######## design 1 ########
design_1/congestion.png
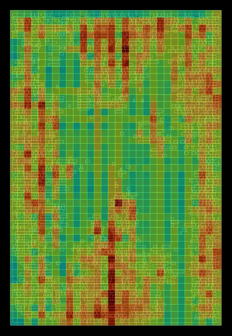

**config.mk**
```make
export PLATFORM = sky130hd
export DESIGN_NAME = karatsuba_issue_ctrl
export DESIGN_NICKNAME = d
export VERILOG_FILES = /design/src/rtl/karatsuba_pkg.sv /design/src/rtl/karatsuba_operand_fifo.sv /design/src/rtl/karatsuba_issue_ctrl.sv
export SDC_FILE = /design/constraint.sdc
export NUM_CORES = 1
export LEC_CHECK = 0
export ABC_AREA = 0
export CAP_MARGIN = 20
export CORE_ASPECT_RATIO = 1.5
export CORE_MARGIN = 2
export CORE_UTILIZATION = 30
export CTS_BUF_LIST = sky130_fd_sc_hd__clkbuf_4
export CTS_CLUSTER_DIAMETER = 30
export DETAILED_ROUTE_END_ITERATION = 8
export GPL_TIMING_DRIVEN = 0
export PLACE_DENSITY = 0.63
export SYNTH_ARGS = -nofsm -noshare
export SYNTH_HDL_FRONTEND = slang
export SYNTH_SLANG_ARGS = --single-unit
```
**constraint.sdc**
```tcl
create_clock -name clk -period 7.2 [get_ports clk]
set_input_delay 0.72 -clock clk [delete_from_list [all_inputs] [get_ports clk]]
set_output_delay 0.72 -clock clk [all_outputs]
set_load 0.02 [all_outputs]
```
**src/rtl/karatsuba_pkg.sv**
```systemverilog
// Shared types and defaults for the Karatsuba multiplier issue/return controller.
// Latency: none (declarations only).
// Backpressure: none (declarations only).
package karatsuba_pkg;

    localparam int DATA_W_DEF = 64;
    localparam int PROD_W_DEF = 128;

    typedef enum logic [1:0] {
        IDLE,
        ISSUE,
        WAIT,
        HOLD
    } issue_state_t;

endpackage

```
**src/rtl/karatsuba_operand_fifo.sv**
```systemverilog
// Small synchronous FIFO buffering {A, B, tag} operand entries ahead of issue.
// Latency: a pushed entry is visible at head_dat the cycle after the push edge.
// Backpressure: full must gate push upstream; a simultaneous push and pop is allowed.
module karatsuba_operand_fifo #(
    parameter int WIDTH = 132,
    parameter int DEPTH = 2
) (
    input  logic             clk,
    input  logic             rst,
    input  logic             push,
    input  logic [WIDTH-1:0] push_dat,
    input  logic             pop,
    output logic             full,
    output logic             empty,
    output logic [WIDTH-1:0] head_dat
);

    localparam int PTR_W = (DEPTH > 1) ? $clog2(DEPTH) : 1;
    localparam int CNT_W = $clog2(DEPTH + 1);
    localparam logic [PTR_W-1:0] PTR_LAST = PTR_W'(DEPTH - 1);
    localparam logic [CNT_W-1:0] CNT_FULL = CNT_W'(DEPTH);

    logic [WIDTH-1:0] r_mem [DEPTH];
    logic [PTR_W-1:0] r_wr_ptr;
    logic [PTR_W-1:0] r_rd_ptr;
    logic [CNT_W-1:0] r_count;

    assign full     = (r_count == CNT_FULL);
    assign empty    = (r_count == '0);
    assign head_dat = r_mem[r_rd_ptr];

    // Entry storage; contents are don't-care until counted valid, so no reset.
    always_ff @(posedge clk) begin
        if (push) begin
            r_mem[r_wr_ptr] <= push_dat;
        end
    end

    // Pointer and occupancy bookkeeping with wrap at DEPTH.
    always_ff @(posedge clk) begin
        if (rst) begin
            r_wr_ptr <= '0;
            r_rd_ptr <= '0;
            r_count  <= '0;
        end else begin
            if (push) begin
                r_wr_ptr <= (r_wr_ptr == PTR_LAST) ? '0 : r_wr_ptr + PTR_W'(1);
            end
            if (pop) begin
                r_rd_ptr <= (r_rd_ptr == PTR_LAST) ? '0 : r_rd_ptr + PTR_W'(1);
            end
            case ({push, pop})
                2'b10:   r_count <= r_count + CNT_W'(1);
                2'b01:   r_count <= r_count - CNT_W'(1);
                default: r_count <= r_count;
            endcase
        end
    end

endmodule

```
**src/rtl/karatsuba_issue_ctrl.sv**
```systemverilog
// Buffers operand pairs, issues one multiply at a time with held operands, returns product+tag.
// Latency: input handshake cycle 0 -> mul_start cycle 2; mul_valid cycle k -> out_valid cycle k+1.
// Backpressure: in_ready low when the 2-entry FIFO is full; result held in HOLD until out_ready.
module karatsuba_issue_ctrl
    import karatsuba_pkg::*;
#(
    parameter int DATA_W      = DATA_W_DEF,
    parameter int TAG_W       = 4,
    parameter int TIMEOUT_CYC = 1024,
    parameter int FIFO_DEPTH  = 2
) (
    input  logic                clk,
    input  logic                rst,
    input  logic                in_valid,
    output logic                in_ready,
    input  logic [DATA_W-1:0]   in_a,
    input  logic [DATA_W-1:0]   in_b,
    input  logic [TAG_W-1:0]    in_tag,
    output logic                mul_start,
    output logic [DATA_W-1:0]   mul_a,
    output logic [DATA_W-1:0]   mul_b,
    input  logic [2*DATA_W-1:0] mul_p,
    input  logic                mul_valid,
    output logic                out_valid,
    input  logic                out_ready,
    output logic [2*DATA_W-1:0] out_p,
    output logic [TAG_W-1:0]    out_tag,
    output logic                out_err,
    output logic                busy
);

    localparam int ENT_W = 2 * DATA_W + TAG_W;
    localparam int CNT_W = (TIMEOUT_CYC > 1) ? $clog2(TIMEOUT_CYC) : 1;
    localparam logic [CNT_W-1:0] CNT_LAST = CNT_W'(TIMEOUT_CYC - 1);

    issue_state_t        r_state;
    logic [CNT_W-1:0]    r_cnt;
    logic [DATA_W-1:0]   r_op_a;
    logic [DATA_W-1:0]   r_op_b;
    logic [TAG_W-1:0]    r_op_tag;
    logic                r_mul_start;
    logic                r_out_valid;
    logic [2*DATA_W-1:0] r_out_p;
    logic [TAG_W-1:0]    r_out_tag;
    logic                r_out_err;

    logic                w_full;
    logic                w_empty;
    logic                w_push;
    logic                w_pop;
    logic [ENT_W-1:0]    w_push_dat;
    logic [ENT_W-1:0]    w_head;
    logic [DATA_W-1:0]   w_head_a;
    logic [DATA_W-1:0]   w_head_b;
    logic [TAG_W-1:0]    w_head_tag;

    // rst gates in_ready combinationally so nothing is accepted in a reset cycle.
    assign in_ready   = !w_full && !rst;
    assign w_push     = in_valid && in_ready;
    assign w_pop      = (r_state == IDLE) && !w_empty;
    assign w_push_dat = {in_a, in_b, in_tag};
    assign {w_head_a, w_head_b, w_head_tag} = w_head;

    assign busy      = (r_state != IDLE) || !w_empty;
    assign mul_start = r_mul_start;
    assign mul_a     = r_op_a;
    assign mul_b     = r_op_b;
    assign out_valid = r_out_valid;
    assign out_p     = r_out_p;
    assign out_tag   = r_out_tag;
    assign out_err   = r_out_err;

    karatsuba_operand_fifo #(
        .WIDTH (ENT_W),
        .DEPTH (FIFO_DEPTH)
    ) u_fifo (
        .clk      (clk),
        .rst      (rst),
        .push     (w_push),
        .push_dat (w_push_dat),
        .pop      (w_pop),
        .full     (w_full),
        .empty    (w_empty),
        .head_dat (w_head)
    );

    // Issue/wait/return sequencer; operand registers only load on IDLE->ISSUE so the
    // multiplier sees stable A/B for every sub-stage through the end of HOLD.
    always_ff @(posedge clk) begin
        if (rst) begin
            r_state     <= IDLE;
            r_cnt       <= '0;
            r_op_a      <= '0;
            r_op_b      <= '0;
            r_op_tag    <= '0;
            r_mul_start <= 1'b0;
            r_out_valid <= 1'b0;
            r_out_p     <= '0;
            r_out_tag   <= '0;
            r_out_err   <= 1'b0;
        end else begin
            case (r_state)
                IDLE: begin
                    if (!w_empty) begin
                        r_op_a      <= w_head_a;
                        r_op_b      <= w_head_b;
                        r_op_tag    <= w_head_tag;
                        r_mul_start <= 1'b1;
                        r_state     <= ISSUE;
                    end
                end
                ISSUE: begin
                    r_mul_start <= 1'b0;
                    r_cnt       <= '0;
                    r_state     <= WAIT;
                end
                WAIT: begin
                    r_cnt <= r_cnt + CNT_W'(1);
                    // A product arriving on the final timeout cycle still wins.
                    if (mul_valid) begin
                        r_out_p     <= mul_p;
                        r_out_err   <= 1'b0;
                        r_out_tag   <= r_op_tag;
                        r_out_valid <= 1'b1;
                        r_state     <= HOLD;
                    end else if (r_cnt == CNT_LAST) begin
                        r_out_p     <= '0;
                        r_out_err   <= 1'b1;
                        r_out_tag   <= r_op_tag;
                        r_out_valid <= 1'b1;
                        r_state     <= HOLD;
                    end
                end
                HOLD: begin
                    if (out_ready) begin
                        r_out_valid <= 1'b0;
                        r_state     <= IDLE;
                    end
                end
                default: begin
                    r_state <= IDLE;
                end
            endcase
        end
    end

endmodule

```
######## design 2 ########
--- src/rtl/arb_pkg.sv ---
`default_nettype none
// ============================================================================
// Module   : arb_pkg
// Brief    : Shared types for the instruction/data memory port arbiter.
// Revision : 1.0 - initial release
// ============================================================================
package arb_pkg;

  typedef enum logic [1:0] {
    IDLE = 2'd0,
    REQ  = 2'd1,
    RSP  = 2'd2
  } arb_state_e;

  typedef enum logic {
    OWN_I = 1'b0,
    OWN_D = 1'b1
  } arb_owner_e;

  // Width needed to hold values 0..limit inclusive.
  function automatic int unsigned ctr_width(input int unsigned limit);
    return (limit < 1) ? 1 : $clog2(limit + 1);
  endfunction

endpackage : arb_pkg
`default_nettype wire

--- src/rtl/arb_starve_ctr.sv ---
`default_nettype none
// ============================================================================
// Module   : arb_starve_ctr
// Brief    : Counts consecutive data-port grants taken while a fetch waits;
//            o_limit_hit lets the fetch port win the next arbitration.
// Revision : 1.0 - initial release
// ============================================================================
module arb_starve_ctr
  import arb_pkg::*;
#(
  parameter int STARVE_LIMIT = 4
) (
  input  logic clk,
  input  logic reset,
  input  logic i_arb_fire,
  input  logic i_fetch_wait,
  input  logic i_grant_fetch,
  output logic o_limit_hit
);

  localparam int unsigned c_cnt_w = ctr_width(STARVE_LIMIT);
  localparam logic [c_cnt_w-1:0] c_limit = c_cnt_w'(STARVE_LIMIT);

  logic [c_cnt_w-1:0] r_cnt;

  always_ff @(posedge clk or negedge reset) begin
    if (!reset) begin
      r_cnt <= '0;
    end else if (i_arb_fire) begin
      // Only a data grant that overtook a waiting fetch counts as starvation.
      if (i_grant_fetch || !i_fetch_wait) begin
        r_cnt <= '0;
      end else if (r_cnt != c_limit) begin
        r_cnt <= r_cnt + 1'b1;
      end
    end
  end

  assign o_limit_hit = (r_cnt == c_limit);

endmodule : arb_starve_ctr
`default_nettype wire

--- src/rtl/mem_port_arbiter.sv ---
`default_nettype none
// ============================================================================
// Module   : mem_port_arbiter
// Brief    : Shares one memory port between fetch (I) and load/store (D),
//            one transaction outstanding. Optional fetch starvation guard
//            enabled by defining ARB_STARVE_GUARD_EN.
// Revision : 1.0 - initial release
// ============================================================================
module mem_port_arbiter
  import arb_pkg::*;
#(
  parameter int ADDR_W       = 64,
  parameter int DATA_W       = 64,
  parameter int STARVE_LIMIT = 4
) (
  input  logic              clk,
  input  logic              reset,
  input  logic              i_req_valid,
  output logic              i_req_ready,
  input  logic [ADDR_W-1:0] i_req_addr,
  output logic              i_rsp_valid,
  output logic [DATA_W-1:0] i_rsp_rdata,
  input  logic              d_req_valid,
  output logic              d_req_ready,
  input  logic [ADDR_W-1:0] d_req_addr,
  input  logic              d_req_we,
  input  logic [DATA_W-1:0] d_req_wdata,
  output logic              d_rsp_valid,
  output logic [DATA_W-1:0] d_rsp_rdata,
  output logic              m_req_valid,
  input  logic              m_req_ready,
  output logic [ADDR_W-1:0] m_req_addr,
  output logic              m_req_we,
  output logic [DATA_W-1:0] m_req_wdata,
  input  logic              m_rsp_valid,
  input  logic [DATA_W-1:0] m_rsp_rdata
);

  arb_state_e        r_state;
  arb_state_e        w_next_state;
  arb_owner_e        r_owner;
  logic [ADDR_W-1:0] r_addr;
  logic              r_we;
  logic [DATA_W-1:0] r_wdata;

  logic w_arb_fire;
  logic w_grant_fetch;
  logic w_grant_data;

  assign w_arb_fire = (r_state == IDLE) && (i_req_valid || d_req_valid);

`ifdef ARB_STARVE_GUARD_EN
  logic w_limit_hit;

  arb_starve_ctr #(
    .STARVE_LIMIT (STARVE_LIMIT)
  ) u_starve_ctr (
    .clk           (clk),
    .reset         (reset),
    .i_arb_fire    (w_arb_fire),
    .i_fetch_wait  (i_req_valid),
    .i_grant_fetch (w_grant_fetch),
    .o_limit_hit   (w_limit_hit)
  );

  assign w_grant_fetch = i_req_valid && (!d_req_valid || w_limit_hit);
`else
  logic w_unused_limit;

  assign w_unused_limit = |STARVE_LIMIT;
  assign w_grant_fetch  = i_req_valid && !d_req_valid;
`endif

  assign w_grant_data = d_req_valid && !w_grant_fetch;

  // State register
  always_ff @(posedge clk or negedge reset) begin
    if (!reset) begin
      r_state <= IDLE;
    end else begin
      r_state <= w_next_state;
    end
  end

  // Request latch: captured at the arbitration cycle, replayed in REQ.
  always_ff @(posedge clk or negedge reset) begin
    if (!reset) begin
      r_owner <= OWN_I;
      r_addr  <= '0;
      r_we    <= 1'b0;
      r_wdata <= '0;
    end else if (w_arb_fire) begin
      if (w_grant_fetch) begin
        r_owner <= OWN_I;
        r_addr  <= i_req_addr;
        r_we    <= 1'b0;
        r_wdata <= '0;
      end else begin
        r_owner <= OWN_D;
        r_addr  <= d_req_addr;
        r_we    <= d_req_we;
        r_wdata <= d_req_wdata;
      end
    end
  end

  // Next-state logic
  always_comb begin
    w_next_state = r_state;
    case (r_state)
      IDLE:    if (i_req_valid || d_req_valid) w_next_state = REQ;
      REQ:     if (m_req_ready)                w_next_state = RSP;
      RSP:     if (m_rsp_valid)                w_next_state = IDLE;
      default:                                 w_next_state = IDLE;
    endcase
  end

  // Output logic; ready is qualified by reset so it drops the moment reset asserts.
  always_comb begin
    i_req_ready = 1'b0;
    d_req_ready = 1'b0;
    m_req_valid = 1'b0;
    i_rsp_valid = 1'b0;
    d_rsp_valid = 1'b0;
    case (r_state)
      IDLE: begin
        i_req_ready = reset && w_grant_fetch;
        d_req_ready = reset && w_grant_data;
      end
      REQ: begin
        m_req_valid = reset;
      end
      RSP: begin
        i_rsp_valid = reset && m_rsp_valid && (r_owner == OWN_I);
        d_rsp_valid = reset && m_rsp_valid && (r_owner == OWN_D);
      end
      default: begin
        m_req_valid = 1'b0;
      end
    endcase
  end

  assign m_req_addr  = r_addr;
  assign m_req_we    = r_we;
  assign m_req_wdata = r_wdata;
  assign i_rsp_rdata = m_rsp_rdata;
  assign d_rsp_rdata = m_rsp_rdata;

endmodule : mem_port_arbiter
`default_nettype wire

--- config.mk ---
export PLATFORM = sky130hd
export DESIGN_NAME = mem_port_arbiter
export DESIGN_NICKNAME = d
export VERILOG_FILES = /design/src/rtl/arb_pkg.sv /design/src/rtl/arb_starve_ctr.sv /design/src/rtl/mem_port_arbiter.sv
export SDC_FILE = /design/constraint.sdc
export NUM_CORES = 1
export LEC_CHECK = 0
export CORE_AREA = 2 2 202 204
export DETAILED_ROUTE_END_ITERATION = 6
export DIE_AREA = 0 0 204 206
export GPL_TIMING_DRIVEN = 0
export PLACE_DENSITY = 0.53
export RECOVER_POWER = 100
export SLEW_MARGIN = 40
export SYNTH_ARGS = -nofsm -noshare
export SYNTH_HDL_FRONTEND = slang
export SYNTH_SLANG_ARGS = --single-unit
--- constraint.sdc ---
create_clock -name clk -period 2.3 [get_ports clk]
set_input_delay 0.46 -clock clk [delete_from_list [all_inputs] [get_ports clk]]
set_output_delay 0.46 -clock clk [all_outputs]
set_load 0.05 [all_outputs]
######## design 3 ########
[config.mk]
export PLATFORM = sky130hd
export DESIGN_NAME = gb_lcd_pixel_tx_flat
export DESIGN_NICKNAME = d
export VERILOG_FILES = /design/src/rtl/gb_lcd_pixel_tx_if.sv /design/src/rtl/gb_lcd_pixel_tx.sv /design/src/flat_wrapper.sv
export SDC_FILE = /design/constraint.sdc
export NUM_CORES = 1
export LEC_CHECK = 0
export CORE_MARGIN = 3
export CORE_UTILIZATION = 35
export CTS_BUF_LIST = sky130_fd_sc_hd__clkbuf_8
export CTS_CLUSTER_SIZE = 12
export DETAILED_ROUTE_END_ITERATION = 6
export GPL_TIMING_DRIVEN = 0
export SLEW_MARGIN = 0
export SYNTH_ARGS = -nofsm -noshare
export SYNTH_HDL_FRONTEND = slang
export SYNTH_SLANG_ARGS = --single-unit
[constraint.sdc]
create_clock -name GameBoy_clk -period 4.45 [get_ports GameBoy_clk]
set_input_delay 0.89 -clock GameBoy_clk [delete_from_list [all_inputs] [get_ports GameBoy_clk]]
set_output_delay 0.89 -clock GameBoy_clk [all_outputs]
set_load 0.01 [all_outputs]
[src/rtl/gb_lcd_pixel_tx_if.sv]
// -----------------------------------------------------------------------------
// gb_lcd_pixel_tx_if
// Valid/ready pixel stream from the PPU into the GameBoy LCD pixel transmitter.
//
// Signals:
//   px_in        2  pixel shade
//   px_in_sof    1  marks px_in as pixel (0,0) of a frame
//   px_in_valid  1  px_in / px_in_sof are valid
//   px_in_ready  1  transmitter accepts the pixel on this edge
//
// Modports:
//   master  PPU side (drives pixels, observes ready)
//   slave   transmitter side (consumes pixels, drives ready)
// -----------------------------------------------------------------------------
interface gb_lcd_pixel_tx_if;
    logic [1:0] px_in;
    logic       px_in_sof;
    logic       px_in_valid;
    logic       px_in_ready;

    modport master (output px_in, output px_in_sof, output px_in_valid, input px_in_ready);
    modport slave  (input px_in, input px_in_sof, input px_in_valid, output px_in_ready);
endinterface

[src/rtl/gb_lcd_pixel_tx.sv]
// -----------------------------------------------------------------------------
// gb_lcd_pixel_tx
// Transmit side of the GameBoy pixel conduit (LD / PX_VALID) feeding the VGA
// frame buffer. PPU shades are buffered in a small FIFO and emitted at most one
// per GameBoy_clk. Every frame is forced to exactly H_PIXELS x V_LINES writes
// (short frames are padded), so the sink's linear write address stays aligned.
//
// Ports:
//   GameBoy_clk      in   clock, all logic on its rising edge
//   GameBoy_reset_n  in   asynchronous active-low reset
//   lcd_en           in   LCD enable; low stops intake and finishes/pads the frame
//   test_mode        in   (only with GB_TX_TEST_PATTERN_EN) emit XOR test pattern
//   px               slave side of the PPU pixel stream
//   LD               out  pixel shade to the frame buffer
//   PX_VALID         out  LD valid, one write per assertion
//   frame_done       out  pulses together with the last PX_VALID of a frame
//   fifo_ovf         out  sticky: PPU offered a pixel that could not be taken
//
// Optional feature: define GB_TX_TEST_PATTERN_EN to add the test_mode input.
// -----------------------------------------------------------------------------
module gb_lcd_pixel_tx #(
    parameter int         H_PIXELS   = 160,
    parameter int         V_LINES    = 144,
    parameter int         FIFO_DEPTH = 16,
    parameter logic [1:0] PAD_PIXEL  = 2'b00
) (
    input  logic               GameBoy_clk,
    input  logic               GameBoy_reset_n,
    input  logic               lcd_en,
`ifdef GB_TX_TEST_PATTERN_EN
    input  logic               test_mode,
`endif
    gb_lcd_pixel_tx_if.slave   px,
    output logic [1:0]         LD,
    output logic               PX_VALID,
    output logic               frame_done,
    output logic               fifo_ovf
);

    localparam int AW = $clog2(FIFO_DEPTH);
    localparam int XW = $clog2(H_PIXELS);
    localparam int YW = $clog2(V_LINES);

    typedef enum logic [1:0] {IDLE, STREAM, PAD} state_t;

    state_t         state, state_next;
    logic [2:0]     mem [FIFO_DEPTH];   // {sof, shade}
    logic [AW:0]    wr_ptr, rd_ptr;
    logic [XW-1:0]  x;
    logic [YW-1:0]  y;

    logic           empty, full, head_sof, at_origin, frame_end;
    logic           ready, push, pop, flush, emit, test_sel;
    logic [1:0]     emit_px;
    logic [2:0]     head;

    assign empty     = (wr_ptr == rd_ptr);
    assign full      = (wr_ptr[AW] != rd_ptr[AW]) && (wr_ptr[AW-1:0] == rd_ptr[AW-1:0]);
    assign head      = mem[rd_ptr[AW-1:0]];
    assign head_sof  = head[2];
    assign at_origin = (x == '0) && (y == '0);
    assign frame_end = (x == XW'(H_PIXELS - 1)) && (y == YW'(V_LINES - 1));

`ifdef GB_TX_TEST_PATTERN_EN
    // test_mode only takes effect between frames; inside a frame the latched
    // choice is used so a frame is never part pattern, part PPU data.
    logic test_active;
    assign test_sel = at_origin ? test_mode : test_active;
`else
    assign test_sel = 1'b0;
`endif

    // Ready uses the pre-pop full flag, so a full FIFO refuses a push even if
    // it pops on the same edge.
    assign ready          = !full && (state != PAD) && lcd_en && !test_sel;
    assign px.px_in_ready = ready;
    assign push           = px.px_in_valid && ready;

    // NOTE: every signal written here gets a default first, so no path can
    // leave one unassigned and infer a latch.
    always_comb begin
        state_next = state;
        pop        = 1'b0;
        flush      = 1'b0;
        emit       = 1'b0;
        emit_px    = head[1:0];
`ifdef GB_TX_TEST_PATTERN_EN
        if (test_sel) begin
            emit    = 1'b1;
            emit_px = {x[4] ^ y[4], x[3] ^ y[3]};
        end else
`endif
        begin
            case (state)
                IDLE: begin
                    // Discard stale data until a frame start reaches the head.
                    if (!lcd_en)
                        flush = 1'b1;
                    else if (!empty) begin
                        if (head_sof) state_next = STREAM;
                        else          pop        = 1'b1;
                    end
                end
                STREAM: begin
                    if (!lcd_en)
                        state_next = at_origin ? IDLE : PAD;
                    else if (!empty) begin
                        // A new frame start mid-frame: pad out the current
                        // frame first and keep the sof pixel for later.
                        if (head_sof && !at_origin)
                            state_next = PAD;
                        else begin
                            pop  = 1'b1;
                            emit = 1'b1;
                        end
                    end
                end
                PAD: begin
                    emit    = 1'b1;
                    emit_px = PAD_PIXEL;
                    if (frame_end)
                        state_next = (lcd_en && !empty && head_sof) ? STREAM : IDLE;
                end
                default: state_next = IDLE;
            endcase
        end
    end

    // NOTE: sequential state uses non-blocking assignments so every register
    // samples pre-edge values regardless of statement order.
    always_ff @(posedge GameBoy_clk or negedge GameBoy_reset_n) begin
        if (!GameBoy_reset_n) begin
            state      <= IDLE;
            wr_ptr     <= '0;
            rd_ptr     <= '0;
            x          <= '0;
            y          <= '0;
            LD         <= 2'b00;
            PX_VALID   <= 1'b0;
            frame_done <= 1'b0;
            fifo_ovf   <= 1'b0;
        end else begin
            state      <= state_next;
            PX_VALID   <= emit;
            LD         <= emit ? emit_px : 2'b00;
            frame_done <= emit && frame_end;

            if (push)       wr_ptr <= wr_ptr + 1'b1;
            if (flush)      rd_ptr <= wr_ptr;
            else if (pop)   rd_ptr <= rd_ptr + 1'b1;

            if (emit) begin
                if (x == XW'(H_PIXELS - 1)) begin
                    x <= '0;
                    y <= (y == YW'(V_LINES - 1)) ? '0 : y + 1'b1;
                end else begin
                    x <= x + 1'b1;
                end
            end

            if (px.px_in_valid && !ready && lcd_en)
                fifo_ovf <= 1'b1;
        end
    end

`ifdef GB_TX_TEST_PATTERN_EN
    always_ff @(posedge GameBoy_clk or negedge GameBoy_reset_n) begin
        if (!GameBoy_reset_n) test_active <= 1'b0;
        else                  test_active <= test_sel;
    end
`endif

    // NOTE: the FIFO storage has no reset; the pointers alone define which
    // entries are valid, so clearing the array would only cost reset fan-out.
    always_ff @(posedge GameBoy_clk) begin
        if (push)
            mem[wr_ptr[AW-1:0]] <= {px.px_in_sof, px.px_in};
    end

endmodule
[src/flat_wrapper.sv]
// flat-port wrapper written by rule: the top's interface ports become plain ports
module gb_lcd_pixel_tx_flat 
#(
    parameter int         H_PIXELS   = 160,
    parameter int         V_LINES    = 144,
    parameter int         FIFO_DEPTH = 16,
    parameter logic [1:0] PAD_PIXEL  = 2'b00
)
  (GameBoy_clk, GameBoy_reset_n, lcd_en, LD, PX_VALID, frame_done, fifo_ovf, px_px_in, px_px_in_sof, px_px_in_valid, px_px_in_ready);
  gb_lcd_pixel_tx_if px_i ();
  input  logic GameBoy_clk;
  input  logic GameBoy_reset_n;
  input  logic lcd_en;
  output logic [1:0] LD;
  output logic PX_VALID;
  output logic frame_done;
  output logic fifo_ovf;
  input wire logic [$bits(px_i.px_in)-1:0] px_px_in;
  input wire logic [$bits(px_i.px_in_sof)-1:0] px_px_in_sof;
  input wire logic [$bits(px_i.px_in_valid)-1:0] px_px_in_valid;
  output wire logic [$bits(px_i.px_in_ready)-1:0] px_px_in_ready;
  assign px_i.px_in = px_px_in;
  assign px_i.px_in_sof = px_px_in_sof;
  assign px_i.px_in_valid = px_px_in_valid;
  assign px_px_in_ready = px_i.px_in_ready;
  gb_lcd_pixel_tx #(.H_PIXELS(H_PIXELS), .V_LINES(V_LINES), .FIFO_DEPTH(FIFO_DEPTH), .PAD_PIXEL(PAD_PIXEL)) u_core (.GameBoy_clk(GameBoy_clk), .GameBoy_reset_n(GameBoy_reset_n), .lcd_en(lcd_en), .px(px_i), .LD(LD), .PX_VALID(PX_VALID), .frame_done(frame_done), .fifo_ovf(fifo_ovf));
endmodule
######## design 4 ########
$ cat config.mk
export PLATFORM = sky130hd
export DESIGN_NAME = crc_block_engine
export DESIGN_NICKNAME = d
export VERILOG_FILES = /design/src/rtl/crc_block_engine.sv
export SDC_FILE = /design/constraint.sdc
export NUM_CORES = 2
export LEC_CHECK = 0
export CORE_ASPECT_RATIO = 0.6
export CORE_UTILIZATION = 43
export CTS_CLUSTER_SIZE = 20
export DETAILED_ROUTE_END_ITERATION = 10
export GPL_TIMING_DRIVEN = 0
export PLACE_DENSITY_LB_ADDON = 0.3
export SYNTH_ARGS = -nofsm -noshare
export SYNTH_HDL_FRONTEND = slang
export SYNTH_SLANG_ARGS = --single-unit
$ cat constraint.sdc
create_clock -name clk -period 44 [get_ports clk]
set_clock_uncertainty 0.2 [all_clocks]
set_input_delay 8.8 -clock clk [delete_from_list [all_inputs] [get_ports clk]]
set_output_delay 8.8 -clock clk [all_outputs]
set_load 0.005 [all_outputs]
$ cat src/rtl/crc_block_engine.sv
// Sequencing CRC engine: owns the SRAM port and runs a programmable CRC over a
// contiguous, address-wrapping block of stored words, one word per cycle.
module crc_block_engine #(
    parameter int ADDR_WIDTH = 11,
    parameter int WORD_WIDTH = 32,
    parameter int CRC_WIDTH  = 32
) (
    input  logic                  clk,
    input  logic                  rst,
    input  logic                  host_we,
    input  logic [ADDR_WIDTH-1:0] host_addr,
    input  logic [WORD_WIDTH-1:0] host_wdata,
    output logic                  host_err,
    input  logic                  start,
    input  logic [ADDR_WIDTH-1:0] base_addr,
    input  logic [ADDR_WIDTH:0]   length,
    input  logic [CRC_WIDTH-1:0]  poly,
    input  logic [CRC_WIDTH-1:0]  init,
    input  logic [CRC_WIDTH-1:0]  xor_out,
    input  logic                  reflect_in,
    input  logic                  reflect_out,
    output logic                  busy,
    output logic                  done,
    output logic [CRC_WIDTH-1:0]  crc_out,
    output logic                  mem_csb,
    output logic                  mem_web,
    output logic [ADDR_WIDTH-1:0] mem_addr,
    output logic [WORD_WIDTH-1:0] mem_din,
    input  logic [WORD_WIDTH-1:0] mem_dout
);

    localparam logic [1:0] IDLE  = 2'd0;
    localparam logic [1:0] RUN   = 2'd1;
    localparam logic [1:0] FLUSH = 2'd2;
    localparam logic [1:0] DONE  = 2'd3;

    localparam logic [ADDR_WIDTH-1:0] ADDR_ONE = ADDR_WIDTH'(1);
    localparam logic [ADDR_WIDTH:0]   CNT_ONE  = (ADDR_WIDTH + 1)'(1);

    logic [1:0]            state;
    logic [ADDR_WIDTH-1:0] read_addr;
    logic [ADDR_WIDTH:0]   remaining;
    logic [CRC_WIDTH-1:0]  crc_reg;
    logic [CRC_WIDTH-1:0]  poly_r;
    logic [CRC_WIDTH-1:0]  xor_r;
    logic                  refl_in_r;
    logic                  refl_out_r;
    logic                  idle;
    logic                  accept;
    logic [CRC_WIDTH-1:0]  crc_next;

    function automatic logic [WORD_WIDTH-1:0] rev_word(input logic [WORD_WIDTH-1:0] w);
        logic [WORD_WIDTH-1:0] r;
        for (int i = 0; i < WORD_WIDTH; i++) r[i] = w[WORD_WIDTH-1-i];
        return r;
    endfunction

    function automatic logic [CRC_WIDTH-1:0] rev_crc(input logic [CRC_WIDTH-1:0] c);
        logic [CRC_WIDTH-1:0] r;
        for (int i = 0; i < CRC_WIDTH; i++) r[i] = c[CRC_WIDTH-1-i];
        return r;
    endfunction

    // Whole word folded in MSB-first within a single cycle.
    function automatic logic [CRC_WIDTH-1:0] crc_step(
        input logic [CRC_WIDTH-1:0]  c_in,
        input logic [WORD_WIDTH-1:0] word,
        input logic [CRC_WIDTH-1:0]  p,
        input logic                  rin
    );
        logic [WORD_WIDTH-1:0] d;
        logic [CRC_WIDTH-1:0]  c;
        logic                  fb;
        d = rin ? rev_word(word) : word;
        c = c_in;
        for (int b = WORD_WIDTH - 1; b >= 0; b--) begin
            fb = c[CRC_WIDTH-1] ^ d[b];
            c  = (c << 1) ^ (fb ? p : '0);
        end
        return c;
    endfunction

    function automatic logic [CRC_WIDTH-1:0] finalize(
        input logic [CRC_WIDTH-1:0] c,
        input logic                 rout,
        input logic [CRC_WIDTH-1:0] x
    );
        return (rout ? rev_crc(c) : c) ^ x;
    endfunction

    assign idle     = (state == IDLE);
    assign accept   = idle && start && !host_we;
    assign crc_next = crc_step(crc_reg, mem_dout, poly_r, refl_in_r);

    // The first read goes out in the accept cycle itself, so the SRAM port is
    // driven combinationally from the live request inputs while idle.
    always_comb begin
        mem_csb  = 1'b1;
        mem_web  = 1'b1;
        mem_addr = read_addr;
        mem_din  = '0;
        if (!rst) begin
            if (idle && host_we) begin
                mem_csb  = 1'b0;
                mem_web  = 1'b0;
                mem_addr = host_addr;
                mem_din  = host_wdata;
            end else if (accept && length != '0) begin
                mem_csb  = 1'b0;
                mem_addr = base_addr;
            end else if (state == RUN) begin
                mem_csb  = 1'b0;
            end
        end
    end

    always_ff @(posedge clk or posedge rst) begin
        if (rst) begin
            state      <= IDLE;
            read_addr  <= '0;
            remaining  <= '0;
            crc_reg    <= '0;
            poly_r     <= '0;
            xor_r      <= '0;
            refl_in_r  <= 1'b0;
            refl_out_r <= 1'b0;
            busy       <= 1'b0;
            done       <= 1'b0;
            host_err   <= 1'b0;
            crc_out    <= '0;
        end else begin
            done     <= 1'b0;
            host_err <= host_we && !idle;
            case (state)
                IDLE: begin
                    if (accept) begin
                        poly_r     <= poly;
                        xor_r      <= xor_out;
                        refl_in_r  <= reflect_in;
                        refl_out_r <= reflect_out;
                        crc_reg    <= init;
                        read_addr  <= base_addr + ADDR_ONE;
                        remaining  <= length - CNT_ONE;
                        if (length == '0) begin
                            done    <= 1'b1;
                            crc_out <= finalize(init, reflect_out, xor_out);
                            state   <= DONE;
                        end else begin
                            busy  <= 1'b1;
                            state <= (length == CNT_ONE) ? FLUSH : RUN;
                        end
                    end
                end
                RUN: begin
                    crc_reg   <= crc_next;
                    read_addr <= read_addr + ADDR_ONE;
                    remaining <= remaining - CNT_ONE;
                    if (remaining == CNT_ONE) state <= FLUSH;
                end
                FLUSH: begin
                    crc_reg <= crc_next;
                    crc_out <= finalize(crc_next, refl_out_r, xor_r);
                    done    <= 1'b1;
                    busy    <= 1'b0;
                    state   <= DONE;
                end
                default: state <= IDLE;
            endcase
        end
    end

endmodule


## Gallery

Sequential cells grouped by signal name.
shot_01.png
Scale: 2 px per um.
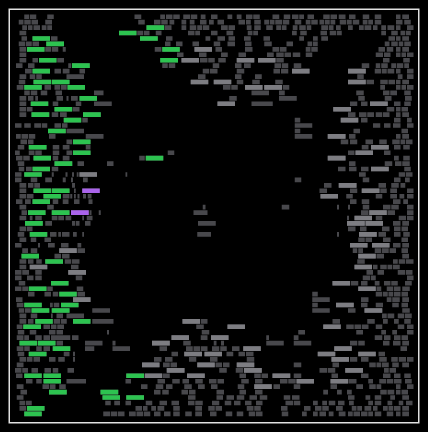
shot_02.png
Scale: 1.5 px per um.
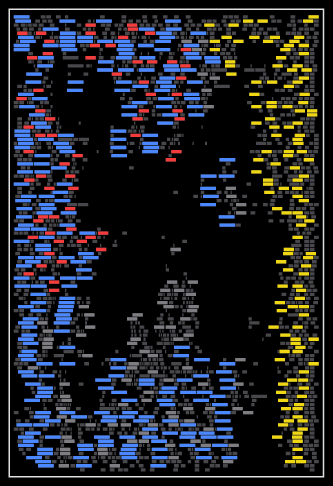
shot_03.png
Scale: 4 px per um.
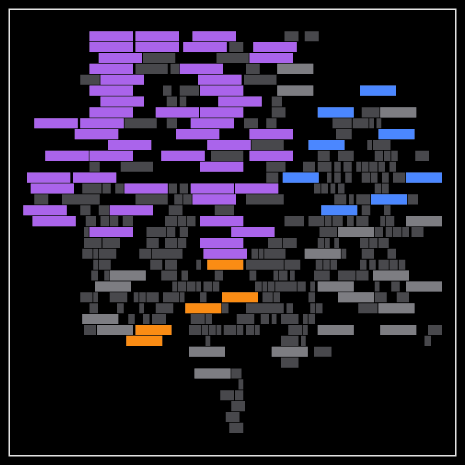
shot_04.png
Scale: 2 px per um.
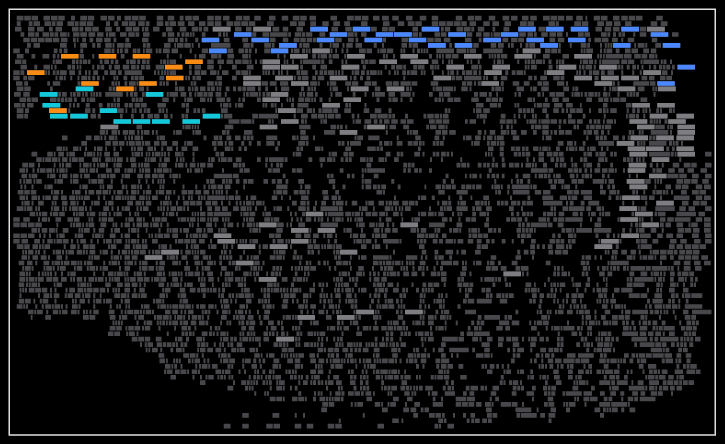
shot_04.png comes from design 4.
shot_02.png comes from design 1.
shot_01.png comes from design 2.
shot_03.png comes from design 3.

design_1/wires.png
Scale: 1.5 px per um. Two of the layers only.
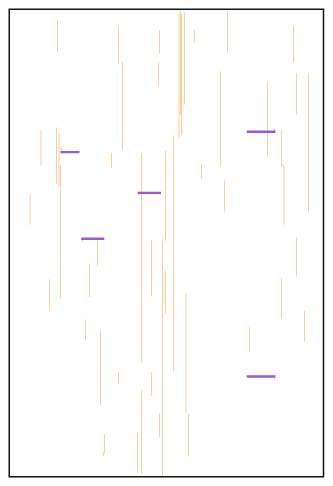
metal 4: drawn in orange, wire length 2,080 um. metal 5: drawn in purple, wire length 73.6 um.

Notes on design_1/congestion.png above:
post-route core utilization: 43.93%
met1 track demand over resource in global routing: 16.96%
All-Layer GR Usage: 17.40%

==> summary.txt, design 1 <==
Notes from the flow run.

Status:
- The run finished with clean final reports.

Finish:
- The run gives the non-filler instance count after layout as 2,863.
- The run puts the number of buffers outside the clock class in the layout at 630.
- The largest register by flop count is u_fifo.r_mem.
- The run gives the flip-flop and latch share of the layout cell area as 49.84%.
- The run gives the count of sequential standard cells as 547.
- By area, the class that comes first in the final layout consists of registers.
- The run puts the share of layout cells above drive strength 1 at 16.48%.
- The run puts the non-clock buffer share of cell area at 22.34%.
- The run gives the inverter count as 7.

Detailed routing:
- The run gives the remaining antenna violation count after routing as 0.
- Dividing the detail-routed via count by the number of cells gives 4.653.
- The run gives the wire length on met1 as 20,340 um.

Global routing:
- The run puts the global routing met2 resource utilization at 30.83%.
- The run puts the wire length of the first global-routing pass at 84,800 um.
- The initial antenna violation count was 12.
- The number of global-route vias before repair came to 14,250.

Flow run:
- In this run the tools logged warnings totalling 31.

Final timing:
- The run gives the total setup violations reported at the end of the flow as 0.
- Summed over all failing endpoints, the final setup total negative slack is 0 ns.
- The run puts the post-route fraction of the period consumed by the critical path at 48.49%.
- The run gives the number of pins exceeding their max-slew limit in the final report as 0.
- The run puts the final clock skew at 0.07216 ns.

Place:
- The run gives the post-place setup slack as 3.687 ns.
- The count of buffers added on input and output ports is 528.
- The run gives the total placed instance area as 0.02532 mm2.
- After legalization and detailed placement, the total HPWL measured 42,020 um.

Clocking:
- After clock tree synthesis, the setup repair step added 0 buffers.
- Post-CTS repair ended up resizing 0 cells.
- The run puts the hold buffer count at CTS at 0.
- The run puts the number of sinks handled by clock tree synthesis at 547.
- The run gives the total clock buffers created by CTS as 142.

Synthesis:
- The run gives the most repeated cell in the gate-level netlist after synthesis as dfxtp_1.
- The run puts the Yosys chip area at 0.01880 mm2.
- The run gives the average cell area after synthesis as 14.94 um2.
- The run puts the cell area after synthesis at 0.01880 mm2.
- Synthesis produced 1,259 cells.
- The run puts the share of the synthesized area in the top cell type at 42.16%.
- Grouping non-sequential cells by family puts the most area in AND-OR/OR-AND gates.
- The run gives the proportion of register bits with asynchronous set or reset after synthesis as 0%.
- The run puts the fraction of the mapped netlist area in adder cells at 0.4658%.

Critical path:
- The run gives the cell type group with the largest total delay on the critical path as buffers and inverters.
- The run gives the total number of cells along the worst setup path as 4.
- The run gives the kind of capture point of the worst setup path as an output port.
- The startpoint identified for the worst register-to-register timing path is u_fifo.r_count[0].
- The data required time reported for the critical path is 6.48 ns.

Die:
- The floorplan report gives the top-level pin count as 530.
- The run puts the horizontal die dimension at 208.4 um.
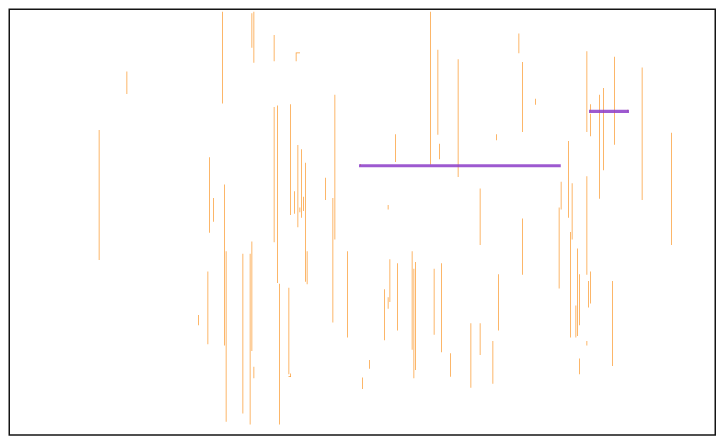
design_4/wires.png
Scale: 2 px per um. Two of the layers only.
metal 4: drawn in orange, wire length 2,790 um. metal 5: drawn in purple, wire length 118 um.

==> summary.txt, design 4 <==
Notes from the flow run.

Status:
- The flow ran to the end, and the final reports show no timing, DRC or antenna violations.

Die:
- The run gives the core area as 0.07227 mm2.
- The run gives the overall die height as 212.2 um.
- The run gives the row count as 76.

Critical path:
- The run gives the class of the most critical setup path as input port to register.
- The run gives the data required time at the worst endpoint as 44.18 ns.
- In this run the critical register-to-register path is launched from poly_r[31].

Synthesis:
- The run gives the largest family of logic cells by area as XOR/XNOR gates.
- Ranked by instance count, the synthesized netlist is headed by 1,132 x nand2_1, 772 x xnor2_1, 313 x clkbuf_1.
- The run puts the area fraction in xor and xnor cells at 27.61%.
- The run gives the net count of the mapped netlist as 4,815.
- The main area contributors are xnor2_1 21%, nand2_1 13%, dfrtp_1 12%, mux2i_1 5.4%, o21ai_0 4.6%.
- The run gives the post-synthesis sequential area ratio as 12.49%.

Finish:
- Clock buffers in the final layout number 22.
- The final layout contains 5,115 nets.
- The run puts the flip-flop and latch share of the layout cell area at 10.90%.

Final timing:
- The run puts the post-route fraction of the period consumed by the critical path at 62.42%.
- The transition time recorded at the tightest slew-check pin is 1.416 ns.
- The run gives the total negative slack as 0 ns.
- The run gives the highest clock frequency the design can meet as 36.41 MHz.
- In this run the tightest slew margin relative to its limit is 5.274%.
- Across all hold checks on the routed design, the worst slack comes to 0.2909 ns.

Detailed routing:
- For this run, the detailed router reports a per-instance via density of 6.219.
- The run gives the number of design rule violations left after detail routing as 0.

Clocking:
- The run gives the post-CTS setup-driven buffer insertion count as 0.
- Looking at the clock tree report, the H-tree level count equals 4.
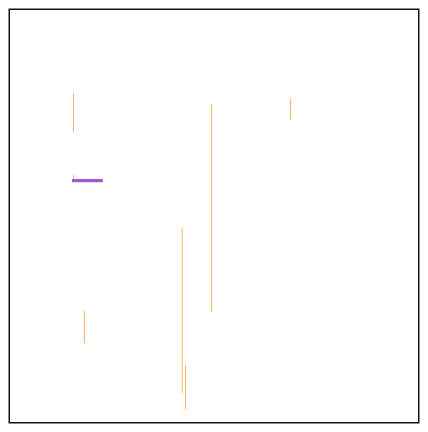
design_2/wires.png
Scale: 2 px per um. Two of the layers only.
metal 5: drawn in purple, wire length 13.8 um. metal 4: drawn in orange, wire length 255 um.

==> summary.txt, design 2 <==
Notes from the flow run.

Synthesis:
- The cell-mix breakdown from Yosys lists the compound-gate area share as 9.162%.
- By count the netlist is led by 132 x dfrtp_1, 128 x buf_4, 79 x mux2_2.

Die:
- The run gives the row count as 74.
- The run puts the core area at 0.04018 mm2.

Final timing:
- The run puts the highest clock frequency the design can meet at 454.0 MHz.
- The run gives the relative max-transition margin as -21.74%.
- The run puts the number of pins exceeding their max-slew limit in the final report at 30.

Flow run:
- Max-cap violations in this run came to 1.

Finish:
- The fraction of final cell area spent on non-clock buffers in this run is 46.69%.
- The run puts the final design instance area without fill at 0.01252 mm2.
- In the layout the commonest cells are 261 x dlygate4sd3_1, 196 x clkdlybuf4s50_1, 132 x dfrtp_1.

Status:
- The checks that failed: capacitance limit, slew limit.
- The run finished, with violations left.

Critical path:
- According to the timing report, the critical path is captured at m_req_wdata[35].
- Looking at the critical path, the single cell with the biggest stage delay is dlygate4sd3_1.

Detailed routing:
- The run puts the total length of routed met3 wires at 2857 um.

Global routing:
- The run puts the total track usage at 11.92%.
- Global routing used 5.377% of the available met3 tracks.

Place:
- The run gives the instance count after placement with tap cells included as 1,494.
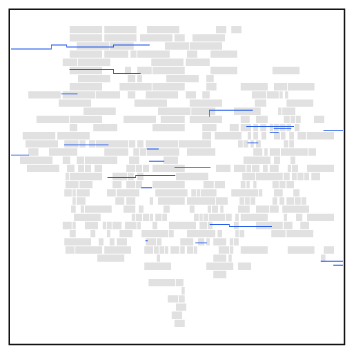
design_3/layer_met3.png
Scale: 3 px per um. Cells faint in the background.
The layer carries 230 um of wire. The wires run mostly horizontal. 14 nets have wire on it. The layer holds 3.1% of the routed length.

==> summary.txt, design 3 <==
Notes from the flow run.

Critical path:
- STA classifies the critical path startpoint as a register.
- The run puts the total number of cells along the worst setup path at 6.
- Per STA, the startpoint of the critical path is u_core.rd_ptr[0].
- In this run the worst path has a maximum fanout of 5.
- The run puts the largest stage delay on the critical path at 0.47 ns.
- The capture point of the critical path was reported as px_px_in_ready.

Synthesis:
- The run gives the most repeated cell in the gate-level netlist after synthesis as edfxtp_1.
- In this run, synthesis inferred 48 flip-flops with an integrated enable.
- Yosys stat counts 286 cells in the synthesized netlist.

Finish:
- The run puts the number of antenna repair diodes at 0.
- The run puts the number of flip-flops in the largest register at 48.

Status:
- The run finished with clean final reports.

Global routing:
- The first global-routing pass estimated 12,140 um of wire.
- The number of global-route vias before repair was 2,385.
- Overall routing resource usage recorded by global route was 12.62%.

Detailed routing:
- The run puts the sum of routed wire length over all layers at 7353 um.

Final timing:
- Per the finish-stage timing summary, setup violations number 0.
- The run gives the final hold slack as 0.4804 ns.
- The run gives the worst-case setup margin in the final layout as 1.212 ns.

Die:
- The run puts the core area at 0.01056 mm2.

Place:
- The run puts the post-place setup slack at 1.007 ns.

######## design 5 ########
design_5/layer_met3.png
Scale: 4 px per um. Cells faint in the background.
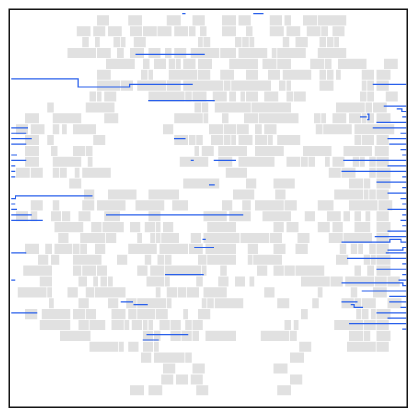

**src/rtl/regfile_wr_sched_if.sv**
```systemverilog
// Bundles the core writeback, NI loader and register-file write port of the
// register-file write scheduler. The slave modport is the scheduler's view.
interface regfile_wr_sched_if #(
    parameter int DW = 32,
    parameter int AW = 5
);
    logic          core_we;
    logic [AW-1:0] core_addr;
    logic [DW-1:0] core_wd;
    logic          core_stall;
    logic          ni_start;
    logic          ni_valid;
    logic [DW-1:0] ni_data;
    logic          ni_ready;
    logic          rf_we;
    logic [AW-1:0] rf_waddr;
    logic [DW-1:0] rf_wd;
    logic          pkt_done;
    logic          busy;
    logic [AW-1:0] ni_ptr;

    modport master (
        output core_we, core_addr, core_wd, ni_start, ni_valid, ni_data,
        input  core_stall, ni_ready, rf_we, rf_waddr, rf_wd, pkt_done, busy, ni_ptr
    );

    modport slave (
        input  core_we, core_addr, core_wd, ni_start, ni_valid, ni_data,
        output core_stall, ni_ready, rf_we, rf_waddr, rf_wd, pkt_done, busy, ni_ptr
    );
endinterface

```
**src/rtl/regfile_wr_sched.sv**
```systemverilog
// Merges core writeback and NI packet-loader writes onto one registered
// register-file write port; core has priority, bounded by a starvation counter.
module regfile_wr_sched #(
    parameter int DW         = 32,
    parameter int AW         = 5,
    parameter int NI_FIRST   = 1,
    parameter int NI_LAST    = 7,
    parameter int PKT_LEN    = 7,
    parameter int STARVE_MAX = 4
) (
    input logic              clk,
    input logic              rst,
    regfile_wr_sched_if.slave bus
);
    localparam int CW = $clog2(PKT_LEN + 1);
    localparam int SW = $clog2(STARVE_MAX + 1);
    localparam logic [AW-1:0] FIRST_A = AW'(NI_FIRST);
    localparam logic [AW-1:0] LAST_A  = AW'(NI_LAST);

    typedef enum logic [1:0] {ST_IDLE, ST_LOAD, ST_DONE} state_t;

    state_t        state_q, state_d;
    logic [AW-1:0] ni_ptr_q, ni_ptr_d;
    logic [CW-1:0] count_q, count_d;
    logic [SW-1:0] starve_q, starve_d;
    logic          rf_we_q, rf_we_d;
    logic [AW-1:0] rf_waddr_q, rf_waddr_d;
    logic [DW-1:0] rf_wd_q, rf_wd_d;
    logic          pkt_done_q, pkt_done_d;
    logic          busy_q, busy_d;
    logic          core_grant, ni_grant, core_stall, ni_ready;

    // NOTE: every signal written here gets a default first, so no path leaves
    // a value unassigned and no latch is inferred.
    always_comb begin
        state_d    = state_q;
        ni_ptr_d   = ni_ptr_q;
        count_d    = count_q;
        starve_d   = starve_q;
        core_grant = bus.core_we;
        ni_grant   = 1'b0;
        core_stall = 1'b0;
        ni_ready   = 1'b0;
        rf_we_d    = 1'b0;
        rf_waddr_d = rf_waddr_q;
        rf_wd_d    = rf_wd_q;

        case (state_q)
            ST_IDLE: begin
                if (bus.ni_start) begin
                    state_d  = ST_LOAD;
                    ni_ptr_d = FIRST_A;
                    count_d  = '0;
                    starve_d = '0;
                end
            end
            ST_LOAD: begin
                // Core wins until the NI has been denied STARVE_MAX cycles in a row.
                if (bus.core_we && (starve_q < SW'(STARVE_MAX))) begin
                    if (bus.ni_valid) starve_d = starve_q + SW'(1);
                end else if (bus.ni_valid) begin
                    core_grant = 1'b0;
                    ni_grant   = 1'b1;
                    ni_ready   = 1'b1;
                    core_stall = bus.core_we;
                    starve_d   = '0;
                end
                if (ni_grant) begin
                    ni_ptr_d = (ni_ptr_q == LAST_A) ? FIRST_A : ni_ptr_q + AW'(1);
                    count_d  = count_q + CW'(1);
                    if (count_q == CW'(PKT_LEN - 1)) state_d = ST_DONE;
                end
            end
            ST_DONE: state_d = ST_IDLE;
            default: state_d = ST_IDLE;
        endcase

        // Writes to the zero register are accepted but never reach the port.
        if (ni_grant) begin
            rf_we_d    = 1'b1;
            rf_waddr_d = ni_ptr_q;
            rf_wd_d    = bus.ni_data;
        end else if (core_grant && (bus.core_addr != '0)) begin
            rf_we_d    = 1'b1;
            rf_waddr_d = bus.core_addr;
            rf_wd_d    = bus.core_wd;
        end

        pkt_done_d = (state_d == ST_DONE);
        busy_d     = (state_d != ST_IDLE);
    end

    // NOTE: sequential state uses non-blocking assignments so every flop
    // samples its _d value from the same pre-edge snapshot.
    always_ff @(posedge clk) begin
        if (!rst) begin
            state_q    <= ST_IDLE;
            ni_ptr_q   <= FIRST_A;
            count_q    <= '0;
            starve_q   <= '0;
            rf_we_q    <= 1'b0;
            rf_waddr_q <= '0;
            rf_wd_q    <= '0;
            pkt_done_q <= 1'b0;
            busy_q     <= 1'b0;
        end else begin
            state_q    <= state_d;
            ni_ptr_q   <= ni_ptr_d;
            count_q    <= count_d;
            starve_q   <= starve_d;
            rf_we_q    <= rf_we_d;
            rf_waddr_q <= rf_waddr_d;
            rf_wd_q    <= rf_wd_d;
            pkt_done_q <= pkt_done_d;
            busy_q     <= busy_d;
        end
    end

    assign bus.core_stall = core_stall;
    assign bus.ni_ready   = ni_ready;
    assign bus.rf_we      = rf_we_q;
    assign bus.rf_waddr   = rf_waddr_q;
    assign bus.rf_wd      = rf_wd_q;
    assign bus.pkt_done   = pkt_done_q;
    assign bus.busy       = busy_q;
    assign bus.ni_ptr     = ni_ptr_q;
endmodule

```
**src/flat_wrapper.sv**
```systemverilog
// flat-port wrapper written by rule: the top's interface ports become plain ports
module regfile_wr_sched_flat 
#(
    parameter int DW         = 32,
    parameter int AW         = 5,
    parameter int NI_FIRST   = 1,
    parameter int NI_LAST    = 7,
    parameter int PKT_LEN    = 7,
    parameter int STARVE_MAX = 4
)
  (clk, rst, bus_core_we, bus_core_addr, bus_core_wd, bus_ni_start, bus_ni_valid, bus_ni_data, bus_core_stall, bus_ni_ready, bus_rf_we, bus_rf_waddr, bus_rf_wd, bus_pkt_done, bus_busy, bus_ni_ptr);
  regfile_wr_sched_if #(.DW(DW), .AW(AW)) bus_i ();
  input logic clk;
  input logic rst;
  input wire logic [$bits(bus_i.core_we)-1:0] bus_core_we;
  input wire logic [$bits(bus_i.core_addr)-1:0] bus_core_addr;
  input wire logic [$bits(bus_i.core_wd)-1:0] bus_core_wd;
  input wire logic [$bits(bus_i.ni_start)-1:0] bus_ni_start;
  input wire logic [$bits(bus_i.ni_valid)-1:0] bus_ni_valid;
  input wire logic [$bits(bus_i.ni_data)-1:0] bus_ni_data;
  output wire logic [$bits(bus_i.core_stall)-1:0] bus_core_stall;
  output wire logic [$bits(bus_i.ni_ready)-1:0] bus_ni_ready;
  output wire logic [$bits(bus_i.rf_we)-1:0] bus_rf_we;
  output wire logic [$bits(bus_i.rf_waddr)-1:0] bus_rf_waddr;
  output wire logic [$bits(bus_i.rf_wd)-1:0] bus_rf_wd;
  output wire logic [$bits(bus_i.pkt_done)-1:0] bus_pkt_done;
  output wire logic [$bits(bus_i.busy)-1:0] bus_busy;
  output wire logic [$bits(bus_i.ni_ptr)-1:0] bus_ni_ptr;
  assign bus_i.core_we = bus_core_we;
  assign bus_i.core_addr = bus_core_addr;
  assign bus_i.core_wd = bus_core_wd;
  assign bus_i.ni_start = bus_ni_start;
  assign bus_i.ni_valid = bus_ni_valid;
  assign bus_i.ni_data = bus_ni_data;
  assign bus_core_stall = bus_i.core_stall;
  assign bus_ni_ready = bus_i.ni_ready;
  assign bus_rf_we = bus_i.rf_we;
  assign bus_rf_waddr = bus_i.rf_waddr;
  assign bus_rf_wd = bus_i.rf_wd;
  assign bus_pkt_done = bus_i.pkt_done;
  assign bus_busy = bus_i.busy;
  assign bus_ni_ptr = bus_i.ni_ptr;
  regfile_wr_sched #(.DW(DW), .AW(AW), .NI_FIRST(NI_FIRST), .NI_LAST(NI_LAST), .PKT_LEN(PKT_LEN), .STARVE_MAX(STARVE_MAX)) u_core (.clk(clk), .rst(rst), .bus(bus_i));
endmodule
```
**config.mk**
```make
export PLATFORM = sky130hd
export DESIGN_NAME = regfile_wr_sched_flat
export DESIGN_NICKNAME = d
export VERILOG_FILES = /design/src/rtl/regfile_wr_sched_if.sv /design/src/rtl/regfile_wr_sched.sv /design/src/flat_wrapper.sv
export SDC_FILE = /design/constraint.sdc
export NUM_CORES = 1
export LEC_CHECK = 0
export CORE_UTILIZATION = 25
export CTS_BUF_LIST = sky130_fd_sc_hd__clkbuf_16
export DETAILED_ROUTE_END_ITERATION = 10
export GPL_ROUTABILITY_DRIVEN = 0
export PLACE_DENSITY = 0.57
export SYNTH_ARGS = -nofsm -noshare
export SYNTH_HDL_FRONTEND = slang
export SYNTH_SLANG_ARGS = --single-unit
```
**constraint.sdc**
```tcl
create_clock -name clk -period 1.4 [get_ports clk]
set_input_delay 0.28 -clock clk [delete_from_list [all_inputs] [get_ports clk]]
set_output_delay 0.28 -clock clk [all_outputs]
set_load 0.01 [all_outputs]
```
######## design 6 ########
`config.mk`:
```
export PLATFORM = sky130hd
export DESIGN_NAME = bus_arbiter
export DESIGN_NICKNAME = d
export VERILOG_FILES = /design/src/rtl/bus_arbiter_pkg.sv /design/src/rtl/bus_arbiter_watchdog.sv /design/src/rtl/bus_arbiter.sv
export SDC_FILE = /design/constraint.sdc
export NUM_CORES = 1
export LEC_CHECK = 0
export CAP_MARGIN = 40
export CORE_AREA = 2 2 191 193
export DETAILED_ROUTE_END_ITERATION = 10
export DIE_AREA = 0 0 193 195
export GPL_TIMING_DRIVEN = 0
export SYNTH_ARGS = -nofsm -noshare
export SYNTH_HDL_FRONTEND = slang
export SYNTH_SLANG_ARGS = --single-unit
export TNS_END_PERCENT = 5
```
`constraint.sdc`:
```
create_clock -name clk_i -period 3.2 [get_ports clk_i]
set_input_delay 0.64 -clock clk_i [delete_from_list [all_inputs] [get_ports clk_i]]
set_output_delay 0.64 -clock clk_i [all_outputs]
set_load 0.005 [all_outputs]
```
`src/rtl/bus_arbiter_pkg.sv`:
```
// Shared definitions for the I/D bus arbiter: FSM states and bus size codes.
package bus_arbiter_pkg;

    typedef enum logic [1:0] {
        ST_IDLE  = 2'b00,
        ST_GNT_I = 2'b01,
        ST_GNT_D = 2'b10
    } state_t;

    localparam logic [1:0] SIZ_NONE  = 2'b00;
    localparam logic [1:0] SIZ_WORD  = 2'b10;
    localparam logic [1:0] SIZ_DWORD = 2'b11;

    function automatic logic is_req(input logic [1:0] siz);
        return siz != SIZ_NONE;
    endfunction

endpackage

```
`src/rtl/bus_arbiter_watchdog.sv`:
```
// Stall watchdog: counts granted cycles without ack, flags the last allowed one.
module bus_arbiter_watchdog #(
    parameter int CW      = 5,
    parameter int TIMEOUT = 16
) (
    input  logic clk_i,
    input  logic reset_i,
    input  logic clr_i,
    input  logic en_i,
    output logic timeout_o
);

    localparam logic [CW-1:0] LAST = CW'(TIMEOUT - 1);

    logic [CW-1:0] cnt_q, cnt_d;

    always_comb begin
        cnt_d = cnt_q;
        if (clr_i) begin
            cnt_d = '0;
        end else if (en_i) begin
            cnt_d = cnt_q + 1'b1;
        end
    end

    always_ff @(posedge clk_i or posedge reset_i) begin
        if (reset_i) begin
            cnt_q <= '0;
        end else begin
            cnt_q <= cnt_d;
        end
    end

    assign timeout_o = (cnt_q == LAST);

endmodule

```
`src/rtl/bus_arbiter.sv`:
```
// Shares one external bus between the instruction-fetch (I) and load/store (D)
// masters; one grant at a time, ended by ack, watchdog timeout or request drop.
module bus_arbiter
    import bus_arbiter_pkg::*;
#(
    parameter bit D_PRIORITY = 1'b1,
    parameter int TIMEOUT    = 16,
    parameter int CW         = 5
) (
    input  logic        clk_i,
    input  logic        reset_i,
    input  logic [63:0] iadr_i,
    input  logic [1:0]  isiz_i,
    output logic [31:0] idat_o,
    output logic        iack_o,
    output logic        ierr_o,
    input  logic [63:0] dadr_i,
    input  logic [1:0]  dsiz_i,
    input  logic        dwe_i,
    input  logic [63:0] ddat_i,
    output logic [63:0] ddat_o,
    output logic        dack_o,
    output logic        derr_o,
    output logic [63:0] xadr_o,
    output logic [1:0]  xsiz_o,
    output logic        xwe_o,
    output logic [63:0] xdat_o,
    input  logic [63:0] xdat_i,
    input  logic        xack_i
);

    state_t state_q, state_d;
    logic   tie_d_q, tie_d_d;
    logic   ireq, dreq;
    logic   gnt_i, gnt_d;
    logic   timeout;

    assign ireq  = is_req(isiz_i);
    assign dreq  = is_req(dsiz_i);
    assign gnt_i = (state_q == ST_GNT_I);
    assign gnt_d = (state_q == ST_GNT_D);

    bus_arbiter_watchdog #(
        .CW      (CW),
        .TIMEOUT (TIMEOUT)
    ) u_wdog (
        .clk_i     (clk_i),
        .reset_i   (reset_i),
        .clr_i     (state_q == ST_IDLE),
        .en_i      ((gnt_i | gnt_d) & ~xack_i),
        .timeout_o (timeout)
    );

    // tie_d_q set means D wins the next simultaneous request
    always_comb begin
        state_d = state_q;
        tie_d_d = tie_d_q;
        unique case (state_q)
            ST_IDLE: begin
                if (dreq && (!ireq || D_PRIORITY || tie_d_q)) begin
                    state_d = ST_GNT_D;
                    tie_d_d = 1'b0;
                end else if (ireq) begin
                    state_d = ST_GNT_I;
                    tie_d_d = 1'b1;
                end
            end
            ST_GNT_I: begin
                if (xack_i || timeout || !ireq) begin
                    state_d = ST_IDLE;
                end
            end
            ST_GNT_D: begin
                if (xack_i || timeout || !dreq) begin
                    state_d = ST_IDLE;
                end
            end
            default: state_d = ST_IDLE;
        endcase
    end

    always_ff @(posedge clk_i or posedge reset_i) begin
        if (reset_i) begin
            state_q <= ST_IDLE;
            tie_d_q <= 1'b0;
        end else begin
            state_q <= state_d;
            tie_d_q <= tie_d_d;
        end
    end

    assign xadr_o = ({64{gnt_i}} & iadr_i) | ({64{gnt_d}} & dadr_i);
    assign xsiz_o = ({2{gnt_i}} & isiz_i) | ({2{gnt_d}} & dsiz_i);
    assign xwe_o  = gnt_d & dwe_i;
    assign xdat_o = {64{gnt_d}} & ddat_i;

    assign idat_o = {32{gnt_i}} & xdat_i[31:0];
    assign ddat_o = {64{gnt_d}} & xdat_i;

    // a dropped request gets neither ack nor error
    assign iack_o = gnt_i & ireq & xack_i;
    assign ierr_o = gnt_i & ireq & timeout & ~xack_i;
    assign dack_o = gnt_d & dreq & xack_i;
    assign derr_o = gnt_d & dreq & timeout & ~xack_i;

endmodule

```
######## design 7 ########
--- src/rtl/uart_line_reader.sv ---
// uart_line_reader: pops receive-buffer bytes and assembles one editable text line for the game front end.
// Define UART_LINE_ECHO_EN to echo accepted edits on tx_data/tx_start (default build has no echo).
module uart_line_reader #(
  parameter int MAX_LEN = 16,
  parameter int LEN_W = $clog2(MAX_LEN + 1)
) (
  input  logic                       clk,
  input  logic                       resetn,
  input  logic [7:0]                 rx_data,
  input  logic                       rx_empty,
  output logic                       rx_get,
  output logic                       line_valid,
  input  logic                       line_ready,
  output logic [LEN_W-1:0]           line_len,
  output logic                       line_ovf,
  input  logic [$clog2(MAX_LEN)-1:0] rd_addr,
  output logic [7:0]                 rd_data,
  output logic [7:0]                 tx_data,
  output logic                       tx_start,
  input  logic                       tx_busy
);
  localparam int AW = $clog2(MAX_LEN);
  typedef enum logic [1:0] {
    COLLECT,
`ifdef UART_LINE_ECHO_EN
    ECHO,
`endif
    DONE
  } state_t;
  state_t state;
  logic [7:0] mem [MAX_LEN];
  logic is_term, is_bs, is_pr, full, store;
  always_comb begin
    is_term = rx_data == 8'h0D || rx_data == 8'h0A;
    is_bs = rx_data == 8'h08 || rx_data == 8'h7F;
    is_pr = rx_data >= 8'h20 && rx_data <= 8'h7E;
    full = line_len == LEN_W'(MAX_LEN);
  end
  assign rx_get = resetn && state == COLLECT && !rx_empty;
  assign store = rx_get && is_pr && !full;
  assign rd_data = mem[rd_addr];
  always_ff @(posedge clk)
    if (store) mem[line_len[AW-1:0]] <= rx_data;
`ifdef UART_LINE_ECHO_EN
  // echo queue: low byte goes out first
  logic [23:0] eq;
  logic [1:0] eq_n, ph;
  logic term_pend;
`else
  logic unused_tx_busy;
  assign unused_tx_busy = tx_busy;
  assign tx_data = 8'h00;
  assign tx_start = 1'b0;
`endif
  always_ff @(posedge clk or negedge resetn) begin
    if (!resetn) begin
      state <= COLLECT;
      line_len <= '0;
      line_ovf <= 1'b0;
      line_valid <= 1'b0;
`ifdef UART_LINE_ECHO_EN
      tx_start <= 1'b0;
      tx_data <= 8'h00;
      eq <= '0;
      eq_n <= '0;
      ph <= '0;
      term_pend <= 1'b0;
`endif
    end else begin
`ifdef UART_LINE_ECHO_EN
      tx_start <= 1'b0;
`endif
      case (state)
        COLLECT: if (rx_get) begin
          if (is_term && line_len != '0) begin
`ifdef UART_LINE_ECHO_EN
            state <= ECHO;
            eq <= 24'h000A0D;
            eq_n <= 2'd2;
            term_pend <= 1'b1;
`else
            state <= DONE;
            line_valid <= 1'b1;
`endif
          end else if (is_bs && line_len != '0) begin
            line_len <= line_len - LEN_W'(1);
`ifdef UART_LINE_ECHO_EN
            state <= ECHO;
            eq <= 24'h082008;
            eq_n <= 2'd3;
            term_pend <= 1'b0;
`endif
          end else if (store) begin
            line_len <= line_len + LEN_W'(1);
`ifdef UART_LINE_ECHO_EN
            state <= ECHO;
            eq <= {16'h0000, rx_data};
            eq_n <= 2'd1;
            term_pend <= 1'b0;
`endif
          end else if (is_pr) line_ovf <= 1'b1;
        end
`ifdef UART_LINE_ECHO_EN
        // one byte per tx_busy rise/fall cycle
        ECHO: begin
          if (ph == 2'd0 && !tx_busy) begin
            tx_start <= 1'b1;
            tx_data <= eq[7:0];
            ph <= 2'd1;
          end else if (ph == 2'd1 && tx_busy) ph <= 2'd2;
          else if (ph == 2'd2 && !tx_busy) begin
            eq <= eq >> 8;
            eq_n <= eq_n - 2'd1;
            ph <= 2'd0;
            if (eq_n == 2'd1) begin
              state <= term_pend ? DONE : COLLECT;
              line_valid <= term_pend;
            end
          end
        end
`endif
        DONE: if (line_ready) begin
          state <= COLLECT;
          line_valid <= 1'b0;
          line_len <= '0;
          line_ovf <= 1'b0;
        end
        default: state <= COLLECT;
      endcase
    end
  end
endmodule

--- config.mk ---
export PLATFORM = sky130hd
export DESIGN_NAME = uart_line_reader
export DESIGN_NICKNAME = d
export VERILOG_FILES = /design/src/rtl/uart_line_reader.sv
export SDC_FILE = /design/constraint.sdc
export NUM_CORES = 1
export LEC_CHECK = 0
export CAP_MARGIN = 15
export CORE_MARGIN = 5
export CORE_UTILIZATION = 52
export DETAILED_ROUTE_END_ITERATION = 8
export GPL_TIMING_DRIVEN = 0
export HOLD_SLACK_MARGIN = 0.12
export PLACE_DENSITY = 0.75
export SLEW_MARGIN = 20
export SYNTH_ARGS = -nofsm -noshare
export SYNTH_HDL_FRONTEND = slang
export SYNTH_SLANG_ARGS = --single-unit
--- constraint.sdc ---
create_clock -name clk -period 2.3 [get_ports clk]
set_input_delay 0.345 -clock clk [delete_from_list [all_inputs] [get_ports clk]]
set_output_delay 0.345 -clock clk [all_outputs]
set_load 0.1 [all_outputs]
design_5/layer_met1.png
Scale: 6 px per um. Supply wires on this layer in gray. Cells faint in the background.
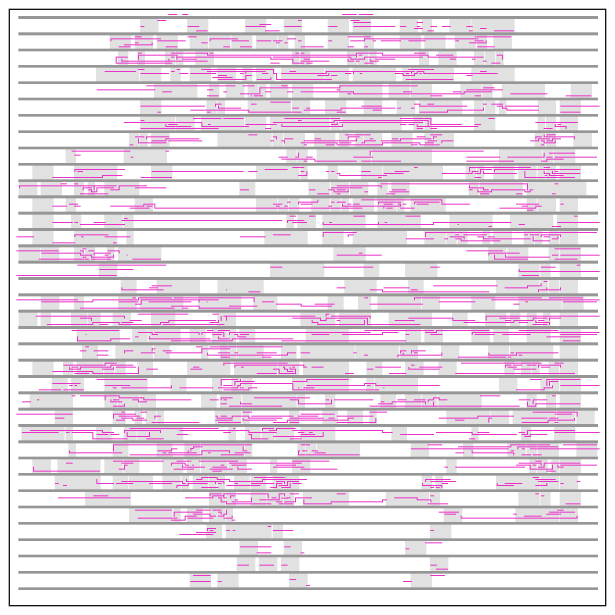
The longest straight run is 34.5 um. The layer carries 3,870 um of wire.

## Picture notes: design_5/layer_met3.png
The layer carries 466 um of wire. The wires run mostly horizontal. 73 nets have wire on it. The longest straight run is 34.0 um.

==> summary.txt, design 5 <==
Notes from the flow run.

Global routing:
- The run gives the initial antenna violation count as 0.

Status:
- The checks that failed: setup timing.
- The run finished, with violations left.

Place:
- After detailed placement, the design holds a cell count of 524.

Final timing:
- The final timing report lists a hold violation count of 0.
- The run gives the total setup violations reported at the end of the flow as 9.
- Across all setup checks in the final design, the least slack found is -0.1506 ns.
- For reference, the final report shows the max-slew violation count at 0.

Synthesis:
- The synthesized design contains 0 enable-type register cells.
- The run puts the number of synthesized register bits at 53.
- Of all cell types, the one taking the most synthesized area is dfxtp_1.
- The run gives the net count of the mapped netlist as 366.
- Looking at the cell usage after synthesis, the top flip-flop cell is dfxtp_1.
- The run gives the post-synthesis simple-gate area fraction as 15.91%.
- After technology mapping, the gate count stands at 288.
- The run gives the post-synthesis sequential area ratio as 44.96%.
- The run gives the tally of unique sky130hd cells used after synthesis as 42.
- The main area contributors are dfxtp_1 45%, a21oi_1 14%, o21ai_0 7.6%, nand2_1 6.4%, ha_1 2.1%.

Clocking:
- CTS built an H-tree with a depth of 2.
- As reported, the later end of the worst-skew pair has a clock insertion delay of 0.29 ns.
- In this run the clock root is driven by a clkbuf_16.

Detailed routing:
- The run puts the routed wire length per instance at 15.44 um.
- Summed over all layers, the routed wires come to 8462 um.
- The run gives the wire length on met1 as 3866 um.
- The detail route stage leaves a number of antenna-violating nets equal to 0.

Critical path:
- The worst register-to-register path has a depth of 7.
- The run gives the kind of capture point of the worst setup path as an output port.
- The signal on the critical path passes through and2b_2, nand3_4, inv_4, and2_4, buf_6.

Power:
- In the power breakdown, the biggest contributor is sequential cells.
- VDD sags by at most 438.7 uV.
- Power attributed to sequential cells is 1640 uW.
- The run puts the power after layout at 3721 uW.

Finish:
- Cells fill 47.33% of the core in the end.
- The run puts the flip-flop and latch share of the layout cell area at 24.55%.
- The run gives the number of buffers outside the clock class in the layout as 164.
- The run puts the number of flip-flops in the largest register at 32.
- Non-clock buffers make up 38.43% of the layout cell area.

Die:
- The run gives the overall die area as 0.009832 mm2.
- The run gives the row count as 35.

Worst hold path:
- The run puts the number of cells on the worst hold path at 3.

Flow run:
- Max-cap violations in this run came to 0.
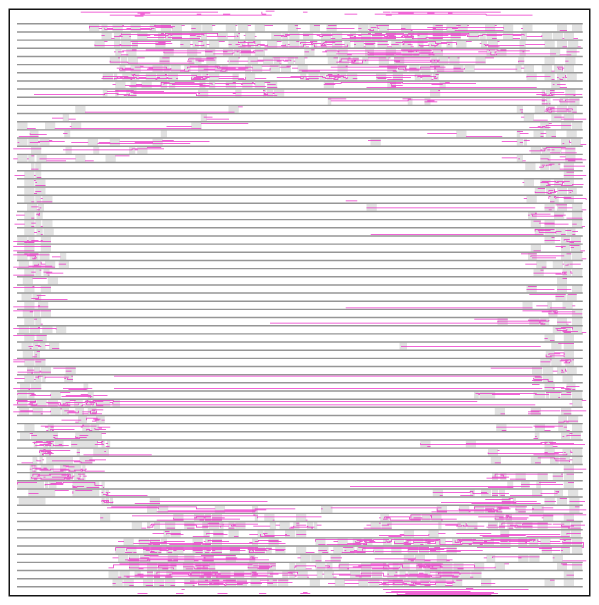
design_6/layer_met1.png
Scale: 3 px per um. Supply wires on this layer in gray. Cells faint in the background.
The wires run mostly horizontal. The longest straight run is 146 um. 907 nets have wire on it. The layer holds 40% of the routed length. The layer carries 8,990 um of wire.

==> summary.txt, design 6 <==
Notes from the flow run.

Status:
- The flow ran to the end, and the final reports show no timing, DRC or antenna violations.

Place:
- The run puts the post-place setup slack at -0.2171 ns.
- The run puts the total of buffers placed on input and output ports at 494.

Clocking:
- Once the clock tree was built, the setup fixing pass inserted 0 buffers.
- The run gives the hold buffer count at CTS as 0.

Detailed routing:
- The run gives the highest metal layer used by the detailed router as met4.

Synthesis:
- Of the total synthesized cell area, the portion taken by AND-OR and OR-AND cells is 30.50%.
- The synthesized design devotes to its leading area cell type 46.24% of total area.
- The run gives the net count of the mapped netlist as 578.

Die:
- Before placement the cells fill 6.154% of the core.

Finish:
- The run gives the flip-flop and latch share of the layout cell area as 2.241%.
- Counting plain and timing-repair buffers in the layout gives 527.

Final timing:
- Derived from the worst setup path, the maximum achievable clock frequency is 331.4 MHz.

Power:
- The share of total power dissipated in sequential elements is 2.9%.

Critical path:
- The run puts the arrival time at the worst endpoint at 2.38 ns.
- The run gives the data required time at the worst endpoint as 2.56 ns.
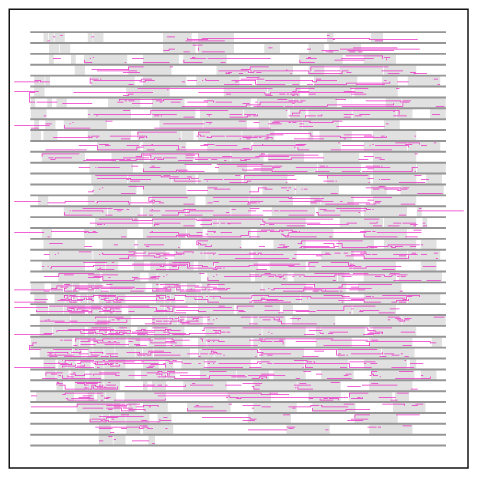
design_7/layer_met1.png
Scale: 4 px per um. Supply wires on this layer in gray. Cells faint in the background.
The layer carries 5,030 um of wire. The wires run mostly horizontal. The longest straight run is 41.9 um.

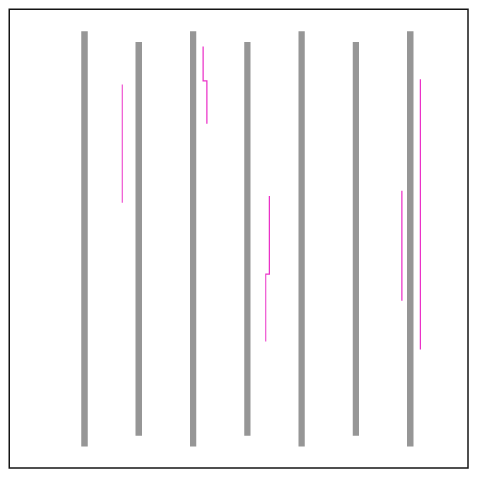
design_7/layer_met4.png
Scale: 4 px per um. Supply wires on this layer in gray.
The wires run mostly vertical. The longest straight run is 67.3 um. 4 nets have wire on it. The layer holds 1.5% of the routed length.

==> summary.txt, design 7 <==
Notes from the flow run.

Clocking:
- The run gives the buffer depth of the longest clock path as 2.
- The CTS log lists the clock sinks for this run as 135.

Finish:
- Counting the clock-network buffers in the layout gives 18.
- The run gives the number of antenna repair diodes as 0.
- Counting plain and timing-repair buffers in the layout gives 70.
- The run gives the share of layout cells above drive strength 1 as 45.19%.
- The area growth from synthesis to layout is 26.15%.
- Multi-input gates account for 23.81% of the area.
- The run gives the number of flip-flops in the largest register as 128.
- The run puts the inverter count at 5.
- The layout contains a multi-input combinational cell count of 132.

Worst hold path:
- Looking at the hold checks, the worst path lands on mem[14][6].
- The run gives the startpoint of the worst hold path as rx_data[6].

Global routing:
- The run puts the number of global-route vias before repair at 3,171.
- The run gives the total track usage as 20.10%.
- The run puts the remaining global-route overflow at 0.
- Entering global routing, the biggest net connects 21 pins.
- The run puts the global routing met2 resource utilization at 33.02%.

Final timing:
- The run puts the worst-case setup margin in the final layout at -0.1949 ns.
- The run puts the number of hold-slack violations in the final timing report at 0.
- Per the finish-stage timing summary, setup violations number 9.

Synthesis:
- The run gives the average cell area after synthesis as 19.79 um2.
- Yosys reports a chip area of 0.005660 mm2.
- For reference, the top cells by area after synthesis are edfxtp_1 68%, mux4_2 16%, dfrtp_1 3.1%, buf_4 1.2%, nor2_1 1.1%.
- The run puts the share of the synthesized area in the top cell type at 67.90%.

Status:
- The final reports fail on setup timing.
- The run finished, with violations left.

Power:
- The run gives the fraction of power consumed by combinational cells as 14.9%.
- The run gives the standby leakage power as 0.002348 uW.

Critical path:
- The run gives the total number of cells along the worst setup path as 3.
- The run puts the count of buffering cells on the critical path with inverters included at 1.
- Per the timing report, the most critical flop-to-flop path originates at line_len[2].

Place:
- The run gives the final weighted congestion in routability-driven placement as 0.8230.

Die:
- The run puts the overall die area at 0.01307 mm2.
- The run puts the row count at 38.

## Gallery

Sequential cells grouped by signal name.
picture 1
Scale: 2 px per um.
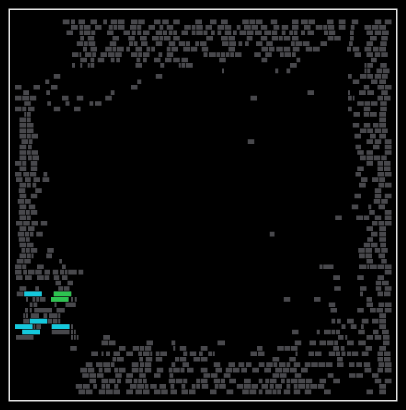
picture 2
Scale: 4 px per um.
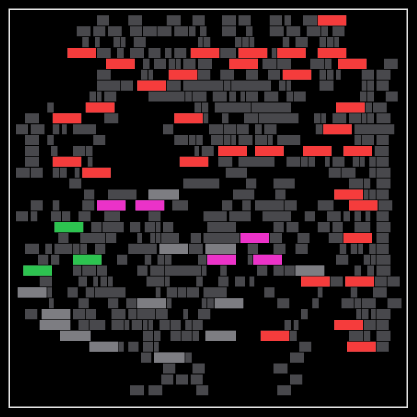
picture 3
Scale: 4 px per um.
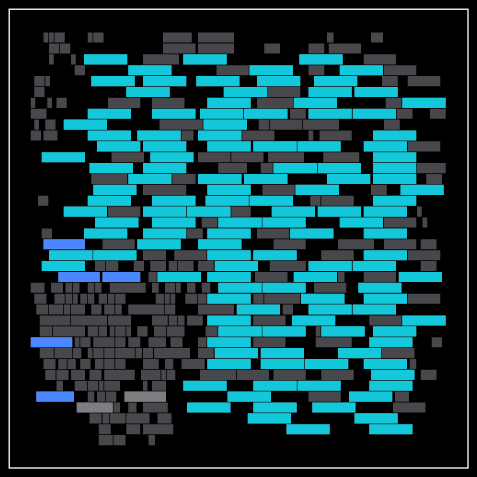
The one with the smallest die is picture 2.
The one with the most sequential cells is picture 3.
Picture 2 is design 5.
Picture 3 is design 7.
Picture 1 is design 6.


######## design 8 ########
design_8/wires.png
Scale: 4 px per um. Two of the layers only.
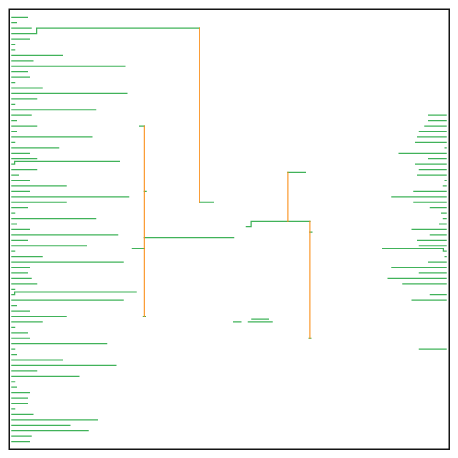

### config.mk
export PLATFORM = sky130hd
export DESIGN_NAME = burst_fetch_arbiter_flat
export DESIGN_NICKNAME = d
export VERILOG_FILES = /design/src/rtl/burst_fetch_arbiter_if.sv /design/src/rtl/burst_fetch_arbiter.sv /design/src/flat_wrapper.sv
export SDC_FILE = /design/constraint.sdc
export NUM_CORES = 1
export LEC_CHECK = 0
export CORE_MARGIN = 4
export CORE_UTILIZATION = 36
export CTS_BUF_LIST = sky130_fd_sc_hd__clkbuf_16
export CTS_CLUSTER_DIAMETER = 40
export DETAILED_ROUTE_END_ITERATION = 16
export PLACE_DENSITY = 0.77
export SKIP_CTS_REPAIR_TIMING = 1
export SYNTH_ARGS = -nofsm -noshare
export SYNTH_HDL_FRONTEND = slang
export SYNTH_SLANG_ARGS = --single-unit
### constraint.sdc
create_clock -name clk -period 1.65 [get_ports clk]
set_input_delay 0.2475 -clock clk [delete_from_list [all_inputs] [get_ports clk]]
set_output_delay 0.2475 -clock clk [all_outputs]
set_load 0.03 [all_outputs]
### src/rtl/burst_fetch_arbiter_if.sv
// DRAM read-port bundle (AR + R channels, no rready) shared by the fetch arbiter.
// The arbiter drives the address side through the master modport; the memory side
// uses the slave modport.
interface burst_fetch_arbiter_if #(
  parameter int unsigned AW = 32,
  parameter int unsigned DW = 32
) ();

  logic [AW-1:0] araddr;
  logic [3:0]    arburst;
  logic          arvalid;
  logic          arready;
  logic [DW-1:0] rdata;
  logic          rvalid;
  logic          rlast;

  modport master (
    output araddr,
    output arburst,
    output arvalid,
    input  arready,
    input  rdata,
    input  rvalid,
    input  rlast
  );

  modport slave (
    input  araddr,
    input  arburst,
    input  arvalid,
    output arready,
    output rdata,
    output rvalid,
    output rlast
  );

endinterface

### src/rtl/burst_fetch_arbiter.sv
// Burst fetch arbiter: shares one DRAM read port among NCH fetch clients.
// Round-robin grant, one outstanding burst, read beats registered and routed back to
// the owning channel, sticky beat-count error against BURST.
// Optional watchdog abort on stalled bursts when FETCH_TIMEOUT_EN is defined
// (adds the TIMEOUT parameter and the timeout_err port).
module burst_fetch_arbiter #(
  parameter int unsigned DW    = 32,
  parameter int unsigned AW    = 32,
  parameter int unsigned NCH   = 2,
  parameter int unsigned BURST = 32,
`ifdef FETCH_TIMEOUT_EN
  parameter int unsigned TIMEOUT = 1024,
`endif
  localparam int unsigned CW = (NCH > 1) ? $clog2(NCH) : 1
) (
  input  logic                  clk,
  input  logic                  rst_n,
  input  logic [NCH-1:0]        ch_req,
  input  logic [AW-1:0]         ch_addr [NCH],
  input  logic [3:0]            ch_burst [NCH],
  output logic [NCH-1:0]        ch_gnt,
  output logic [DW-1:0]         ch_rdata,
  output logic [NCH-1:0]        ch_rvalid,
  output logic [NCH-1:0]        ch_rlast,
  burst_fetch_arbiter_if.master dram,
  output logic                  busy,
  output logic [CW-1:0]         cur_ch,
  output logic                  burst_err,
  input  logic                  err_clr
`ifdef FETCH_TIMEOUT_EN
  ,
  output logic                  timeout_err
`endif
);

  typedef enum logic [1:0] {StIdle, StAddr, StData} state_e;

  // Beat counter saturates at BURST+1 so an over-long burst can never alias to BURST.
  localparam int unsigned BCW = $clog2(BURST + 2);

  state_e         state_q;
  logic [CW-1:0]  cur_ch_q;
  logic [CW-1:0]  rr_ptr_q;
  logic [AW-1:0]  araddr_q;
  logic [3:0]     arburst_q;
  logic           arvalid_q;
  logic [DW-1:0]  rdata_q;
  logic [NCH-1:0] rvalid_q;
  logic [NCH-1:0] rlast_q;
  logic [BCW-1:0] beat_cnt_q;
  logic           burst_err_q;

  logic           pick_valid;
  logic [CW-1:0]  pick_ch;
  logic [CW:0]    arb_sum;
  logic [CW:0]    ptr_sum;
  logic [CW-1:0]  next_ptr;
  logic [BCW-1:0] beat_num;
  logic           ar_hs;
  logic           data_beat;
  logic           beat_err;
  logic           abort;

  // Round-robin pick: first requesting channel at or after the pointer, wrapping.
  always_comb begin
    pick_valid = 1'b0;
    pick_ch    = '0;
    arb_sum    = '0;
    for (int unsigned i = 0; i < NCH; i++) begin
      arb_sum = {1'b0, rr_ptr_q} + (CW + 1)'(i);
      if (arb_sum >= (CW + 1)'(NCH)) begin
        arb_sum = arb_sum - (CW + 1)'(NCH);
      end
      if (!pick_valid && ch_req[arb_sum[CW-1:0]]) begin
        pick_valid = 1'b1;
        pick_ch    = arb_sum[CW-1:0];
      end
    end
  end

  // Pointer after a grant: the channel following the granted one, modulo NCH.
  always_comb begin
    ptr_sum = {1'b0, cur_ch_q} + (CW + 1)'(1);
    if (ptr_sum >= (CW + 1)'(NCH)) begin
      ptr_sum = ptr_sum - (CW + 1)'(NCH);
    end
    next_ptr = ptr_sum[CW-1:0];
  end

  assign ar_hs     = arvalid_q & dram.arready;
  assign data_beat = (state_q == StData) & dram.rvalid;
  assign beat_num  = (beat_cnt_q == BCW'(BURST + 1)) ? beat_cnt_q : beat_cnt_q + 1'b1;
  // Error on rlast at the wrong count, or on reaching BURST without rlast.
  assign beat_err  = data_beat & (dram.rlast ? (beat_num != BCW'(BURST))
                                             : (beat_num == BCW'(BURST)));

  // Grant pulse coincides with the AR handshake of the owning channel.
  always_comb begin
    ch_gnt = '0;
    if (ar_hs) begin
      ch_gnt[cur_ch_q] = 1'b1;
    end
  end

`ifdef FETCH_TIMEOUT_EN
  localparam int unsigned TW = $clog2(TIMEOUT + 1);

  logic [TW-1:0] wdog_q;
  logic          wd_kick;
  logic          timeout_err_q;

  assign wd_kick = ((state_q == StAddr) & dram.arready) | ((state_q == StData) & dram.rvalid);
  assign abort   = (state_q != StIdle) & ~wd_kick & ((wdog_q + 1'b1) == TW'(TIMEOUT));

  // Watchdog: counts stalled cycles of an active burst; sticky flag when it expires.
  always_ff @(posedge clk or negedge rst_n) begin
    if (!rst_n) begin
      wdog_q        <= '0;
      timeout_err_q <= 1'b0;
    end else begin
      if ((state_q == StIdle) || wd_kick || abort) begin
        wdog_q <= '0;
      end else begin
        wdog_q <= wdog_q + 1'b1;
      end
      if (abort) begin
        timeout_err_q <= 1'b1;
      end else if (err_clr) begin
        timeout_err_q <= 1'b0;
      end
    end
  end

  assign timeout_err = timeout_err_q;
`else
  assign abort = 1'b0;
`endif

  // Main FSM with registered AR outputs, beat routing, counting and error flag.
  always_ff @(posedge clk or negedge rst_n) begin
    if (!rst_n) begin
      state_q     <= StIdle;
      cur_ch_q    <= '0;
      rr_ptr_q    <= '0;
      araddr_q    <= '0;
      arburst_q   <= '0;
      arvalid_q   <= 1'b0;
      rdata_q     <= '0;
      rvalid_q    <= '0;
      rlast_q     <= '0;
      beat_cnt_q  <= '0;
      burst_err_q <= 1'b0;
    end else begin
      rvalid_q <= '0;
      rlast_q  <= '0;
      // Set wins over a coincident clear.
      if (beat_err) begin
        burst_err_q <= 1'b1;
      end else if (err_clr) begin
        burst_err_q <= 1'b0;
      end
      if (abort) begin
        // Aborted burst: close it out with a bare rlast to the owner.
        state_q           <= StIdle;
        arvalid_q         <= 1'b0;
        rlast_q[cur_ch_q] <= 1'b1;
        beat_cnt_q        <= '0;
      end else begin
        unique case (state_q)
          StIdle: begin
            if (pick_valid) begin
              cur_ch_q  <= pick_ch;
              araddr_q  <= ch_addr[pick_ch];
              arburst_q <= ch_burst[pick_ch];
              arvalid_q <= 1'b1;
              state_q   <= StAddr;
            end
          end
          StAddr: begin
            if (dram.arready) begin
              arvalid_q  <= 1'b0;
              rr_ptr_q   <= next_ptr;
              beat_cnt_q <= '0;
              state_q    <= StData;
            end
          end
          StData: begin
            if (dram.rvalid) begin
              rdata_q            <= dram.rdata;
              rvalid_q[cur_ch_q] <= 1'b1;
              rlast_q[cur_ch_q]  <= dram.rlast;
              if (dram.rlast) begin
                beat_cnt_q <= '0;
                state_q    <= StIdle;
              end else begin
                beat_cnt_q <= beat_num;
              end
            end
          end
          default: state_q <= StIdle;
        endcase
      end
    end
  end

  assign dram.araddr  = araddr_q;
  assign dram.arburst = arburst_q;
  assign dram.arvalid = arvalid_q;
  assign ch_rdata     = rdata_q;
  assign ch_rvalid    = rvalid_q;
  assign ch_rlast     = rlast_q;
  assign busy         = (state_q != StIdle);
  assign cur_ch       = cur_ch_q;
  assign burst_err    = burst_err_q;

endmodule

### src/flat_wrapper.sv
// flat-port wrapper written by rule: the top's interface ports become plain ports
module burst_fetch_arbiter_flat 
#(
  parameter int unsigned DW    = 32,
  parameter int unsigned AW    = 32,
  parameter int unsigned NCH   = 2,
  parameter int unsigned BURST = 32,

  localparam int unsigned CW = (NCH > 1) ? $clog2(NCH) : 1
)
  (clk, rst_n, ch_req, ch_addr, ch_burst, ch_gnt, ch_rdata, ch_rvalid, ch_rlast, busy, cur_ch, burst_err, err_clr, dram_araddr, dram_arburst, dram_arvalid, dram_arready, dram_rdata, dram_rvalid, dram_rlast);
  burst_fetch_arbiter_if #(.AW(AW), .DW(DW)) dram_i ();
  input  logic clk;
  input  logic rst_n;
  input  logic [NCH-1:0] ch_req;
  input  logic [AW-1:0] ch_addr[NCH];
  input  logic [3:0] ch_burst[NCH];
  output logic [NCH-1:0] ch_gnt;
  output logic [DW-1:0] ch_rdata;
  output logic [NCH-1:0] ch_rvalid;
  output logic [NCH-1:0] ch_rlast;
  output logic busy;
  output logic [CW-1:0] cur_ch;
  output logic burst_err;
  input  logic err_clr;
  output wire logic [$bits(dram_i.araddr)-1:0] dram_araddr;
  output wire logic [$bits(dram_i.arburst)-1:0] dram_arburst;
  output wire logic [$bits(dram_i.arvalid)-1:0] dram_arvalid;
  input wire logic [$bits(dram_i.arready)-1:0] dram_arready;
  input wire logic [$bits(dram_i.rdata)-1:0] dram_rdata;
  input wire logic [$bits(dram_i.rvalid)-1:0] dram_rvalid;
  input wire logic [$bits(dram_i.rlast)-1:0] dram_rlast;
  assign dram_araddr = dram_i.araddr;
  assign dram_arburst = dram_i.arburst;
  assign dram_arvalid = dram_i.arvalid;
  assign dram_i.arready = dram_arready;
  assign dram_i.rdata = dram_rdata;
  assign dram_i.rvalid = dram_rvalid;
  assign dram_i.rlast = dram_rlast;
  burst_fetch_arbiter #(.DW(DW), .AW(AW), .NCH(NCH), .BURST(BURST)) u_core (.clk(clk), .rst_n(rst_n), .ch_req(ch_req), .ch_addr(ch_addr), .ch_burst(ch_burst), .ch_gnt(ch_gnt), .ch_rdata(ch_rdata), .ch_rvalid(ch_rvalid), .ch_rlast(ch_rlast), .dram(dram_i), .busy(busy), .cur_ch(cur_ch), .burst_err(burst_err), .err_clr(err_clr));
endmodule
######## design 9 ########
$ cat config.mk
export PLATFORM = sky130hd
export DESIGN_NAME = ex_issue_stage
export DESIGN_NICKNAME = d
export VERILOG_FILES = /design/src/rtl/ex_issue_stage.sv
export SDC_FILE = /design/constraint.sdc
export NUM_CORES = 1
export LEC_CHECK = 0
export ABC_AREA = 1
export CAP_MARGIN = 20
export CELL_PAD_IN_SITES_DETAIL_PLACEMENT = 1
export CELL_PAD_IN_SITES_GLOBAL_PLACEMENT = 1
export CORE_MARGIN = 2
export CORE_UTILIZATION = 36
export CTS_CLUSTER_DIAMETER = 200
export DETAILED_ROUTE_END_ITERATION = 10
export PLACE_DENSITY_LB_ADDON = 0.1
export SLEW_MARGIN = 20
export SYNTH_ARGS = -nofsm -noshare
export SYNTH_HDL_FRONTEND = slang
export SYNTH_SLANG_ARGS = --single-unit
$ cat constraint.sdc
create_clock -name clk -period 1.98 [get_ports clk]
set_input_delay 0.198 -clock clk [delete_from_list [all_inputs] [get_ports clk]]
set_output_delay 0.198 -clock clk [all_outputs]
set_load 0.01 [all_outputs]
$ cat src/rtl/ex_issue_stage.sv
`default_nettype none
// +--------------------------------------------------------------------------+
// | ex_issue_stage: ID/EX issue stage that resolves ALU operands and buffers  |
// | ops in a two-entry skid buffer.                              Rev 1.0      |
// +--------------------------------------------------------------------------+

`ifndef ADD
`define ADD 3'b000
`endif
`ifndef SUB
`define SUB 3'b001
`endif
`ifndef AND
`define AND 3'b010
`endif
`ifndef OR
`define OR  3'b011
`endif
`ifndef XOR
`define XOR 3'b100
`endif
`ifndef SLL
`define SLL 3'b101
`endif
`ifndef SRL
`define SRL 3'b110
`endif
`ifndef SRA
`define SRA 3'b111
`endif

module ex_issue_stage #(
  parameter int XLEN = 32,
  parameter int RAW  = 5
) (
  input  logic            clk,
  input  logic            rst,
  input  logic            flush,
  input  logic            in_valid,
  output logic            in_ready,
  input  logic            in_is_imm,
  input  logic [2:0]      in_funct3,
  input  logic            in_funct7_5,
  input  logic [XLEN-1:0] in_imm,
  input  logic [RAW-1:0]  in_rs1,
  input  logic [RAW-1:0]  in_rs2,
  input  logic [XLEN-1:0] in_rf1,
  input  logic [XLEN-1:0] in_rf2,
  input  logic [RAW-1:0]  in_rd,
  input  logic            in_wr_en,
  input  logic            exf_en,
  input  logic [RAW-1:0]  exf_rd,
  input  logic [XLEN-1:0] exf_data,
  input  logic            wb_en,
  input  logic [RAW-1:0]  wb_rd,
  input  logic [XLEN-1:0] wb_data,
  output logic            out_valid,
  input  logic            out_ready,
  output logic [2:0]      out_ctrl,
  output logic [XLEN-1:0] out_a,
  output logic [XLEN-1:0] out_b,
  output logic [RAW-1:0]  out_rd,
  output logic            out_wr_en,
  output logic            out_illegal
);

  typedef struct packed {
    logic            illegal;
    logic            wr_en;
    logic [RAW-1:0]  rd;
    logic [2:0]      ctrl;
    logic [XLEN-1:0] a;
    logic [XLEN-1:0] b;
    logic [RAW-1:0]  rs1;
    logic [RAW-1:0]  rs2;
    logic            a_reg;
    logic            b_reg;
    logic            shift;
  } entry_t;

  entry_t main_q, main_d, skid_q, skid_d, new_e;
  logic   main_v_q, main_v_d, skid_v_q, skid_v_d;
  logic   fire, accept, main_free;

  // The ALU shifts by the whole B value, so shift amounts must be trimmed here.
  function automatic logic [XLEN-1:0] shmask(input logic sh, input logic [XLEN-1:0] v);
    return sh ? {{(XLEN-5){1'b0}}, v[4:0]} : v;
  endfunction

  function automatic logic [XLEN-1:0] resolve(input logic [RAW-1:0] rs,
                                              input logic [XLEN-1:0] rf);
    if (rs == '0)                    return '0;
    else if (exf_en && exf_rd == rs) return exf_data;
    else if (wb_en && wb_rd == rs)   return wb_data;
    else                             return rf;
  endfunction

  function automatic entry_t snoop(input entry_t e);
    entry_t r;
    r = e;
    if (e.a_reg && wb_en && wb_rd == e.rs1) r.a = wb_data;
    if (e.b_reg && wb_en && wb_rd == e.rs2) r.b = shmask(e.shift, wb_data);
    return r;
  endfunction

  always_comb begin
    new_e         = '0;
    new_e.ctrl    = `ADD;
    new_e.illegal = 1'b0;
    new_e.shift   = 1'b0;
    case (in_funct3)
      3'b000:  new_e.ctrl = (!in_is_imm && in_funct7_5) ? `SUB : `ADD;
      3'b001:  begin new_e.ctrl = `SLL; new_e.shift = 1'b1; end
      3'b100:  new_e.ctrl = `XOR;
      3'b101:  begin new_e.ctrl = in_funct7_5 ? `SRA : `SRL; new_e.shift = 1'b1; end
      3'b110:  new_e.ctrl = `OR;
      3'b111:  new_e.ctrl = `AND;
      default: new_e.illegal = 1'b1;
    endcase
    new_e.wr_en = in_wr_en;
    new_e.rd    = in_rd;
    new_e.rs1   = in_rs1;
    new_e.rs2   = in_rs2;
    new_e.a_reg = (in_rs1 != '0);
    new_e.b_reg = !in_is_imm && (in_rs2 != '0);
    new_e.a     = resolve(in_rs1, in_rf1);
    new_e.b     = shmask(new_e.shift, in_is_imm ? in_imm : resolve(in_rs2, in_rf2));
  end

  always_comb begin
    fire      = main_v_q & out_ready;
    accept    = in_valid & in_ready;
    main_free = !main_v_q | fire;
    main_d    = snoop(main_q);
    skid_d    = snoop(skid_q);
    main_v_d  = main_v_q;
    skid_v_d  = skid_v_q;
    if (flush) begin
      main_v_d = 1'b0;
      skid_v_d = 1'b0;
    end else if (main_free) begin
      // in_ready is low whenever skid is full, so refill and accept never collide.
      if (skid_v_q) begin
        main_d   = snoop(skid_q);
        main_v_d = 1'b1;
        skid_v_d = 1'b0;
      end else if (accept) begin
        main_d   = new_e;
        main_v_d = 1'b1;
      end else begin
        main_v_d = 1'b0;
      end
    end else if (accept) begin
      skid_d   = new_e;
      skid_v_d = 1'b1;
    end
  end

  always_ff @(posedge clk) begin
    if (rst) begin
      main_q   <= '0;
      skid_q   <= '0;
      main_v_q <= 1'b0;
      skid_v_q <= 1'b0;
    end else begin
      main_q   <= main_d;
      skid_q   <= skid_d;
      main_v_q <= main_v_d;
      skid_v_q <= skid_v_d;
    end
  end

  assign in_ready    = !skid_v_q;
  assign out_valid   = main_v_q;
  assign out_ctrl    = main_q.ctrl;
  assign out_a       = main_q.a;
  assign out_b       = main_q.b;
  assign out_rd      = main_q.rd;
  assign out_wr_en   = main_q.wr_en;
  assign out_illegal = main_q.illegal;

endmodule

`default_nettype wire

design_8/layer_met1.png
Scale: 4 px per um. Supply wires on this layer in gray. Cells faint in the background.
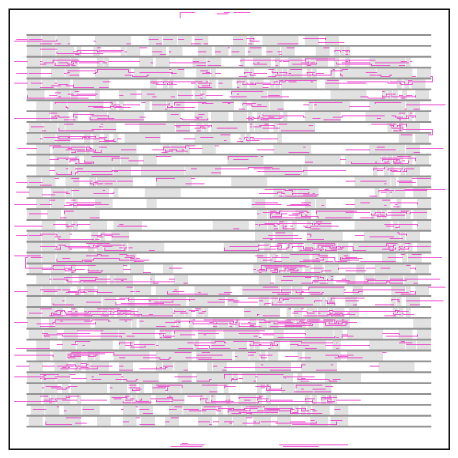
The layer holds 39% of the routed length. 593 nets have wire on it. The wires run mostly horizontal. The layer carries 4,080 um of wire.

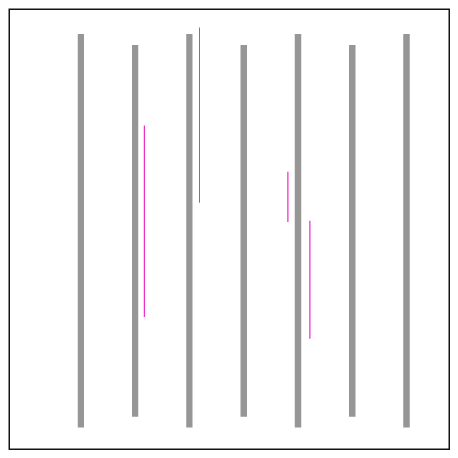
design_8/layer_met4.png
Scale: 4 px per um. Supply wires on this layer in gray.
The layer carries 133 um of wire. The longest straight run is 47.6 um. The layer holds 1.3% of the routed length. 2 nets have wire on it. The wires run mostly vertical.

Notes on design_8/wires.png above:
metal 3: drawn in green, wire length 1,030 um. metal 4: drawn in orange, wire length 133 um.

==> summary.txt, design 8 <==
Notes from the flow run.

Final timing:
- The run gives the number of hold-slack violations in the final timing report as 0.
- The run puts the post-route fraction of the period consumed by the critical path at 97.93%.
- Across all setup checks in the final design, the least slack found is 0.03419 ns.

Synthesis:
- The run puts the fraction of the mapped netlist area in compound gates at 8.249%.
- Summing every instance area after synthesis gives 0.003716 mm2.
- By area, the combinational part of the netlist is dominated by simple AND/OR/NAND/NOR gates.
- The run gives the tally of unique sky130hd cells used after synthesis as 39.
- The run puts the mux contribution to synthesized area at 9.966%.
- The run gives the post-synthesis sequential area ratio as 56.57%.
- Yosys reports that the most numerous cell types are 142 x nand2_1, 84 x dfrtp_1, 44 x o21ai_0.
- The synthesis stat section lists a flop and latch total of 84.
- The run puts the area fraction in xor and xnor cells at 0.9428%.
- The run puts the cell count in the Yosys report at 381.

Detailed routing:
- The run gives the highest metal layer used by the detailed router as met4.
- The run gives the routed wire length per instance as 14.29 um.
- The script parses the final routing iteration and logs DRC violations as 0.

Finish:
- The layout has 219 buffers outside the clock class.
- The run puts the flip-flop and latch share of the layout cell area at 33.33%.
- The run gives the non-filler instance count after layout as 727.
- The run gives the logic share of the area as 24.01%.
- The run gives the storage element area as 0.002107 mm2.
- The top cell type in the final layout, fill and taps aside, is clkdlybuf4s50_1.
- The run puts the inverter count at 3.
- The finished cells cover 0.006322 mm2.

Global routing:
- The run gives the global routing met1 resource utilization as 21.13%.
- The run gives the remaining global-route overflow as 0.

Die:
- The run gives the overall die height as 109.6 um.
- During I/O placement, the number of pins put on the boundary was 190.
- The run gives the overall die area as 0.01201 mm2.

Status:
- The flow ran to the end, and the final reports show no timing, DRC or antenna violations.

Worst hold path:
- According to the hold report, the worst path is of the input port to asynchronous set/reset pin type.

Clocking:
- The run puts the H-tree level count at 3.

Place:
- The run gives the estimated wirelength of the detail-placed design as 8238 um.

Critical path:
- Following the worst setup path forward leads to its endpoint at dram_araddr[31].
- The run gives the cell type of the slowest stage on the worst timing path as clkdlybuf4s50_1.

Power:
- In the power breakdown, the biggest contributor is combinational cells.
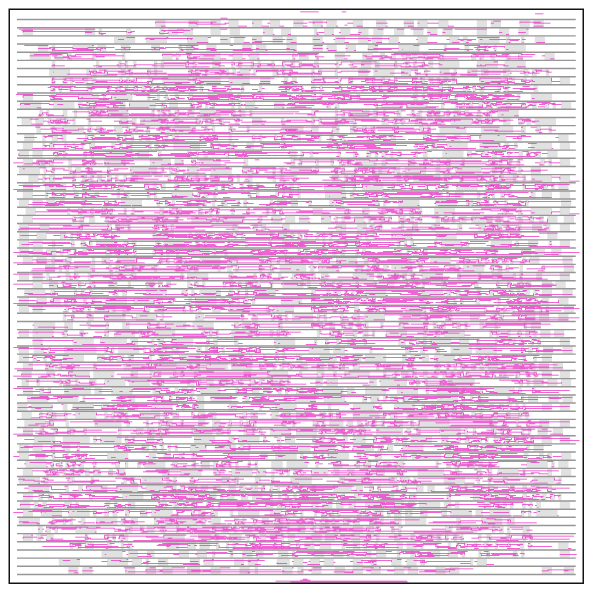
design_9/layer_met1.png
Scale: 3 px per um. Supply wires on this layer in gray. Cells faint in the background.
2,218 nets have wire on it. The wires run mostly horizontal. The longest straight run is 81.0 um. The layer holds 45% of the routed length. The layer carries 26.7 mm of wire.

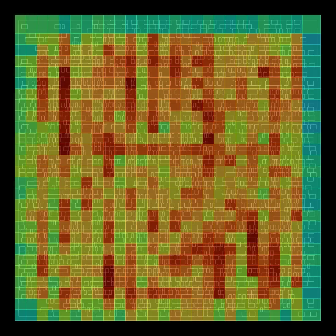
design_9/congestion.png
M2 GR Usage: 51.55%
per-cell routed wire length: 21.71 um
All-Layer GR Usage: 32.40%
post-route core utilization: 49.00%

==> summary.txt, design 9 <==
Notes from the flow run.

Power:
- Power attributed to sequential cells is 3730 uW.
- The run gives the switching share of power as 31.32%.

Critical path:
- The script reports the combined buffer and inverter count of the critical path as 5.

Finish:
- The register with the most flip-flops in the final layout is skid_q.
- The run puts the tally of clock buffers in the finished layout at 19.
- The run gives the number of buffers outside the clock class in the layout as 428.

Global routing:
- The run puts the number of global-route vias before repair at 15,440.

Clocking:
- Clock latency on the worst-skew pair, taken at its later pin, is 0.46 ns.
- Buffers inserted during clock tree synthesis total 17.

Synthesis:
- Dividing the synthesized area by the synthesized cell count gives 6.153 um2.
- Summed over its instances, the top area cell type makes up 28.03% of the synthesized netlist area.

Die:
- The run puts the tap cell count at 455.

Status:
- The run finished with clean final reports.

Place:
- The run gives the instance count after placement with tap cells included as 2,695.

Final timing:
- The run gives the highest clock frequency the design can meet as 525.1 MHz.
- For reference, the final report shows the hold violation count at 0.
- The run puts the final period demand of the worst path at 1.904 ns.


==> gallery <==
Congestion heat map.
Plate I
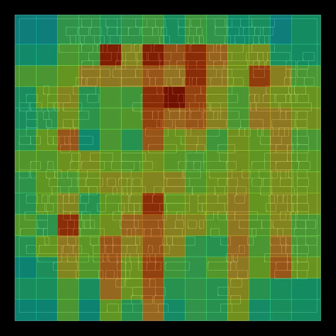
Plate II
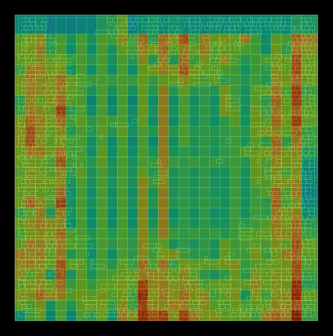
Plate III
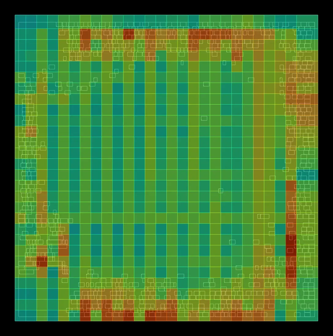
Plate IV
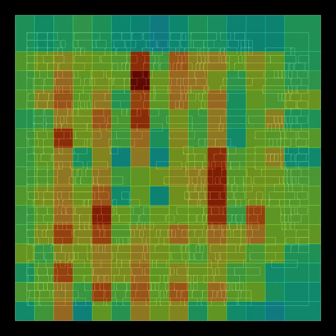
Plate V
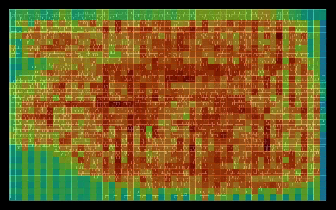
Plate VI
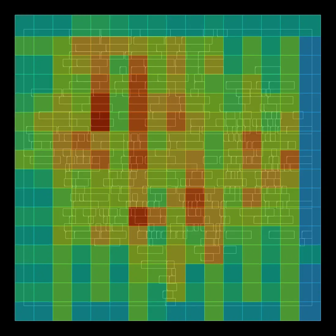
| picture | from |
|---|---|
| Plate IV | design 8 |
| Plate VI | design 3 |
| Plate I | design 5 |
| Plate II | design 2 |
| Plate III | design 6 |
| Plate V | design 4 |
The one with the lowest utilization is Plate III.


## Gallery

Wiring by layer.
panel A
Scale: 4 px per um. Two of the layers only.
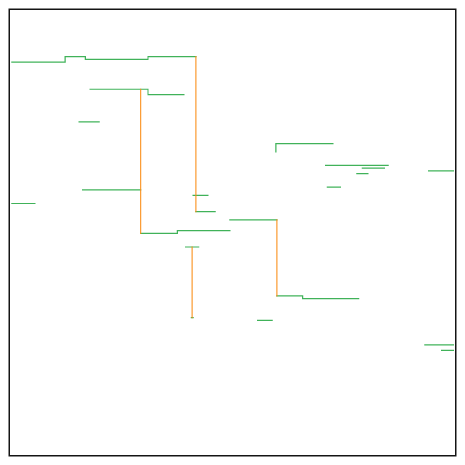
panel B
Scale: 2 px per um. Two of the layers only.
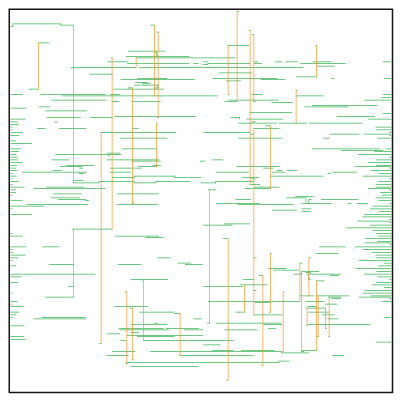
panel C
Scale: 2 px per um. Two of the layers only.
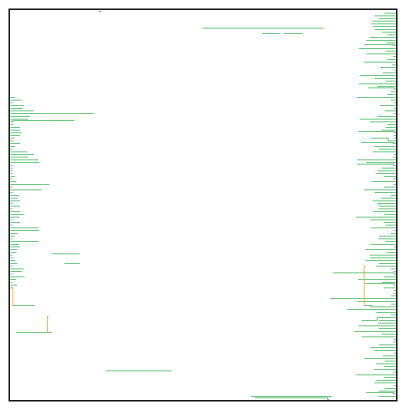
panel D
Scale: 4 px per um. Two of the layers only.
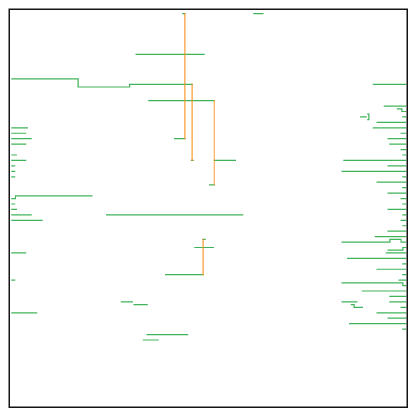
panel E
Scale: 4 px per um. Two of the layers only.
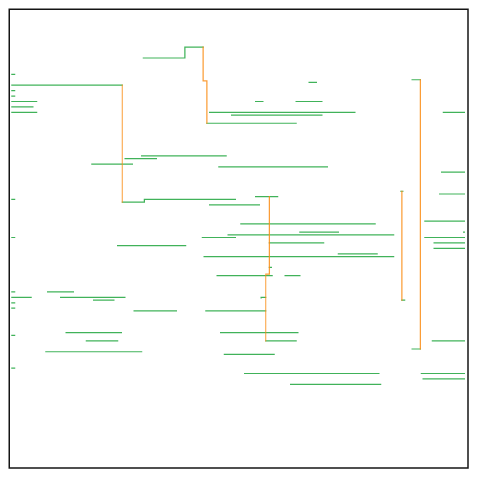
- panel A = design 3
- panel E = design 7
- panel D = design 5
- panel B = design 9
- panel C = design 6
Of these, most wire: panel B
Of these, least wire: panel A

Power and IR drop assume default switching activity.
